==================== rr_bank_buffer
Fig. 1: rr_bank_buffer, routing congestion
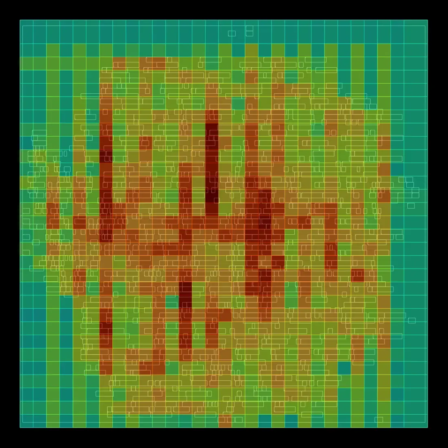

### src/rtl/rr_bank_buffer.sv
// N-bank rotating buffer: the producer fills banks round-robin, the consumer drains them in the same order, and a sweep engine scrubs drained banks back to CLEAR_VAL.
// Latency: a write is readable the next cycle; read data and dout_valid are registered and appear 1 cycle after rd_en.
// Backpressure: wr_ready/rd_ready gate the ports; strobes and done pulses while not ready are dropped. Optional macro: RR_BUFFER_CLEAR_ON_RESET_EN.
module rr_bank_buffer #(
    parameter int                    DATA_WIDTH = 8,
    parameter int                    ADDR_WIDTH = 4,
    parameter int                    NUM_BANKS  = 2,
    parameter logic [DATA_WIDTH-1:0] CLEAR_VAL  = '0,
    localparam int                   BIDX_W     = (NUM_BANKS > 1) ? $clog2(NUM_BANKS) : 1
) (
    input  logic                  clk,
    input  logic                  rst_n,
    input  logic                  clear,
    input  logic                  wr_en,
    input  logic [ADDR_WIDTH-1:0] wr_addr,
    input  logic [DATA_WIDTH-1:0] din,
    input  logic                  wr_done,
    output logic                  wr_ready,
    output logic [BIDX_W-1:0]     wr_bank,
    input  logic                  rd_en,
    input  logic [ADDR_WIDTH-1:0] rd_addr,
    output logic [DATA_WIDTH-1:0] dout,
    output logic                  dout_valid,
    input  logic                  rd_done,
    output logic                  rd_ready,
    output logic [BIDX_W-1:0]     rd_bank,
    output logic                  clr_busy,
    output logic [BIDX_W:0]       full_cnt
);

    localparam int                DEPTH     = 1 << ADDR_WIDTH;
    localparam logic [BIDX_W-1:0] LAST_BANK = BIDX_W'(NUM_BANKS - 1);

    typedef enum logic [1:0] {
        B_EMPTY = 2'd0,
        B_FULL  = 2'd1,
        B_CLEAR = 2'd2
    } bank_st_t;

    typedef enum logic {
        S_IDLE  = 1'b0,
        S_SWEEP = 1'b1
    } clr_st_t;

    bank_st_t              bank_state [NUM_BANKS];
    clr_st_t               clr_state;
    logic [NUM_BANKS-1:0]  clr_mask;
    logic [NUM_BANKS-1:0]  clr_vec;
    logic [ADDR_WIDTH-1:0] clr_cnt;
    logic [DATA_WIDTH-1:0] mem [NUM_BANKS][DEPTH];

    logic wr_hand;
    logic rd_hand;
    logic wr_fire;
    logic sweep_last;

    assign wr_ready   = (bank_state[wr_bank] == B_EMPTY);
    assign rd_ready   = (bank_state[rd_bank] == B_FULL);
    assign clr_busy   = (clr_state == S_SWEEP);
    // clear overrides both handoffs and blocks producer writes for that cycle
    assign wr_hand    = wr_done && wr_ready && !clear;
    assign rd_hand    = rd_done && rd_ready && !clear;
    assign wr_fire    = wr_en && wr_ready && !clear;
    assign sweep_last = (clr_state == S_SWEEP) && (clr_cnt == {ADDR_WIDTH{1'b1}});

    // Flag every bank currently waiting to be scrubbed
    always_comb begin
        clr_vec = '0;
        for (int b = 0; b < NUM_BANKS; b++) begin
            clr_vec[b] = (bank_state[b] == B_CLEAR);
        end
    end

    // Bank ownership, round-robin pointers, FULL count and the sweep FSM
    always_ff @(posedge clk) begin
        if (!rst_n) begin
            for (int b = 0; b < NUM_BANKS; b++) begin
`ifdef RR_BUFFER_CLEAR_ON_RESET_EN
                bank_state[b] <= B_CLEAR;
`else
                bank_state[b] <= B_EMPTY;
`endif
            end
            wr_bank   <= '0;
            rd_bank   <= '0;
            full_cnt  <= '0;
            clr_state <= S_IDLE;
            clr_mask  <= '0;
            clr_cnt   <= '0;
        end else begin
            if (clear) begin
                for (int b = 0; b < NUM_BANKS; b++) begin
                    bank_state[b] <= B_CLEAR;
                end
                wr_bank  <= '0;
                rd_bank  <= '0;
                full_cnt <= '0;
            end else begin
                for (int b = 0; b < NUM_BANKS; b++) begin
                    if (sweep_last && clr_mask[b]) begin
                        bank_state[b] <= B_EMPTY;
                    end
                end
                // write bank is EMPTY and read bank is FULL, so these never collide
                if (wr_hand) begin
                    bank_state[wr_bank] <= B_FULL;
                    wr_bank             <= (wr_bank == LAST_BANK) ? '0 : wr_bank + 1'b1;
                end
                if (rd_hand) begin
                    bank_state[rd_bank] <= B_CLEAR;
                    rd_bank             <= (rd_bank == LAST_BANK) ? '0 : rd_bank + 1'b1;
                end
                case ({wr_hand, rd_hand})
                    2'b10:   full_cnt <= full_cnt + 1'b1;
                    2'b01:   full_cnt <= full_cnt - 1'b1;
                    default: full_cnt <= full_cnt;
                endcase
            end

            if (clear) begin
                // an in-flight sweep restarts over every bank; from IDLE the
                // next cycle latches the full mask on its own
                if (clr_state == S_SWEEP) begin
                    clr_cnt  <= '0;
                    clr_mask <= '1;
                end
            end else begin
                case (clr_state)
                    S_IDLE: begin
                        if (|clr_vec) begin
                            clr_state <= S_SWEEP;
                            clr_mask  <= clr_vec;
                            clr_cnt   <= '0;
                        end
                    end
                    S_SWEEP: begin
                        clr_cnt <= clr_cnt + 1'b1;
                        if (sweep_last) begin
                            clr_state <= S_IDLE;
                        end
                    end
                    default: clr_state <= S_IDLE;
                endcase
            end
        end
    end

    // Bank RAM writes: sweep engine on masked banks, producer on the write bank
    always_ff @(posedge clk) begin
        for (int b = 0; b < NUM_BANKS; b++) begin
            if (clr_state == S_SWEEP && clr_mask[b]) begin
                mem[b][clr_cnt] <= CLEAR_VAL;
            end else if (wr_fire && wr_bank == BIDX_W'(b)) begin
                mem[b][wr_addr] <= din;
            end
        end
    end

    // Registered read port; dout holds its value when no read is accepted
    always_ff @(posedge clk) begin
        if (!rst_n) begin
            dout       <= '0;
            dout_valid <= 1'b0;
        end else if (clear) begin
            dout_valid <= 1'b0;
        end else if (rd_en && rd_ready) begin
            dout       <= mem[rd_bank][rd_addr];
            dout_valid <= 1'b1;
        end else begin
            dout_valid <= 1'b0;
        end
    end

endmodule

### config.mk
export PLATFORM = sky130hd
export DESIGN_NAME = rr_bank_buffer
export DESIGN_NICKNAME = d
export VERILOG_FILES = /design/src/rtl/rr_bank_buffer.sv
export SDC_FILE = /design/constraint.sdc
export NUM_CORES = 1
export LEC_CHECK = 0
export CORE_UTILIZATION = 30
export DETAILED_ROUTE_END_ITERATION = 12
export GPL_TIMING_DRIVEN = 0
export PLACE_DENSITY = 0.46
export SLEW_MARGIN = 40
export SYNTH_ARGS = -nofsm -noshare
export SYNTH_HDL_FRONTEND = slang
export SYNTH_SLANG_ARGS = --single-unit
### constraint.sdc
create_clock -name clk -period 2.3 [get_ports clk]
set_input_delay 0.345 -clock clk [delete_from_list [all_inputs] [get_ports clk]]
set_output_delay 0.345 -clock clk [all_outputs]
set_load 0.01 [all_outputs]
==================== button_event
==> config.mk <==
export PLATFORM = sky130hd
export DESIGN_NAME = button_event
export DESIGN_NICKNAME = d
export VERILOG_FILES = /design/src/rtl/button_event_pkg.sv /design/src/rtl/button_event_switch_sync.sv /design/src/rtl/button_event.sv
export SDC_FILE = /design/constraint.sdc
export NUM_CORES = 1
export LEC_CHECK = 0
export CAP_MARGIN = 20
export CORE_MARGIN = 8
export CORE_UTILIZATION = 55
export DETAILED_ROUTE_END_ITERATION = 8
export GPL_ROUTABILITY_DRIVEN = 0
export PLACE_DENSITY = 0.74
export SYNTH_ARGS = -nofsm -noshare
export SYNTH_HDL_FRONTEND = slang
export SYNTH_SLANG_ARGS = --single-unit
==> constraint.sdc <==
create_clock -name CLOCK -period 2.63 [get_ports CLOCK]
set_input_delay 0.789 -clock CLOCK [delete_from_list [all_inputs] [get_ports CLOCK]]
set_output_delay 0.789 -clock CLOCK [all_outputs]
set_load 0.005 [all_outputs]
==> src/rtl/button_event_pkg.sv <==
// Shared types and constants for the button_event block.
// Holds the gesture FSM state encoding and the counter ceiling helper.
// Imported by the top and the input synchronizer.
package button_event_pkg;

  // Gesture FSM states: idle, first press held, long press held,
  // released awaiting a second press, second press held.
  typedef enum logic [2:0] {
    ST_IDLE  = 3'd0,
    ST_P1    = 3'd1,
    ST_LHELD = 3'd2,
    ST_W2    = 3'd3,
    ST_P2    = 3'd4
  } state_t;

  // Widest timing counter supported by cnt_max().
  localparam int unsigned CNT_W_MAX = 32;

  // All-ones value of a w-bit counter (1 <= w <= CNT_W_MAX).
  // The timing counter saturates here instead of wrapping.
  function automatic logic [CNT_W_MAX-1:0] cnt_max(input int unsigned w);
    return {CNT_W_MAX{1'b1}} >> (CNT_W_MAX - w);
  endfunction

endpackage

==> src/rtl/button_event_switch_sync.sv <==
// Input stage: polarity normalization, multi-flop synchronizer, edge detect.
// Latency: SYNC_STAGES cycles to o_s; o_rise/o_fall are combinational from the flops.
// No backpressure: free-running every cycle.
module button_event_switch_sync
  import button_event_pkg::*;
#(
  parameter bit ACTIVE_LOW  = 1'b0,
  parameter int SYNC_STAGES = 2
) (
  input  logic CLOCK,
  input  logic NRESET,
  input  logic i_switch,
  output logic o_s,
  output logic o_rise,
  output logic o_fall
);

  logic [SYNC_STAGES-1:0] r_sync;
  logic                   r_prev;
  logic                   w_p;

  // After the XOR, 1 always means "pressed", so the released level is 0
  // whatever ACTIVE_LOW is.
  assign w_p = i_switch ^ ACTIVE_LOW;

  // Shift the pressed level through the synchronizer; keep last synced value.
  always_ff @(posedge CLOCK or negedge NRESET) begin
    if (!NRESET) begin
      r_sync <= '0;
      r_prev <= 1'b0;
    end else begin
      r_sync <= {r_sync[SYNC_STAGES-2:0], w_p};
      r_prev <= r_sync[SYNC_STAGES-1];
    end
  end

  assign o_s    = r_sync[SYNC_STAGES-1];
  assign o_rise = o_s & ~r_prev;
  assign o_fall = ~o_s & r_prev;

endmodule

==> src/rtl/button_event.sv <==
// Turns a debounced switch level into press/release/short/long/double pulses.
// Latency: PRESS/RELEASE/HOLD SYNC_STAGES+1 cycles after the switch moves.
// No backpressure: events are single-cycle pulses, consumer must sample them.
module button_event
  import button_event_pkg::*;
#(
  parameter bit ACTIVE_LOW    = 1'b0,
  parameter int SYNC_STAGES   = 2,
  parameter int CNT_W         = 24,
  parameter int LONG_CYCLES   = 12000000,
  parameter int DOUBLE_CYCLES = 3000000
) (
  input  logic CLOCK,
  input  logic NRESET,
  input  logic SWITCHI,
  output logic PRESS,
  output logic RELEASE,
  output logic SHORT,
  output logic LONG,
  output logic DOUBLE,
  output logic HOLD
);

  localparam logic [CNT_W-1:0] CNT_MAX   = CNT_W'(cnt_max(CNT_W));
  localparam logic [CNT_W-1:0] LONG_LAST = CNT_W'(LONG_CYCLES - 1);
  localparam logic [CNT_W-1:0] DBL_LAST  = CNT_W'(DOUBLE_CYCLES - 1);

  logic             w_s;
  logic             w_rise;
  logic             w_fall;
  state_t           r_state;
  state_t           w_state_nxt;
  logic [CNT_W-1:0] r_cnt;
  logic [CNT_W-1:0] w_cnt_nxt;
  logic             w_short;
  logic             w_long;
  logic             w_double;
  logic             r_press;
  logic             r_release;
  logic             r_short;
  logic             r_long;
  logic             r_double;
  logic             r_hold;

  button_event_switch_sync #(
    .ACTIVE_LOW  (ACTIVE_LOW),
    .SYNC_STAGES (SYNC_STAGES)
  ) u_sync (
    .CLOCK    (CLOCK),
    .NRESET   (NRESET),
    .i_switch (SWITCHI),
    .o_s      (w_s),
    .o_rise   (w_rise),
    .o_fall   (w_fall)
  );

  // Gesture decode: next state, gesture event strobes and counter update.
  always_comb begin
    w_state_nxt = r_state;
    w_short     = 1'b0;
    w_long      = 1'b0;
    w_double    = 1'b0;
    case (r_state)
      ST_IDLE: begin
        if (w_rise) w_state_nxt = ST_P1;
      end
      ST_P1: begin
        // A release on the last counted cycle still ends as a click.
        if (w_fall) begin
          w_state_nxt = ST_W2;
        end else if (r_cnt == LONG_LAST) begin
          w_long      = 1'b1;
          w_state_nxt = ST_LHELD;
        end
      end
      ST_LHELD: begin
        if (w_fall) w_state_nxt = ST_IDLE;
      end
      ST_W2: begin
        // A second press on the timeout cycle counts as a double click.
        if (w_rise) begin
          w_double    = 1'b1;
          w_state_nxt = ST_P2;
        end else if (r_cnt == DBL_LAST) begin
          w_short     = 1'b1;
          w_state_nxt = ST_IDLE;
        end
      end
      ST_P2: begin
        if (w_fall) w_state_nxt = ST_IDLE;
      end
      default: w_state_nxt = ST_IDLE;
    endcase

    // Counter restarts on any state change and only runs while timing a window.
    w_cnt_nxt = r_cnt;
    if (w_state_nxt != r_state) begin
      w_cnt_nxt = '0;
    end else if ((r_state == ST_P1 || r_state == ST_W2) && r_cnt != CNT_MAX) begin
      w_cnt_nxt = r_cnt + 1'b1;
    end
  end

  // State, counter and registered outputs.
  always_ff @(posedge CLOCK or negedge NRESET) begin
    if (!NRESET) begin
      r_state   <= ST_IDLE;
      r_cnt     <= '0;
      r_press   <= 1'b0;
      r_release <= 1'b0;
      r_short   <= 1'b0;
      r_long    <= 1'b0;
      r_double  <= 1'b0;
      r_hold    <= 1'b0;
    end else begin
      r_state   <= w_state_nxt;
      r_cnt     <= w_cnt_nxt;
      r_press   <= w_rise;
      r_release <= w_fall;
      r_short   <= w_short;
      r_long    <= w_long;
      r_double  <= w_double;
      r_hold    <= w_s;
    end
  end

  assign PRESS   = r_press;
  assign RELEASE = r_release;
  assign SHORT   = r_short;
  assign LONG    = r_long;
  assign DOUBLE  = r_double;
  assign HOLD    = r_hold;

endmodule

==================== fiber_cmd_ctrl
<file path="config.mk">
export PLATFORM = sky130hd
export DESIGN_NAME = fiber_cmd_ctrl
export DESIGN_NICKNAME = d
export VERILOG_FILES = /design/src/rtl/fiber_cmd_ctrl.sv
export SDC_FILE = /design/constraint.sdc
export NUM_CORES = 1
export LEC_CHECK = 0
export ABC_AREA = 1
export ABC_CLOCK_PERIOD_IN_PS = 1400
export CORE_MARGIN = 2
export CORE_UTILIZATION = 49
export DETAILED_ROUTE_END_ITERATION = 10
export GPL_TIMING_DRIVEN = 0
export HOLD_SLACK_MARGIN = 0.08
export PLACE_DENSITY = 0.75
export SETUP_SLACK_MARGIN = 0.3
export SLEW_MARGIN = 20
export SYNTH_ARGS = -nofsm -noshare
export SYNTH_HDL_FRONTEND = slang
export SYNTH_SLANG_ARGS = --single-unit
</file>
<file path="constraint.sdc">
create_clock -name clk -period 1.4 [get_ports clk]
set_input_delay 0.42 -clock clk [delete_from_list [all_inputs] [get_ports clk]]
set_output_delay 0.42 -clock clk [all_outputs]
set_load 0.005 [all_outputs]
</file>
<file path="src/rtl/fiber_cmd_ctrl.sv">
// fiber_cmd_ctrl
// Link/command supervisor behind the fiber receive parity checker.
// It acquires the link (LOCK_N consecutive good frames), then applies a
// command once CONFIRM_N identical consecutive good frames have been seen.
// A time_1us-driven watchdog and the latched parity fault force the FAULT
// state, which drives SAFE_CMD until reset_unit is asserted.
//
// Optional feature macro: FIBER_CMD_HEARTBEAT_EN
//   When defined, a good frame carrying HB_CODE in ACTIVE only feeds the
//   watchdog and is never applied. When undefined, HB_CODE is not a
//   parameter and every code is an ordinary command.
//
// Ports:
//   clk           system clock
//   rst_n         synchronous active-low reset
//   time_1us      one-clk strobe every microsecond
//   frame_end     one-clk strobe, frame reception finished
//   frame_valid   frame parity good (qualified by frame_end)
//   frame_data    frame payload (CMD_W bits)
//   verify_err    latched parity-error fault from the checker
//   reset_unit    fault clear / re-acquire request
//   cmd_out       applied command
//   cmd_valid     one-clk pulse when cmd_out changes value
//   link_ok       high in ACTIVE
//   link_lost_err latched watchdog fault
//   fault_out     high in FAULT
//   state_out     00 LINK_WAIT, 01 ACTIVE, 10 FAULT
module fiber_cmd_ctrl #(
  parameter int CMD_W = 4,
  parameter int LOCK_N = 8,
  parameter int CONFIRM_N = 2,
  parameter int TIMEOUT_US = 200,
  parameter logic [CMD_W-1:0] SAFE_CMD = '0
`ifdef FIBER_CMD_HEARTBEAT_EN
  ,
  parameter logic [CMD_W-1:0] HB_CODE = '1
`endif
) (
  input  logic             clk,
  input  logic             rst_n,
  input  logic             time_1us,
  input  logic             frame_end,
  input  logic             frame_valid,
  input  logic [CMD_W-1:0] frame_data,
  input  logic             verify_err,
  input  logic             reset_unit,
  output logic [CMD_W-1:0] cmd_out,
  output logic             cmd_valid,
  output logic             link_ok,
  output logic             link_lost_err,
  output logic             fault_out,
  output logic [1:0]       state_out
);

  localparam int LW = $clog2(LOCK_N + 1);
  localparam int RW = $clog2(CONFIRM_N + 1);
  localparam int WW = $clog2(TIMEOUT_US + 1);
  localparam logic [LW-1:0] LOCK_LAST = LW'(LOCK_N - 1);
  localparam logic [RW-1:0] RUN_MAX   = RW'(CONFIRM_N);
  localparam logic [RW-1:0] RUN_ONE   = RW'(1);
  localparam logic [WW-1:0] WD_MAX    = WW'(TIMEOUT_US);
  localparam logic [WW-1:0] WD_ONE    = WW'(1);
  localparam logic [LW-1:0] LOCK_ONE  = LW'(1);

  typedef enum logic [1:0] {
    LINK_WAIT = 2'b00,
    ACTIVE    = 2'b01,
    FAULT     = 2'b10
  } state_t;

  state_t           state, state_nxt;
  logic [LW-1:0]    lock_cnt, lock_nxt;
  logic [RW-1:0]    run_cnt, run_nxt, run_inc;
  logic [WW-1:0]    wd_cnt, wd_nxt;
  logic [CMD_W-1:0] prev_data, prev_nxt;
  logic [CMD_W-1:0] cmd_nxt;
  logic             valid_nxt, lost_nxt;
  logic             good, bad, expired, is_hb;

  assign good    = frame_end & frame_valid;
  assign bad     = frame_end & ~frame_valid;
  assign expired = (wd_cnt == WD_MAX);

`ifdef FIBER_CMD_HEARTBEAT_EN
  assign is_hb = (frame_data == HB_CODE);
`else
  assign is_hb = 1'b0;
`endif

  assign link_ok   = (state == ACTIVE);
  assign fault_out = (state == FAULT);
  assign state_out = state;

  // Next-state and datapath decisions. Run tracking also happens during
  // acquisition so that the frame completing lock can already confirm a
  // command; that command is applied on the same edge that enters ACTIVE.
  always_comb begin
    state_nxt = state;
    lock_nxt  = lock_cnt;
    run_nxt   = run_cnt;
    wd_nxt    = wd_cnt;
    prev_nxt  = prev_data;
    cmd_nxt   = cmd_out;
    valid_nxt = 1'b0;
    lost_nxt  = link_lost_err;

    // run length including the current frame, saturating at CONFIRM_N
    if (frame_data == prev_data) begin
      run_inc = (run_cnt == RUN_MAX) ? RUN_MAX : run_cnt + RUN_ONE;
    end else begin
      run_inc = RUN_ONE;
    end

    if (reset_unit) begin
      state_nxt = LINK_WAIT;
      lock_nxt  = '0;
      run_nxt   = '0;
      wd_nxt    = '0;
      lost_nxt  = 1'b0;
      cmd_nxt   = SAFE_CMD;
    end else begin
      case (state)
        LINK_WAIT, ACTIVE: begin
          if (verify_err || expired) begin
            // both fault causes are recorded when they coincide
            state_nxt = FAULT;
            lost_nxt  = link_lost_err | expired;
            cmd_nxt   = SAFE_CMD;
            valid_nxt = (cmd_out != SAFE_CMD);
            lock_nxt  = '0;
            run_nxt   = '0;
            wd_nxt    = '0;
          end else begin
            // a good frame wins over a simultaneous tick
            if (good) begin
              wd_nxt = '0;
            end else if (time_1us && !expired) begin
              wd_nxt = wd_cnt + WD_ONE;
            end

            if (bad) begin
              lock_nxt = '0;
              run_nxt  = '0;
            end else if (good && state == LINK_WAIT) begin
              prev_nxt = frame_data;
              run_nxt  = run_inc;
              if (lock_cnt == LOCK_LAST) begin
                state_nxt = ACTIVE;
                lock_nxt  = '0;
                wd_nxt    = '0;
                if (run_inc == RUN_MAX && frame_data != cmd_out) begin
                  cmd_nxt   = frame_data;
                  valid_nxt = 1'b1;
                end
              end else begin
                lock_nxt = lock_cnt + LOCK_ONE;
              end
            end else if (good && !is_hb) begin
              prev_nxt = frame_data;
              run_nxt  = run_inc;
              if (run_inc == RUN_MAX && frame_data != cmd_out) begin
                cmd_nxt   = frame_data;
                valid_nxt = 1'b1;
              end
            end
          end
        end
        FAULT: begin
          // frames ignored; only reset_unit leaves FAULT
        end
        default: begin
          state_nxt = LINK_WAIT;
          cmd_nxt   = SAFE_CMD;
        end
      endcase
    end
  end

  // State and datapath registers with synchronous active-low reset.
  always_ff @(posedge clk) begin
    if (!rst_n) begin
      state         <= LINK_WAIT;
      lock_cnt      <= '0;
      run_cnt       <= '0;
      wd_cnt        <= '0;
      prev_data     <= SAFE_CMD;
      cmd_out       <= SAFE_CMD;
      cmd_valid     <= 1'b0;
      link_lost_err <= 1'b0;
    end else begin
      state         <= state_nxt;
      lock_cnt      <= lock_nxt;
      run_cnt       <= run_nxt;
      wd_cnt        <= wd_nxt;
      prev_data     <= prev_nxt;
      cmd_out       <= cmd_nxt;
      cmd_valid     <= valid_nxt;
      link_lost_err <= lost_nxt;
    end
  end

endmodule

</file>
Fig. 2: button_event, signal wires by layer
Scale bar: 20 µm. Only two layers are drawn.
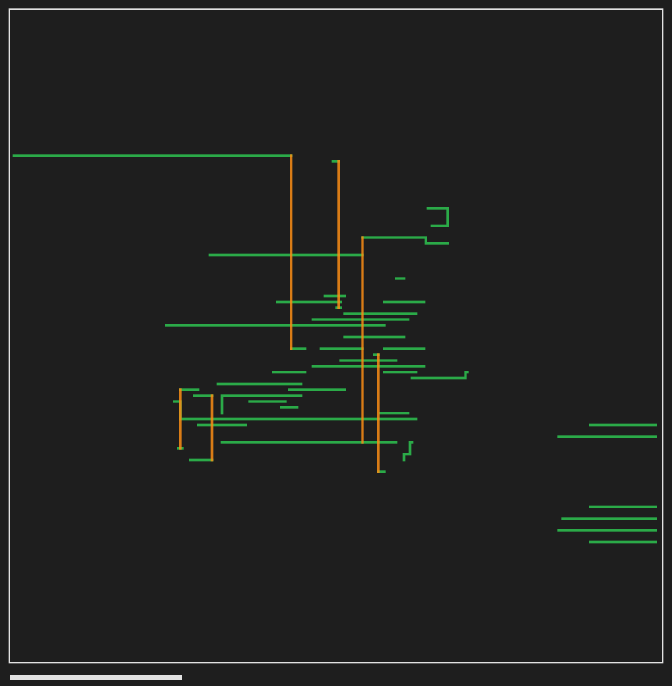
legend:
  green:
    layer: met3
    wire_length: 338 µm
  orange:
    layer: met4
    wire_length: 91.1 µm

==> flow_summary.ini, button_event <==
; generated from flow reports
[floorplanning]
floorplan.tapcells = 46
area_of_the_core_mm2 = 0.00339

[layout]
stdcell_area_mm2 = 0.00218
finalCoreUtilization = 0.644
top_regs = r_cnt: 24 flops, r_state: 3 flops, u_sync.r_sync: 2 flops

[yosys]
synth_nets = 200
synth-area-yosys_mm2 = 0.00196
synthTopLogicFamily = simple AND/OR/NAND/NOR gates

[clock_tree]
cts_tree = yes

[worst_setup_path]
critPathCapture = r_cnt[2]
cp_slowest_stage_delay_ps = 600
crit_cells = 6

[detailed_routing]
top_layer = met4
met2_length_mm = 2.00

[global_route]
global_route.peak_usage_layer = met2

[timing]
setup_ws_ps = 346
relSlewSlack = 0.403
fin_setup_tns_ps = 0

[placement]
dpl.hpwl_mm = 3.03

[pwr]
pg_comb_mw = 0.441
report.power.total_mw = 1.42

[outcome]
run_status = completed
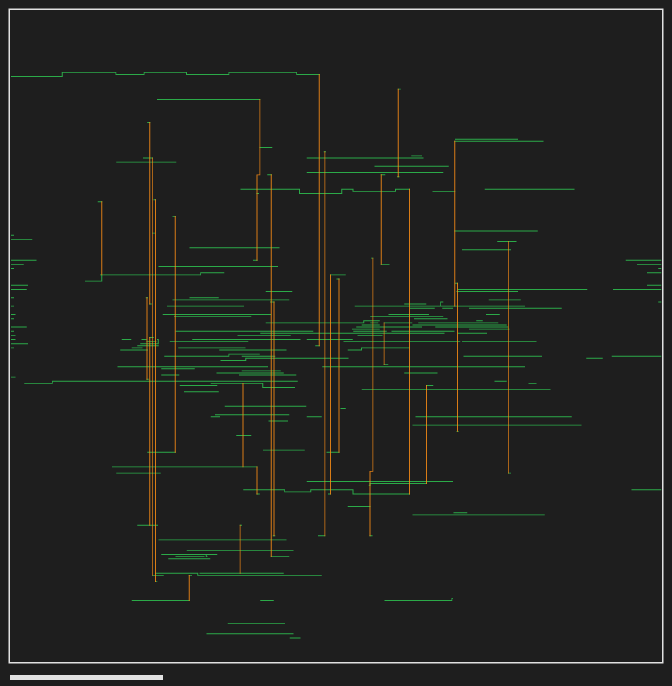
Fig. 3. Signal wires by layer (rr_bank_buffer).
Scale bar: 50 µm. Only two layers are drawn.
legend:
  orange:
    layer: met4
    wire_length: 1630 µm
  green:
    layer: met3
    wire_length: 2950 µm

About Fig. 1:
combined global-route utilization of all metal layers: 0.197
Most Used Layer, Global Route: met2
Core Util, Final: 0.388
met3 Track Usage GR: 0.0369
Global Route met2 Usage: 0.309

==> flow_summary.ini, rr_bank_buffer <==
; generated from flow reports
[outcome]
run_status = complete, but fails checks
failed_checks = setup timing

[yosys]
number_of_enable_flip_flop_cells = 256
synthesis.area_per_instance_um2 = 14.3
yosys-mux-area-fraction = 0.130
synth-xor-area-share = 0.00330
synth_nets = 954
postSynth.topFlopCell = sky130_fd_sc_hd__edfxtp_1

[worst_setup_path]
worstPathMaxFanout = 8
cp_data_arrival_time_ps = 2600

[layout]
top_regs = mem: 256 flops, dout: 8 flops
layout.non_clock_buffers = 136
buf_share = 0.0806
design.final.nets = 1067
stdcell_area_mm2 = 0.0168
logic_gate_count = 577

[clock_tree]
cts.repair.resized = 97
cts_tree = yes

[timing]
fin_setup_tns_ps = -3340
setup_ws_ps = -66.2
setup_violations = 109
period_minus_slack_ps = 2370

[global_route]
grt_pass1_wl_mm = 61.2
grt_use_met1 = 0.270

[pwr]
ir_worst_vdd_uv = 384
pwr-share-seq = 0.481

[floorplanning]
area_of_the_core_mm2 = 0.0434

[run]
warning_count = 31

[placement]
post_place_setup_slack_ps = -757
Fig. 4: fiber_cmd_ctrl, a small window of the routed layout
Scale bar: 5 µm. Window x 36 to 56, y 36 to 56 µm. Cells in gray, sequential cells in the stronger gray; small squares are vias.
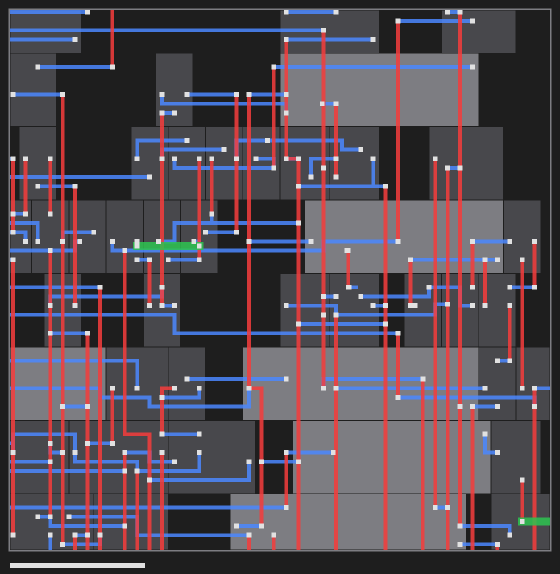
legend:
  red:
    layer: met2
  blue:
    layer: met1
  green:
    layer: met3
cells with their middle in the window: 42
most frequent: nand2_1 (12), inv_1 (5)
sequential cells in the window: 5
netlist names of flops here include: cmd_out (2), prev_data (2)

==> flow_summary.ini, fiber_cmd_ctrl <==
; generated from flow reports
[outcome]
run_status = complete, but fails checks
failed_checks = setup timing

[worst_setup_path]
critPathCapture = fault_out
startpoint_type = register
critical_path_class = reg2out

[placement]
gp_congestion = 0.833

[detailed_routing]
top_layer = met4

[floorplanning]
dieWidth_um = 61.0

[timing]
setup_violations = 20
setup_ws_ps = -131

[clock_tree]
cts_num_sinks = 26
post-cts-setup-buffers = 26
ctsRootBufferMaster = sky130_fd_sc_hd__clkbuf_4

[global_route]
antenna_found_initial = 0
grt_pass1_vias = 1479
grt_util_met2 = 0.386

[pwr]
total_leakage_power_nw = 1.02

[layout]
multi_input_comb_area_mm2 = 0.00106

==================== mux_rr_arbiter
Fig. 5: mux_rr_arbiter, signal wires by layer
Scale bar: 20 µm. Only two layers are drawn.
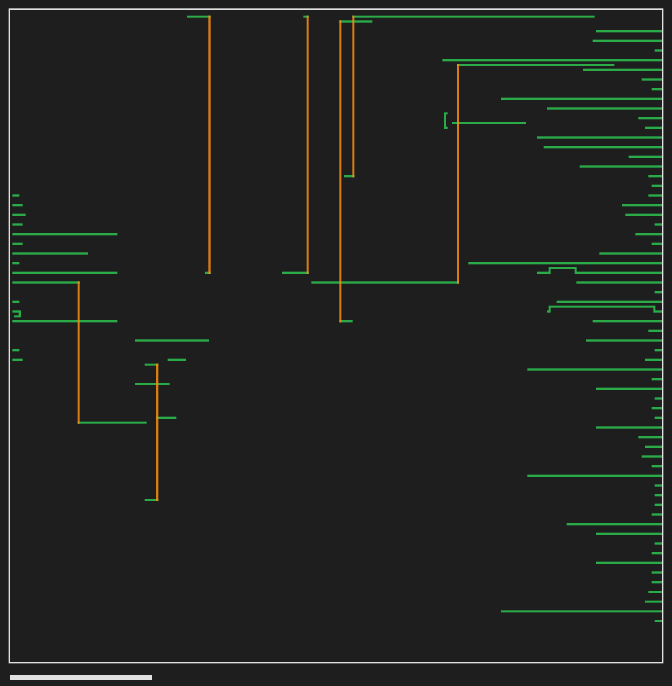

<file path="config.mk">
export PLATFORM = sky130hd
export DESIGN_NAME = mux_rr_arbiter
export DESIGN_NICKNAME = d
export VERILOG_FILES = /design/src/rtl/mux_rr_arbiter.sv
export SDC_FILE = /design/constraint.sdc
export NUM_CORES = 1
export LEC_CHECK = 0
export CORE_MARGIN = 10
export CORE_UTILIZATION = 30
export DETAILED_ROUTE_END_ITERATION = 7
export GPL_TIMING_DRIVEN = 0
export PLACE_DENSITY = 0.88
export SYNTH_ARGS = -nofsm -noshare
export SYNTH_HDL_FRONTEND = slang
export SYNTH_SLANG_ARGS = --single-unit
</file>
<file path="constraint.sdc">
create_clock -name clk_i -period 4.9 [get_ports clk_i]
set_clock_uncertainty 0.15 [all_clocks]
set_input_delay 0.98 -clock clk_i [delete_from_list [all_inputs] [get_ports clk_i]]
set_output_delay 0.98 -clock clk_i [all_outputs]
set_load 0.02 [all_outputs]
</file>
<file path="src/rtl/mux_rr_arbiter.sv">
// Round-robin arbiter/sequencer driving the shared 4:1 32-bit datapath mux.
// Grants one requester for up to BURST_MAX valid/ready beats, then forces an idle bubble.
module mux_rr_arbiter #(
  parameter int DATA_W    = 32,
  parameter int BURST_MAX = 4
) (
  input  logic              clk_i,
  input  logic              rst_n_i,
  input  logic [3:0]        req_i,
  input  logic [DATA_W-1:0] src0_i,
  input  logic [DATA_W-1:0] src1_i,
  input  logic [DATA_W-1:0] src2_i,
  input  logic [DATA_W-1:0] src3_i,
  input  logic              out_ready_i,
  output logic              out_valid_o,
  output logic [DATA_W-1:0] out_data_o,
  output logic [1:0]        select_o,
  output logic [3:0]        gnt_o,
  output logic [3:0]        ack_o
);

  typedef enum logic {IDLE, GRANT} state_t;

  state_t      r_state, w_state_nxt;
  logic [1:0]  r_select, w_select_nxt;
  logic [3:0]  r_gnt, w_gnt_nxt;
  logic [3:0]  r_beat_cnt, w_beat_cnt_nxt;
  logic [1:0]  r_last, w_last_nxt;

  logic [1:0]  w_winner;
  logic        w_found;
  logic [1:0]  w_cand;
  logic        w_valid;
  logic        w_xfer;

  // Scan last+1, last+2, ... so the most recently served requester ranks lowest.
  always_comb begin
    w_winner = r_last;
    w_found  = 1'b0;
    w_cand   = '0;
    for (int unsigned k = 1; k <= 4; k++) begin
      w_cand = r_last + k[1:0];
      if (!w_found && req_i[w_cand]) begin
        w_winner = w_cand;
        w_found  = 1'b1;
      end
    end
  end

  assign w_valid = (|r_gnt) & req_i[r_select];
  assign w_xfer  = w_valid & out_ready_i;

  always_comb begin
    w_state_nxt    = r_state;
    w_select_nxt   = r_select;
    w_gnt_nxt      = r_gnt;
    w_beat_cnt_nxt = r_beat_cnt;
    w_last_nxt     = r_last;
    case (r_state)
      IDLE: begin
        if (w_found) begin
          w_select_nxt   = w_winner;
          w_gnt_nxt      = 4'b0001 << w_winner;
          w_beat_cnt_nxt = '0;
          w_state_nxt    = GRANT;
        end
      end
      GRANT: begin
        if (!req_i[r_select] ||
            (w_xfer && (r_beat_cnt + 4'd1 == 4'(BURST_MAX)))) begin
          w_last_nxt  = r_select;
          w_gnt_nxt   = '0;
          w_state_nxt = IDLE;
        end else if (w_xfer) begin
          w_beat_cnt_nxt = r_beat_cnt + 4'd1;
        end
      end
      default: w_state_nxt = IDLE;
    endcase
  end

  always_ff @(posedge clk_i or negedge rst_n_i) begin
    if (!rst_n_i) begin
      r_state    <= IDLE;
      r_select   <= '0;
      r_gnt      <= '0;
      r_beat_cnt <= '0;
      r_last     <= 2'd3;
    end else begin
      r_state    <= w_state_nxt;
      r_select   <= w_select_nxt;
      r_gnt      <= w_gnt_nxt;
      r_beat_cnt <= w_beat_cnt_nxt;
      r_last     <= w_last_nxt;
    end
  end

  always_comb begin
    case (r_select)
      2'd0:    out_data_o = src0_i;
      2'd1:    out_data_o = src1_i;
      2'd2:    out_data_o = src2_i;
      default: out_data_o = src3_i;
    endcase
  end

  assign out_valid_o = w_valid;
  assign ack_o       = r_gnt & req_i & {4{out_ready_i}};
  assign select_o    = r_select;
  assign gnt_o       = r_gnt;

endmodule

</file>
==================== neureka_accumulator_streamout
### config.mk
export PLATFORM = sky130hd
export DESIGN_NAME = neureka_accumulator_streamout
export DESIGN_NICKNAME = d
export VERILOG_FILES = /design/src/rtl/neureka_accumulator_streamout_pkg.sv /design/src/rtl/neureka_streamout_outreg.sv /design/src/rtl/neureka_accumulator_streamout.sv
export SDC_FILE = /design/constraint.sdc
export NUM_CORES = 1
export LEC_CHECK = 0
export CAP_MARGIN = 10
export CORE_AREA = 2 2 213 215
export CTS_CLUSTER_SIZE = 16
export DETAILED_ROUTE_END_ITERATION = 6
export DIE_AREA = 0 0 215 217
export GPL_TIMING_DRIVEN = 1
export RECOVER_POWER = 50
export SETUP_SLACK_MARGIN = 0.05
export SLEW_MARGIN = 20
export SYNTH_ARGS = -nofsm -noshare
export SYNTH_HDL_FRONTEND = slang
export SYNTH_SLANG_ARGS = --single-unit
### constraint.sdc
create_clock -name clk_word -period 2.3 [get_ports clk_word]
set_input_delay 0.23 -clock clk_word [delete_from_list [all_inputs] [get_ports clk_word]]
set_output_delay 0.23 -clock clk_word [all_outputs]
set_load 0.05 [all_outputs]
### src/rtl/neureka_accumulator_streamout_pkg.sv
// Shared types and constants for the accumulator stream-out engine.
package neureka_package;

    // Drain sequencer states
    typedef enum logic [2:0] {
        IDLE,
        RUN,
        DRAIN,
        CLR,
        FIN
    } streamout_state_e;

    // The buffer's wide-read port addresses aligned groups with even codes:
    // group b is selected by address b*WIDE_ADDR_STEP.
    localparam int WIDE_ADDR_STEP = 2;

endpackage

### src/rtl/neureka_streamout_outreg.sv
// Single-entry output register of the stream-out path: loads a wide beat
// from the buffer, masks the unused words of a partial last beat, and holds
// it stable until the downstream handshake.
module neureka_streamout_outreg
    import neureka_package::*;
#(
    parameter int  DATA_WIDTH   = 32,
    parameter int  WIDTH_FACTOR = 8,
    localparam int REM_WIDTH    = $clog2(WIDTH_FACTOR)
) (
    input  logic                               clk_word,
    input  logic                               rst_ni,
    input  logic                               flush,
    input  logic                               load,
    input  logic [WIDTH_FACTOR*DATA_WIDTH-1:0] rdata_wide,
    input  logic                               last_beat,
    input  logic [REM_WIDTH-1:0]               rem,
    output logic                               free,
    output logic [WIDTH_FACTOR*DATA_WIDTH-1:0] data,
    output logic [WIDTH_FACTOR-1:0]            strb,
    output logic                               last,
    output logic                               valid,
    input  logic                               ready
);

    logic [WIDTH_FACTOR-1:0]            strb_d;
    logic [WIDTH_FACTOR*DATA_WIDTH-1:0] data_d;

    // The register can take a new beat when empty or being drained this cycle
    assign free = !valid || ready;

    // Per-word strobe: a partial last beat keeps only its low rem words,
    // and every word without a strobe is driven as zero.
    for (genvar w = 0; w < WIDTH_FACTOR; w++) begin : g_word
        assign strb_d[w] = !last_beat || (rem == '0) || (REM_WIDTH'(w) < rem);
        assign data_d[w*DATA_WIDTH +: DATA_WIDTH] =
            strb_d[w] ? rdata_wide[w*DATA_WIDTH +: DATA_WIDTH] : '0;
    end

    // Load/accept state of the single entry
    always_ff @(posedge clk_word or negedge rst_ni) begin
        if (!rst_ni) begin
            data  <= '0;
            strb  <= '0;
            last  <= 1'b0;
            valid <= 1'b0;
        end else if (flush) begin
            data  <= '0;
            strb  <= '0;
            last  <= 1'b0;
            valid <= 1'b0;
        end else if (load) begin
            data  <= data_d;
            strb  <= strb_d;
            last  <= last_beat;
            valid <= 1'b1;
        end else if (valid && ready) begin
            valid <= 1'b0;
        end
    end

endmodule

### src/rtl/neureka_accumulator_streamout.sv
// Read-side engine of the accumulator buffer: drains up to NUM_WORDS words
// as WIDTH_FACTOR-word beats onto a valid/ready stream, optionally clearing
// the buffer once the final beat has been accepted.
module neureka_accumulator_streamout
    import neureka_package::*;
#(
    parameter int  DATA_WIDTH   = 32,
    parameter int  NUM_WORDS    = 32,
    parameter int  WIDTH_FACTOR = 8,
    localparam int ADDR_WIDTH   = $clog2(NUM_WORDS),
    localparam int NBEATS       = NUM_WORDS / WIDTH_FACTOR
) (
    input  logic                               clk_word,
    input  logic                               rst_ni,
    input  logic                               clear_i,
    input  logic                               start_i,
    input  logic [ADDR_WIDTH:0]                num_words_i,
    input  logic                               clear_on_done_i,
    output logic [ADDR_WIDTH-1:0]              raddr_o,
    input  logic [WIDTH_FACTOR*DATA_WIDTH-1:0] rdata_wide_i,
    output logic                               buf_clear_o,
    output logic [WIDTH_FACTOR*DATA_WIDTH-1:0] data_o,
    output logic [WIDTH_FACTOR-1:0]            strb_o,
    output logic                               last_o,
    output logic                               valid_o,
    input  logic                               ready_i,
    output logic                               busy_o,
    output logic                               done_o
);

    localparam int                BCW         = $clog2(NBEATS) + 1;
    localparam int                REM_WIDTH   = $clog2(WIDTH_FACTOR);
    localparam logic [ADDR_WIDTH:0] NUM_WORDS_L = (ADDR_WIDTH+1)'(NUM_WORDS);

    streamout_state_e       state_q;
    logic [BCW-1:0]         b_q;
    logic [BCW-1:0]         last_b_q;
    logic [REM_WIDTH-1:0]   rem_q;
    logic                   clr_pending_q;

    logic [ADDR_WIDTH:0]    n_sat;
    logic [ADDR_WIDTH:0]    nbeats_d;
    logic                   is_last;
    logic                   free;
    logic                   load;

    // Oversized requests drain the whole buffer
    assign n_sat = (num_words_i > NUM_WORDS_L) ? NUM_WORDS_L : num_words_i;

    // ceil(n / WIDTH_FACTOR); WIDTH_FACTOR is a power of two
    assign nbeats_d = (n_sat >> REM_WIDTH) +
                      {{ADDR_WIDTH{1'b0}}, |n_sat[REM_WIDTH-1:0]};

    assign is_last = (b_q == last_b_q);
    assign load    = (state_q == RUN) && free;

    // Wide-read address follows the beat counter only while reading
    assign raddr_o = (state_q == RUN) ?
                     ADDR_WIDTH'(b_q) * ADDR_WIDTH'(WIDE_ADDR_STEP) : '0;

    neureka_streamout_outreg #(
        .DATA_WIDTH  (DATA_WIDTH),
        .WIDTH_FACTOR(WIDTH_FACTOR)
    ) i_outreg (
        .clk_word  (clk_word),
        .rst_ni    (rst_ni),
        .flush     (clear_i),
        .load      (load),
        .rdata_wide(rdata_wide_i),
        .last_beat (is_last),
        .rem       (rem_q),
        .free      (free),
        .data      (data_o),
        .strb      (strb_o),
        .last      (last_o),
        .valid     (valid_o),
        .ready     (ready_i)
    );

    // Drain sequencer with registered busy/done/clear outputs.
    // A drain that handed out beats pulses done_o on entry to FIN; an empty
    // drain enters FIN still busy and pulses done_o on the FIN exit, so busy_o
    // is visible for one cycle in that case too.
    always_ff @(posedge clk_word or negedge rst_ni) begin
        if (!rst_ni) begin
            state_q       <= IDLE;
            b_q           <= '0;
            last_b_q      <= '0;
            rem_q         <= '0;
            clr_pending_q <= 1'b0;
            busy_o        <= 1'b0;
            done_o        <= 1'b0;
            buf_clear_o   <= 1'b0;
        end else if (clear_i) begin
            state_q       <= IDLE;
            b_q           <= '0;
            clr_pending_q <= 1'b0;
            busy_o        <= 1'b0;
            done_o        <= 1'b0;
            buf_clear_o   <= 1'b0;
        end else begin
            done_o      <= 1'b0;
            buf_clear_o <= 1'b0;
            unique case (state_q)
                IDLE: begin
                    if (start_i) begin
                        clr_pending_q <= clear_on_done_i;
                        last_b_q      <= BCW'(nbeats_d - (ADDR_WIDTH+1)'(1));
                        rem_q         <= n_sat[REM_WIDTH-1:0];
                        b_q           <= '0;
                        busy_o        <= 1'b1;
                        state_q       <= (n_sat == '0) ? FIN : RUN;
                    end
                end
                RUN: begin
                    if (load) begin
                        b_q <= b_q + BCW'(1);
                        if (is_last) state_q <= DRAIN;
                    end
                end
                DRAIN: begin
                    if (valid_o && ready_i) begin
                        if (clr_pending_q) begin
                            state_q     <= CLR;
                            buf_clear_o <= 1'b1;
                        end else begin
                            state_q <= FIN;
                            done_o  <= 1'b1;
                            busy_o  <= 1'b0;
                        end
                    end
                end
                CLR: begin
                    state_q <= FIN;
                    done_o  <= 1'b1;
                    busy_o  <= 1'b0;
                end
                FIN: begin
                    state_q <= IDLE;
                    busy_o  <= 1'b0;
                    done_o  <= !done_o;
                end
                default: state_q <= IDLE;
            endcase
        end
    end

endmodule

==================== sync_fifo_wr_arbiter
**config.mk**
```make
export PLATFORM = sky130hd
export DESIGN_NAME = sync_fifo_wr_arbiter
export DESIGN_NICKNAME = d
export VERILOG_FILES = /design/src/rtl/sync_fifo_arb_pkg.sv /design/src/rtl/sync_fifo_rr_pick.sv /design/src/rtl/sync_fifo_wr_arbiter.sv
export SDC_FILE = /design/constraint.sdc
export NUM_CORES = 1
export LEC_CHECK = 0
export ABC_AREA = 1
export CAP_MARGIN = 0
export CORE_MARGIN = 3
export CORE_UTILIZATION = 29
export DETAILED_ROUTE_END_ITERATION = 7
export GPL_TIMING_DRIVEN = 0
export MAX_ROUTING_LAYER = met4
export PLACE_DENSITY_LB_ADDON = 0.15
export SYNTH_ARGS = -nofsm -noshare
export SYNTH_HDL_FRONTEND = slang
export SYNTH_SLANG_ARGS = --single-unit
```
**constraint.sdc**
```tcl
create_clock -name clk -period 2.6 [get_ports clk]
set_input_delay 0.39 -clock clk [delete_from_list [all_inputs] [get_ports clk]]
set_output_delay 0.39 -clock clk [all_outputs]
set_load 0.005 [all_outputs]
```
**src/rtl/sync_fifo_arb_pkg.sv**
```systemverilog
// Shared types and the round-robin search helper for the sync_fifo write-port arbiter.
// The helper works on a fixed 16-wide vector so that any NUM_REQ up to 16 can reuse it.
package sync_fifo_arb_pkg;

  localparam int MAX_REQ = 16;
  localparam int IDX_W   = 4;

  typedef enum logic {
    ARB_IDLE,
    ARB_BURST
  } arb_state_t;

  typedef struct packed {
    logic             found;
    logic [IDX_W-1:0] idx;
  } rr_pick_t;

  // Scan start, start+1, ... num-1, 0, ... start-1 and return the first valid index.
  // Only one subtraction is needed to wrap, because start < num and k < num.
  function automatic rr_pick_t rr_next_owner(input logic [MAX_REQ-1:0] valid,
                                             input logic [IDX_W-1:0]   start,
                                             input int                 num);
    rr_pick_t pick;
    int       j;
    pick = '0;
    for (int k = 0; k < MAX_REQ; k++) begin
      j = int'(start) + k;
      if (j >= num) j = j - num;
      if (k < num && !pick.found && valid[j[IDX_W-1:0]]) begin
        pick.found = 1'b1;
        pick.idx   = j[IDX_W-1:0];
      end
    end
    return pick;
  endfunction

endpackage

```
**src/rtl/sync_fifo_rr_pick.sv**
```systemverilog
// Combinational round-robin picker: widens the request vector and applies rr_next_owner.
// A single instance serves both the idle-grant search and the release-time search.
module sync_fifo_rr_pick
  import sync_fifo_arb_pkg::*;
#(
  parameter int NUM_REQ = 4,
  parameter int OWN_W   = $clog2(NUM_REQ)
) (
  input  logic [NUM_REQ-1:0] valid,
  input  logic [OWN_W-1:0]   start,
  output logic               found,
  output logic [OWN_W-1:0]   idx
);

  logic [MAX_REQ-1:0] valid_ext;
  rr_pick_t           pick;

  always_comb begin
    valid_ext                = '0;
    valid_ext[NUM_REQ-1:0]   = valid;
    pick                     = rr_next_owner(valid_ext, IDX_W'(start), NUM_REQ);
  end

  assign found = pick.found;
  assign idx   = pick.idx[OWN_W-1:0];

  // The picked index is always below NUM_REQ, so the upper bits are structurally zero.
  generate
    if (OWN_W < IDX_W) begin : g_spare
      logic unused_idx_bits;
      assign unused_idx_bits = ^pick.idx[IDX_W-1:OWN_W];
    end
  endgenerate

endmodule

```
**src/rtl/sync_fifo_wr_arbiter.sv**
```systemverilog
// Round-robin arbiter sharing one sync_fifo push port among NUM_REQ valid/ready/last producers.
// A grant stays with one owner for up to MAX_BURST beats and never pushes into a full FIFO.
module sync_fifo_wr_arbiter
  import sync_fifo_arb_pkg::*;
#(
  parameter int  NUM_REQ   = 4,
  parameter int  WIDTH     = 32,
  parameter int  MAX_BURST = 4,
  localparam int OWN_W     = $clog2(NUM_REQ)
) (
  input  logic                     clk,
  input  logic                     rst_n,
  input  logic                     enable,
  input  logic [NUM_REQ-1:0]       req_valid,
  input  logic [NUM_REQ-1:0]       req_last,
  input  logic [NUM_REQ*WIDTH-1:0] req_data,
  output logic [NUM_REQ-1:0]       req_ready,
  output logic                     fifo_push,
  output logic [WIDTH-1:0]         fifo_data_in,
  input  logic                     fifo_full,
  output logic                     busy,
  output logic [OWN_W-1:0]         owner
);

  localparam int CNT_W = $clog2(MAX_BURST + 1);

  arb_state_t       state;
  logic [OWN_W-1:0] rr_ptr;
  logic [CNT_W-1:0] beat_cnt;

  logic             in_burst;
  logic             owner_valid;
  logic             owner_last;
  logic             accept;
  logic             last_beat;
  logic             release_now;
  logic [OWN_W-1:0] next_start;
  logic [OWN_W-1:0] search_start;
  logic             pick_found;
  logic [OWN_W-1:0] pick_idx;

  assign in_burst     = (state == ARB_BURST);
  assign busy         = in_burst;
  assign owner_valid  = req_valid[owner];
  assign owner_last   = req_last[owner];
  assign accept       = in_burst && owner_valid && !fifo_full;
  assign fifo_push    = accept;
  assign last_beat    = owner_last || (beat_cnt == CNT_W'(MAX_BURST - 1));
  // An idle owner gives up the grant even while the FIFO is full, so a stalled burst cannot lock out others.
  assign release_now  = in_burst && (!owner_valid || (accept && last_beat));
  assign next_start   = (owner == OWN_W'(NUM_REQ - 1)) ? '0 : owner + OWN_W'(1);
  assign search_start = in_burst ? next_start : rr_ptr;

  sync_fifo_rr_pick #(
    .NUM_REQ (NUM_REQ),
    .OWN_W   (OWN_W)
  ) u_pick (
    .valid (req_valid),
    .start (search_start),
    .found (pick_found),
    .idx   (pick_idx)
  );

  always_comb begin
    req_ready    = '0;
    fifo_data_in = '0;
    if (in_burst) begin
      req_ready[owner] = !fifo_full;
      fifo_data_in     = req_data[int'(owner)*WIDTH +: WIDTH];
    end
  end

  // On release the next owner is chosen in the same cycle, so back-to-back bursts have no bubble.
  always_ff @(posedge clk or negedge rst_n) begin
    if (!rst_n) begin
      state    <= ARB_IDLE;
      rr_ptr   <= '0;
      owner    <= '0;
      beat_cnt <= '0;
    end else begin
      case (state)
        ARB_IDLE: begin
          if (enable && pick_found) begin
            state    <= ARB_BURST;
            owner    <= pick_idx;
            beat_cnt <= '0;
          end
        end
        ARB_BURST: begin
          if (release_now) begin
            rr_ptr   <= next_start;
            beat_cnt <= '0;
            if (enable && pick_found) owner <= pick_idx;
            else                      state <= ARB_IDLE;
          end else if (accept) begin
            beat_cnt <= beat_cnt + CNT_W'(1);
          end
        end
        default: state <= ARB_IDLE;
      endcase
    end
  end

endmodule

```
==================== vector5_decoder_flat
<file path="src/rtl/vector5_decoder_if.sv">
// vector5_decoder_if
//   Bundles the frame input handshake, the result output handshake and the
//   error-counter controls of vector5_decoder.
//   master : frame producer / result consumer (drives in_*, anchor, out_ready, clr_cnt)
//   slave  : the decoder (drives in_ready, out_*, err, err_row, err_count)
interface vector5_decoder_if #(
    parameter int ERR_CNT_W = 8
);
    logic                 in_valid;
    logic                 in_ready;
    logic [24:0]          in_bits;
    logic                 anchor;
    logic                 out_valid;
    logic                 out_ready;
    logic [4:0]           out_bits;
    logic                 err;
    logic [2:0]           err_row;
    logic [ERR_CNT_W-1:0] err_count;
    logic                 clr_cnt;

    modport master (
        output in_valid, in_bits, anchor, out_ready, clr_cnt,
        input  in_ready, out_valid, out_bits, err, err_row, err_count
    );

    modport slave (
        input  in_valid, in_bits, anchor, out_ready, clr_cnt,
        output in_ready, out_valid, out_bits, err, err_row, err_count
    );
endinterface

</file>
<file path="src/rtl/vector5_decoder.sv">
// vector5_decoder
//   Reconstructs a 5-bit pattern {a,b,c,d,e} from a 25-bit pairwise-equality
//   matrix, relative to an anchor value for a. The matrix is checked one row
//   per cycle; the first inconsistent row is reported and rejected frames are
//   counted in a saturating counter.
//   Ports:
//     clk   : clock, rising edge
//     rst_n : asynchronous active-low reset
//     bus   : vector5_decoder_if.slave (frame in, result out, counter clear)
//
//   state | meaning
//   IDLE  | waiting for a frame, in_ready=1
//   CHECK | checking matrix rows 0..4, one per cycle
//   DONE  | result presented, waiting for out_ready
module vector5_decoder #(
    parameter int ERR_CNT_W = 8
) (
    input  logic              clk,
    input  logic              rst_n,
    vector5_decoder_if.slave  bus
);

    typedef enum logic [1:0] {
        IDLE  = 2'd0,
        CHECK = 2'd1,
        DONE  = 2'd2
    } state_e;

    state_e               state_q, state_d;
    logic [24:0]          bits_q, bits_d;
    logic [4:0]           x_q, x_d;
    logic [2:0]           row_q, row_d;
    logic                 err_q, err_d;
    logic [2:0]           err_row_q, err_row_d;
    logic [ERR_CNT_W-1:0] cnt_q, cnt_d;

    logic [4:0]           row_bits;
    logic                 x_r;
    logic [4:0]           row_exp;

    // Row r occupies bits 24-5r down to 20-5r, column 0 in the MSB.
    always_comb begin
        row_bits = bits_q[24:20];
        x_r      = x_q[4];
        unique case (row_q)
            3'd0: begin row_bits = bits_q[24:20]; x_r = x_q[4]; end
            3'd1: begin row_bits = bits_q[19:15]; x_r = x_q[3]; end
            3'd2: begin row_bits = bits_q[14:10]; x_r = x_q[2]; end
            3'd3: begin row_bits = bits_q[9:5];   x_r = x_q[1]; end
            3'd4: begin row_bits = bits_q[4:0];   x_r = x_q[0]; end
            default: begin row_bits = bits_q[24:20]; x_r = x_q[4]; end
        endcase
        // x_j == x_r is x_j itself when x_r=1, its complement otherwise.
        row_exp = x_r ? x_q : ~x_q;
    end

    always_comb begin
        state_d   = state_q;
        bits_d    = bits_q;
        x_d       = x_q;
        row_d     = row_q;
        err_d     = err_q;
        err_row_d = err_row_q;
        cnt_d     = cnt_q;

        if (bus.clr_cnt) begin
            cnt_d = '0;
        end

        unique case (state_q)
            IDLE: begin
                if (bus.in_valid) begin
                    bits_d    = bus.in_bits;
                    // a is the anchor by definition; the diagonal bit is not
                    // trusted here so a corrupted diagonal shows up as a row-0 error.
                    x_d[4]    = bus.anchor;
                    x_d[3:0]  = bus.anchor ? bus.in_bits[23:20] : ~bus.in_bits[23:20];
                    row_d     = 3'd0;
                    err_d     = 1'b0;
                    err_row_d = 3'd0;
                    state_d   = CHECK;
                end
            end
            CHECK: begin
                if ((row_bits != row_exp) && !err_q) begin
                    err_d     = 1'b1;
                    err_row_d = row_q;
                end
                if (row_q == 3'd4) begin
                    state_d = DONE;
                end else begin
                    row_d = row_q + 3'd1;
                end
            end
            DONE: begin
                if (bus.out_ready) begin
                    if (err_q && !bus.clr_cnt && (cnt_q != '1)) begin
                        cnt_d = cnt_q + 1'b1;
                    end
                    state_d = IDLE;
                end
            end
            default: state_d = IDLE;
        endcase
    end

    always_ff @(posedge clk or negedge rst_n) begin
        if (!rst_n) begin
            state_q   <= IDLE;
            bits_q    <= '0;
            x_q       <= '0;
            row_q     <= '0;
            err_q     <= 1'b0;
            err_row_q <= '0;
            cnt_q     <= '0;
        end else begin
            state_q   <= state_d;
            bits_q    <= bits_d;
            x_q       <= x_d;
            row_q     <= row_d;
            err_q     <= err_d;
            err_row_q <= err_row_d;
            cnt_q     <= cnt_d;
        end
    end

    assign bus.in_ready  = (state_q == IDLE);
    assign bus.out_valid = (state_q == DONE);
    assign bus.out_bits  = x_q;
    assign bus.err       = err_q;
    assign bus.err_row   = err_row_q;
    assign bus.err_count = cnt_q;

endmodule

</file>
<file path="src/flat_wrapper.sv">
// flat-port wrapper written by rule: the top's interface ports become plain ports
module vector5_decoder_flat 
#(
    parameter int ERR_CNT_W = 8
)
  (clk, rst_n, bus_in_valid, bus_in_bits, bus_anchor, bus_out_ready, bus_clr_cnt, bus_in_ready, bus_out_valid, bus_out_bits, bus_err, bus_err_row, bus_err_count);
  vector5_decoder_if #(.ERR_CNT_W(ERR_CNT_W)) bus_i ();
  input  logic clk;
  input  logic rst_n;
  input wire logic [$bits(bus_i.in_valid)-1:0] bus_in_valid;
  input wire logic [$bits(bus_i.in_bits)-1:0] bus_in_bits;
  input wire logic [$bits(bus_i.anchor)-1:0] bus_anchor;
  input wire logic [$bits(bus_i.out_ready)-1:0] bus_out_ready;
  input wire logic [$bits(bus_i.clr_cnt)-1:0] bus_clr_cnt;
  output wire logic [$bits(bus_i.in_ready)-1:0] bus_in_ready;
  output wire logic [$bits(bus_i.out_valid)-1:0] bus_out_valid;
  output wire logic [$bits(bus_i.out_bits)-1:0] bus_out_bits;
  output wire logic [$bits(bus_i.err)-1:0] bus_err;
  output wire logic [$bits(bus_i.err_row)-1:0] bus_err_row;
  output wire logic [$bits(bus_i.err_count)-1:0] bus_err_count;
  assign bus_i.in_valid = bus_in_valid;
  assign bus_i.in_bits = bus_in_bits;
  assign bus_i.anchor = bus_anchor;
  assign bus_i.out_ready = bus_out_ready;
  assign bus_i.clr_cnt = bus_clr_cnt;
  assign bus_in_ready = bus_i.in_ready;
  assign bus_out_valid = bus_i.out_valid;
  assign bus_out_bits = bus_i.out_bits;
  assign bus_err = bus_i.err;
  assign bus_err_row = bus_i.err_row;
  assign bus_err_count = bus_i.err_count;
  vector5_decoder #(.ERR_CNT_W(ERR_CNT_W)) u_core (.clk(clk), .rst_n(rst_n), .bus(bus_i));
endmodule
</file>
<file path="config.mk">
export PLATFORM = sky130hd
export DESIGN_NAME = vector5_decoder_flat
export DESIGN_NICKNAME = d
export VERILOG_FILES = /design/src/rtl/vector5_decoder_if.sv /design/src/rtl/vector5_decoder.sv /design/src/flat_wrapper.sv
export SDC_FILE = /design/constraint.sdc
export NUM_CORES = 1
export LEC_CHECK = 0
export CAP_MARGIN = 20
export CORE_UTILIZATION = 40
export DETAILED_ROUTE_END_ITERATION = 10
export PLACE_DENSITY_LB_ADDON = 0.05
export REMOVE_ABC_BUFFERS = 1
export SYNTH_ARGS = -nofsm -noshare
export SYNTH_HDL_FRONTEND = slang
export SYNTH_SLANG_ARGS = --single-unit
</file>
<file path="constraint.sdc">
create_clock -name clk -period 3.3 [get_ports clk]
set_clock_uncertainty 0.15 [all_clocks]
set_input_delay 0.495 -clock clk [delete_from_list [all_inputs] [get_ports clk]]
set_output_delay 0.495 -clock clk [all_outputs]
set_load 0.02 [all_outputs]
</file>

==> layout pictures side by side <==
A small window of the routed layout.
(a)
Scale bar: 5 µm. Window x 49 to 69, y 49 to 69 µm. Cells in gray, sequential cells in the stronger gray; small squares are vias.
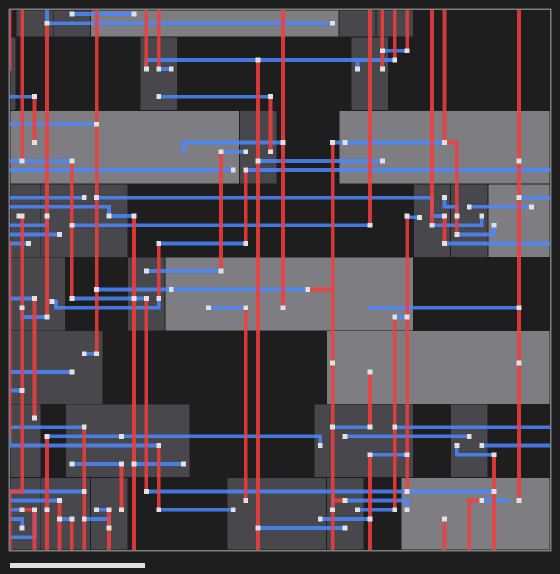
(b)
Scale bar: 5 µm. Window x 59 to 79, y 59 to 79 µm. Cells in gray, sequential cells in the stronger gray; small squares are vias.
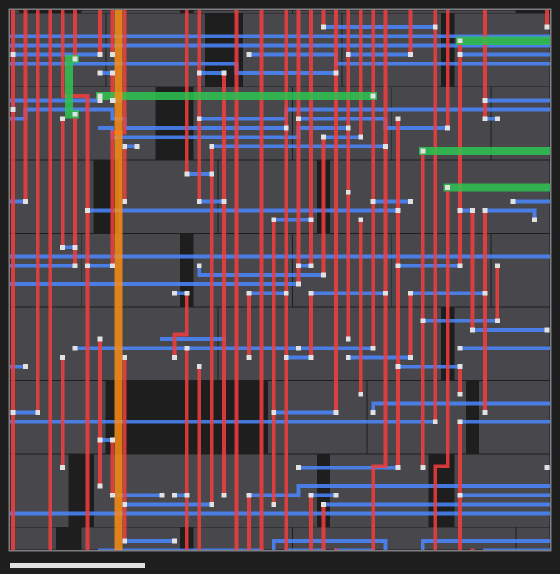
(c)
Scale bar: 5 µm. Window x 58 to 78, y 58 to 78 µm. Cells in gray, sequential cells in the stronger gray; small squares are vias.
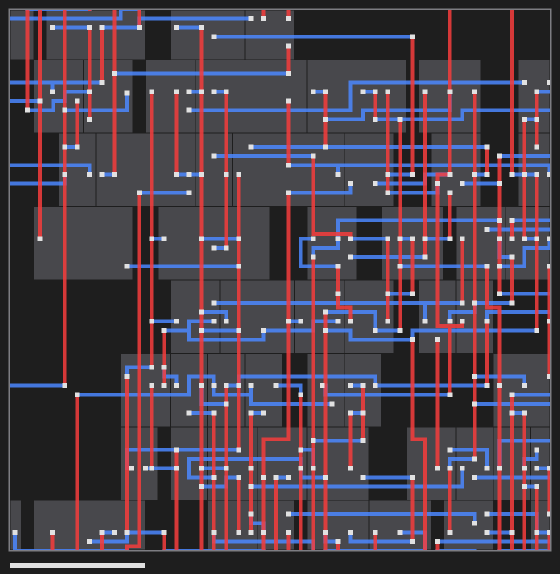
(d)
Scale bar: 5 µm. Window x 151 to 171, y 153 to 173 µm. Cells in gray, sequential cells in the stronger gray; small squares are vias.
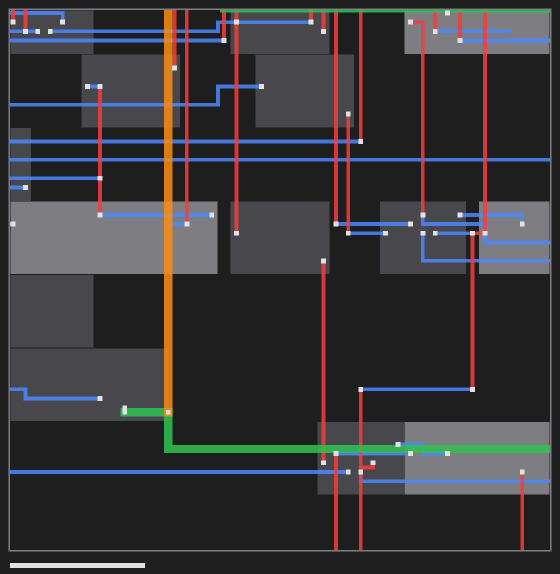
neureka_accumulator_streamout -> (d)
vector5_decoder_flat -> (a)
mux_rr_arbiter -> (b)
sync_fifo_wr_arbiter -> (c)
The one with the largest die is (d).
The one with the smallest die is (a).

Key to (a):
legend:
  red:
    layer: met2
  blue:
    layer: met1
sequential cells in the window: 5
netlist names of flops here include: u_core.bus.err_row (3), u_core.bits_q (2)
cells with their middle in the window: 23
most frequent: nand2_1 (10), dfrtp_1 (5), mux2i_1 (2)

Fig. 6: neureka_accumulator_streamout, signal wires by layer
Scale bar: 50 µm. Only two layers are drawn.
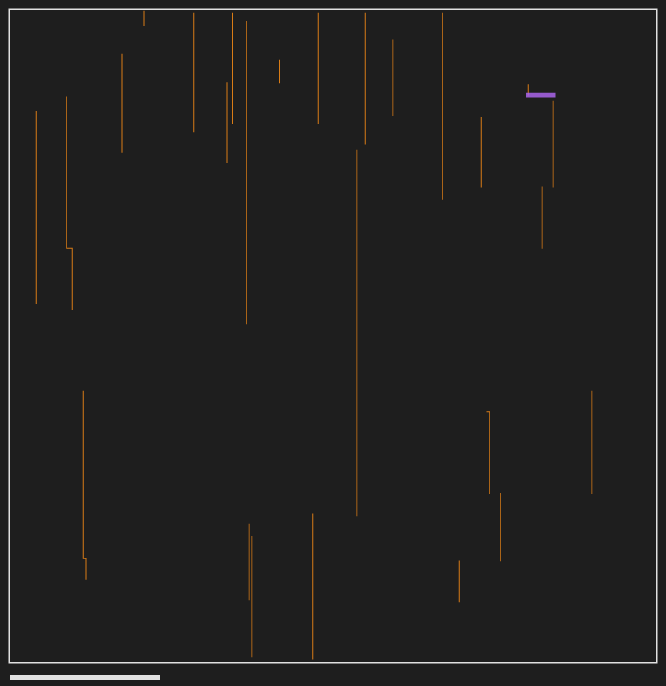
legend:
  purple:
    layer: met5
    wire_length: 8.30 µm
  orange:
    layer: met4
    wire_length: 1020 µm

==> flow_summary.ini, neureka_accumulator_streamout <==
; generated from flow reports
[run]
max-cap-violations = 1

[timing]
timing.final.max_slew_violations = 51
fin_setup_tns_ps = 0

[layout]
clock_tree_area_fraction = 0.0579
finalCoreUtilization = 0.391
ff_latch_area_mm2 = 0.00706

[outcome]
failed_checks = capacitance limit, slew limit
run_status = complete, but fails checks

[worst_setup_path]
cp_data_arrival_time_ps = 2530
timing.rr.end = i_outreg.data[105]

[global_route]
grt_use_met1 = 0.182
grt_pass1_vias = 9013
grt_pass1_wl_mm = 54.1

[detailed_routing]
m1WireLength_mm = 14.8

[pwr]
combPwrFrac = 0.457

[yosys]
synthTopLogicFamily = AND-OR/OR-AND gates
synth-area-yosys_mm2 = 0.0103

[clock_tree]
postCtsHoldBufs = 1
post-cts-setup-buffers = 0

[worst_hold_path]
worst_hold_startpoint = rdata_wide_i[36]

[placement]
gp_congestion = 0.839
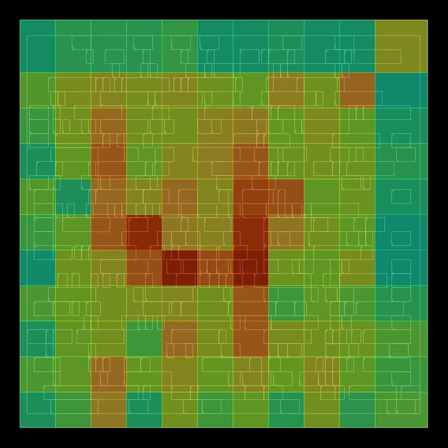
Fig. 7. Routing congestion (vector5_decoder_flat).
combined global-route utilization of all metal layers: 0.196
Global Route met2 Usage: 0.292
grt met1 use: 0.281
Core Util, Final: 0.549

Fig. 8: vector5_decoder_flat, signal wires by layer
Scale bar: 20 µm. Only two layers are drawn.
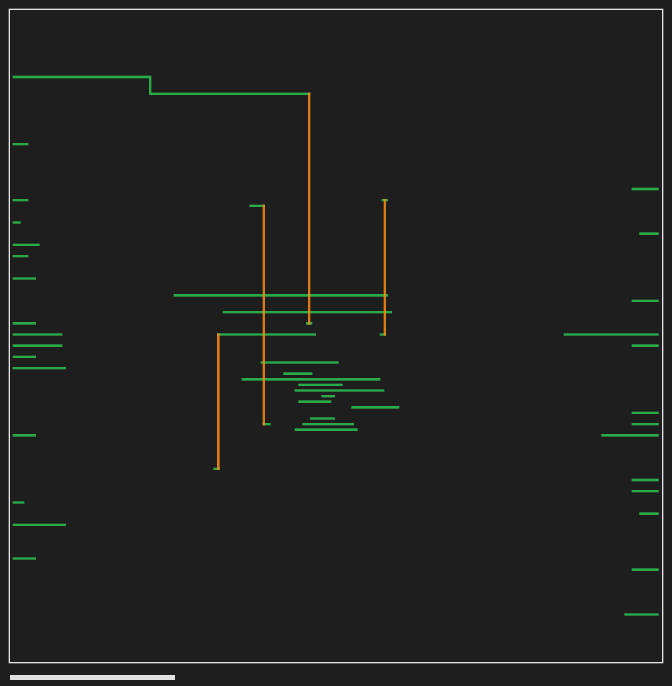
legend:
  orange:
    layer: met4
    wire_length: 87.0 µm
  green:
    layer: met3
    wire_length: 266 µm

==> flow_summary.ini, vector5_decoder_flat <==
; generated from flow reports
[pwr]
swShare = 0.411

[yosys]
synthAdderAreaFrac = 0.0315
ys.warnings.count = 0
synth.cellmix.compoundShare = 0.149
synth-area-yosys_mm2 = 0.00238
asyncSetResetFlopFracSynth = 1.00
synthTopLogicFamily = simple AND/OR/NAND/NOR gates

[worst_setup_path]
critPathCapture = u_core.bus.err_row[0]
slowest_stage = sky130_fd_sc_hd__or4_4
cp_slowest_stage_delay_ps = 560
worstPathMaxFanout = 7
timing.rr.end = u_core.bus.err_row[0]

[detailed_routing]
met3_wirelength_um = 266

[floorplanning]
boundary_pin_count = 50

[timing]
worst_pin_slew_ps = 923
fin_setup_tns_ps = 0

[outcome]
run_status = completed

[layout]
biggestCellCategory = sequential cells
design.final.nets = 355
stdcell_area_mm2 = 0.00308
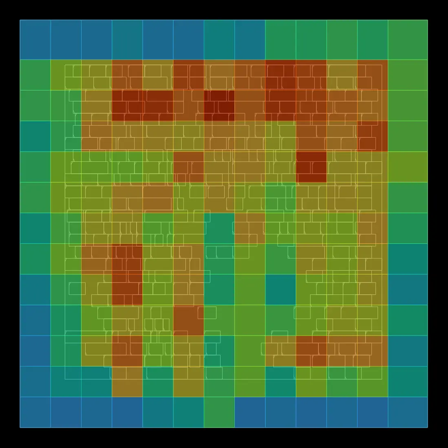
Fig. 9. Routing congestion (mux_rr_arbiter).
combined global-route utilization of all metal layers: 0.199
Most Used Layer, Global Route: met2
Global Route met2 Usage: 0.361

## Picture notes: Fig. 5
legend:
  green:
    layer: met3
    wire_length: 641 µm
  orange:
    layer: met4
    wire_length: 206 µm

==> flow_summary.ini, mux_rr_arbiter <==
; generated from flow reports
[detailed_routing]
detail_route.wirelength_mm = 8.77

[outcome]
run_status = completed

[worst_setup_path]
critical_path.startpoint = req_i[3]
critPathCaptureType = output pin
reg2reg_from = r_last[1]
critPathCapture = out_valid_o
worstPathMaxFanout = 8

[floorplanning]
rows = 26
area_of_the_core_mm2 = 0.00504
boundary_pin_count = 178

[layout]
logic_gate_count = 82
clockBufferCount = 4
layout_top_cells_excl_fill_tap = 177 x sky130_fd_sc_hd__clkdlybuf4s50_1, 33 x sky130_fd_sc_hd__mux4_2, 11 x sky130_fd_sc_hd__dfrtp_1, 7 x sky130_fd_sc_hd__buf_2
seq_area_frac = 0.0951
finalCoreUtilization = 0.684

[yosys]
top_cell = sky130_fd_sc_hd__mux4_2

[timing]
post-route-period-util = 0.800

[clock_tree]
ctsRootBufferMaster = sky130_fd_sc_hd__clkbuf_8

[placement]
dpl_cell_area_mm2 = 0.00340
Fig. 10: sync_fifo_wr_arbiter, signal wires by layer
Scale bar: 20 µm. Only two layers are drawn.
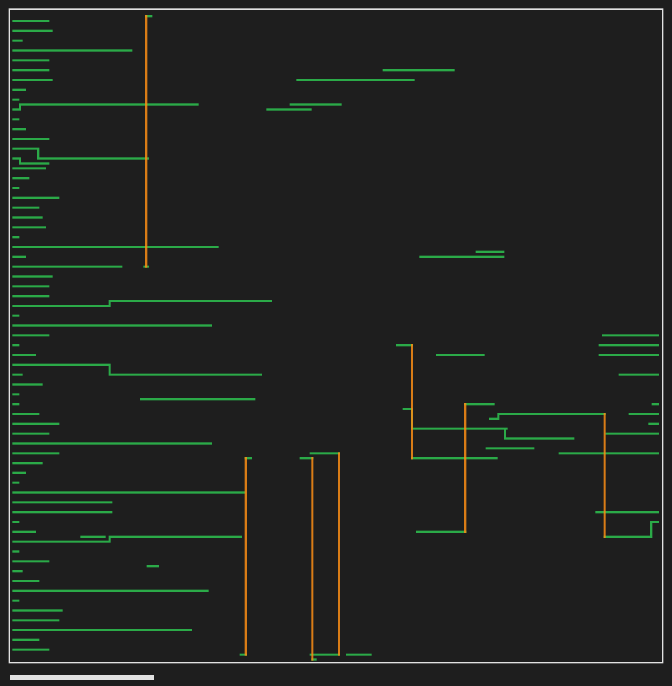
legend:
  green:
    layer: met3
    wire_length: 781 µm
  orange:
    layer: met4
    wire_length: 168 µm

==> flow_summary.ini, sync_fifo_wr_arbiter <==
; generated from flow reports
[detailed_routing]
m1WireLength_mm = 3.84

[clock_tree]
cts_buffer_depth = 2

[yosys]
synthTopLogicFamily = simple AND/OR/NAND/NOR gates
synth.largest_area_cell = sky130_fd_sc_hd__nor2_1
yosys.stat.seqShare = 0.0972

[worst_setup_path]
timing.reg2reg.setup_slack_ps = 190
critical_path_class = reg2out

[floorplanning]
die.size.y_um = 90.3

[global_route]
grt_pass1_wl_mm = 15.4

[layout]
top_regs = beat_cnt: 3 flops, owner: 2 flops, rr_ptr: 2 flops

[pwr]
total_leakage_power_nw = 1.81
switchingPower_mw = 2.06
intPower_mw = 1.98
combPwrFrac = 0.906

[timing]
fmax_ghz = 0.404
setup_ws_ps = 127

[outcome]
run_status = completed

[run]
max-cap-violations = 0

[placement]
gp_congestion = 0.903


==> screenshots <==
Metal 1.
image #1
Scale bar: 20 µm. Cells faint in the background.
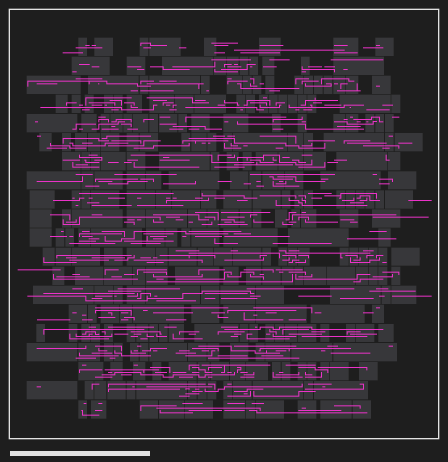
image #2
Scale bar: 50 µm. Cells faint in the background.
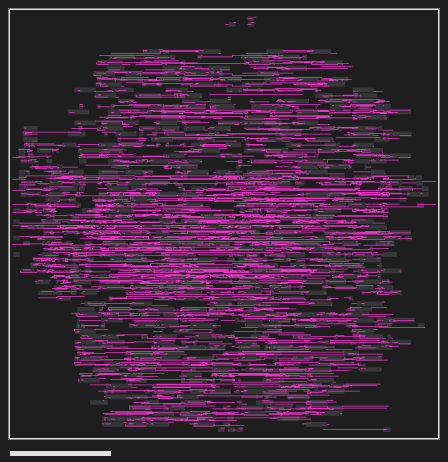
image #3
Scale bar: 20 µm. Cells faint in the background.
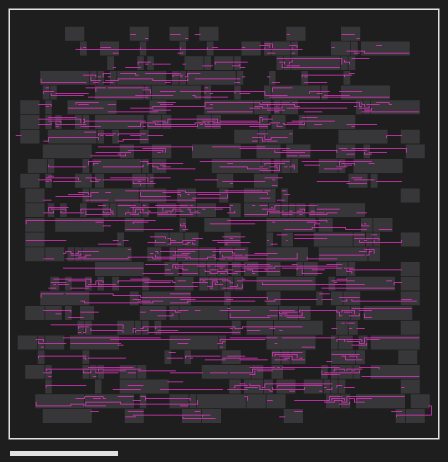
image #4
Scale bar: 50 µm. Cells faint in the background.
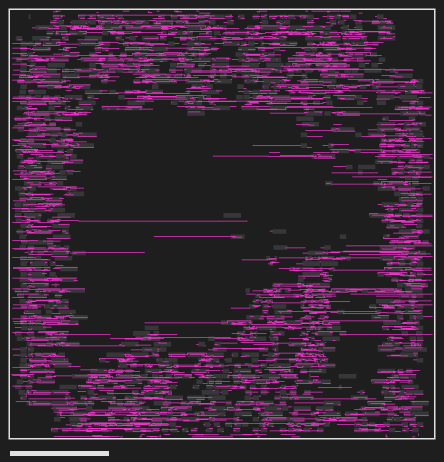
image #5
Scale bar: 20 µm. Cells faint in the background.
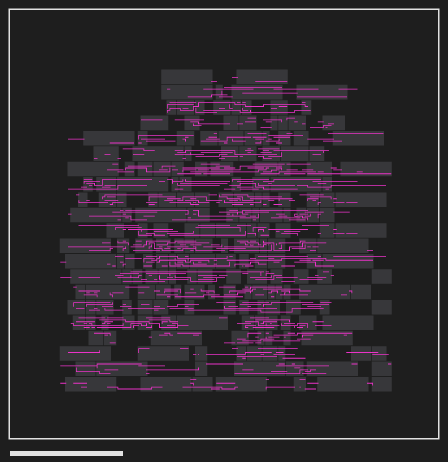
image #6
Scale bar: 20 µm. Cells faint in the background.
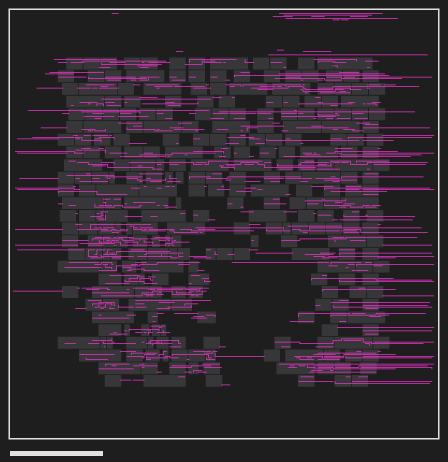
For rr_bank_buffer, see image #2.
For vector5_decoder_flat, see image #3.
For fiber_cmd_ctrl, see image #1.
For neureka_accumulator_streamout, see image #4.
For button_event, see image #5.
For mux_rr_arbiter, see image #6.
The one with the smallest die is image #1.

Key to image #6:
nets with wire on the layer: 396
wire length on this layer: 3270 µm


==> notes/layouts.md <==
Pictures saved along the way, in no particular order.

Routing congestion.
panel A
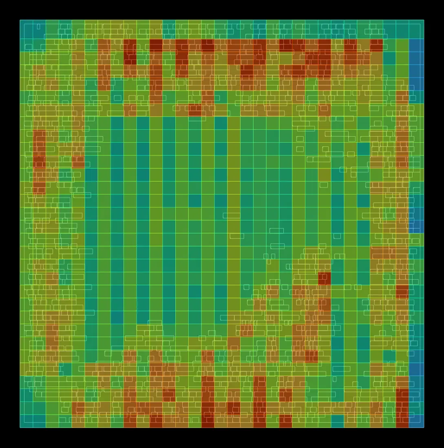
panel B
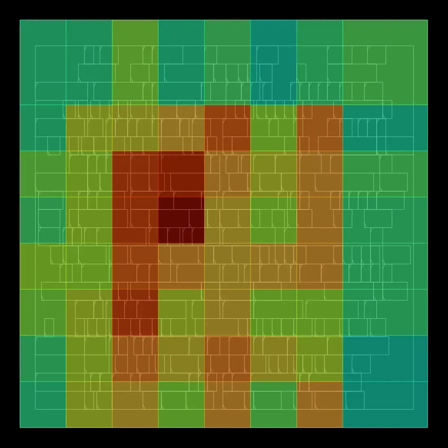
panel C
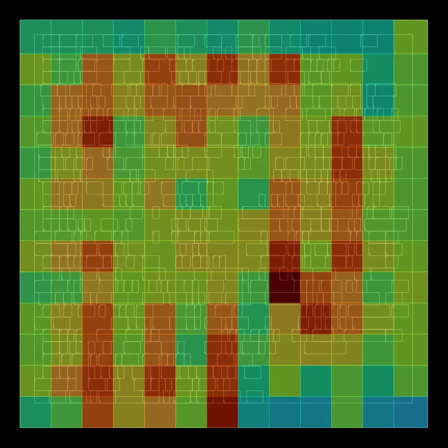
sync_fifo_wr_arbiter is panel C.
fiber_cmd_ctrl is panel B.
neureka_accumulator_streamout is panel A.
- most wire per cell: panel A
- least wire per cell: panel B

Power and IR drop assume default switching activity.
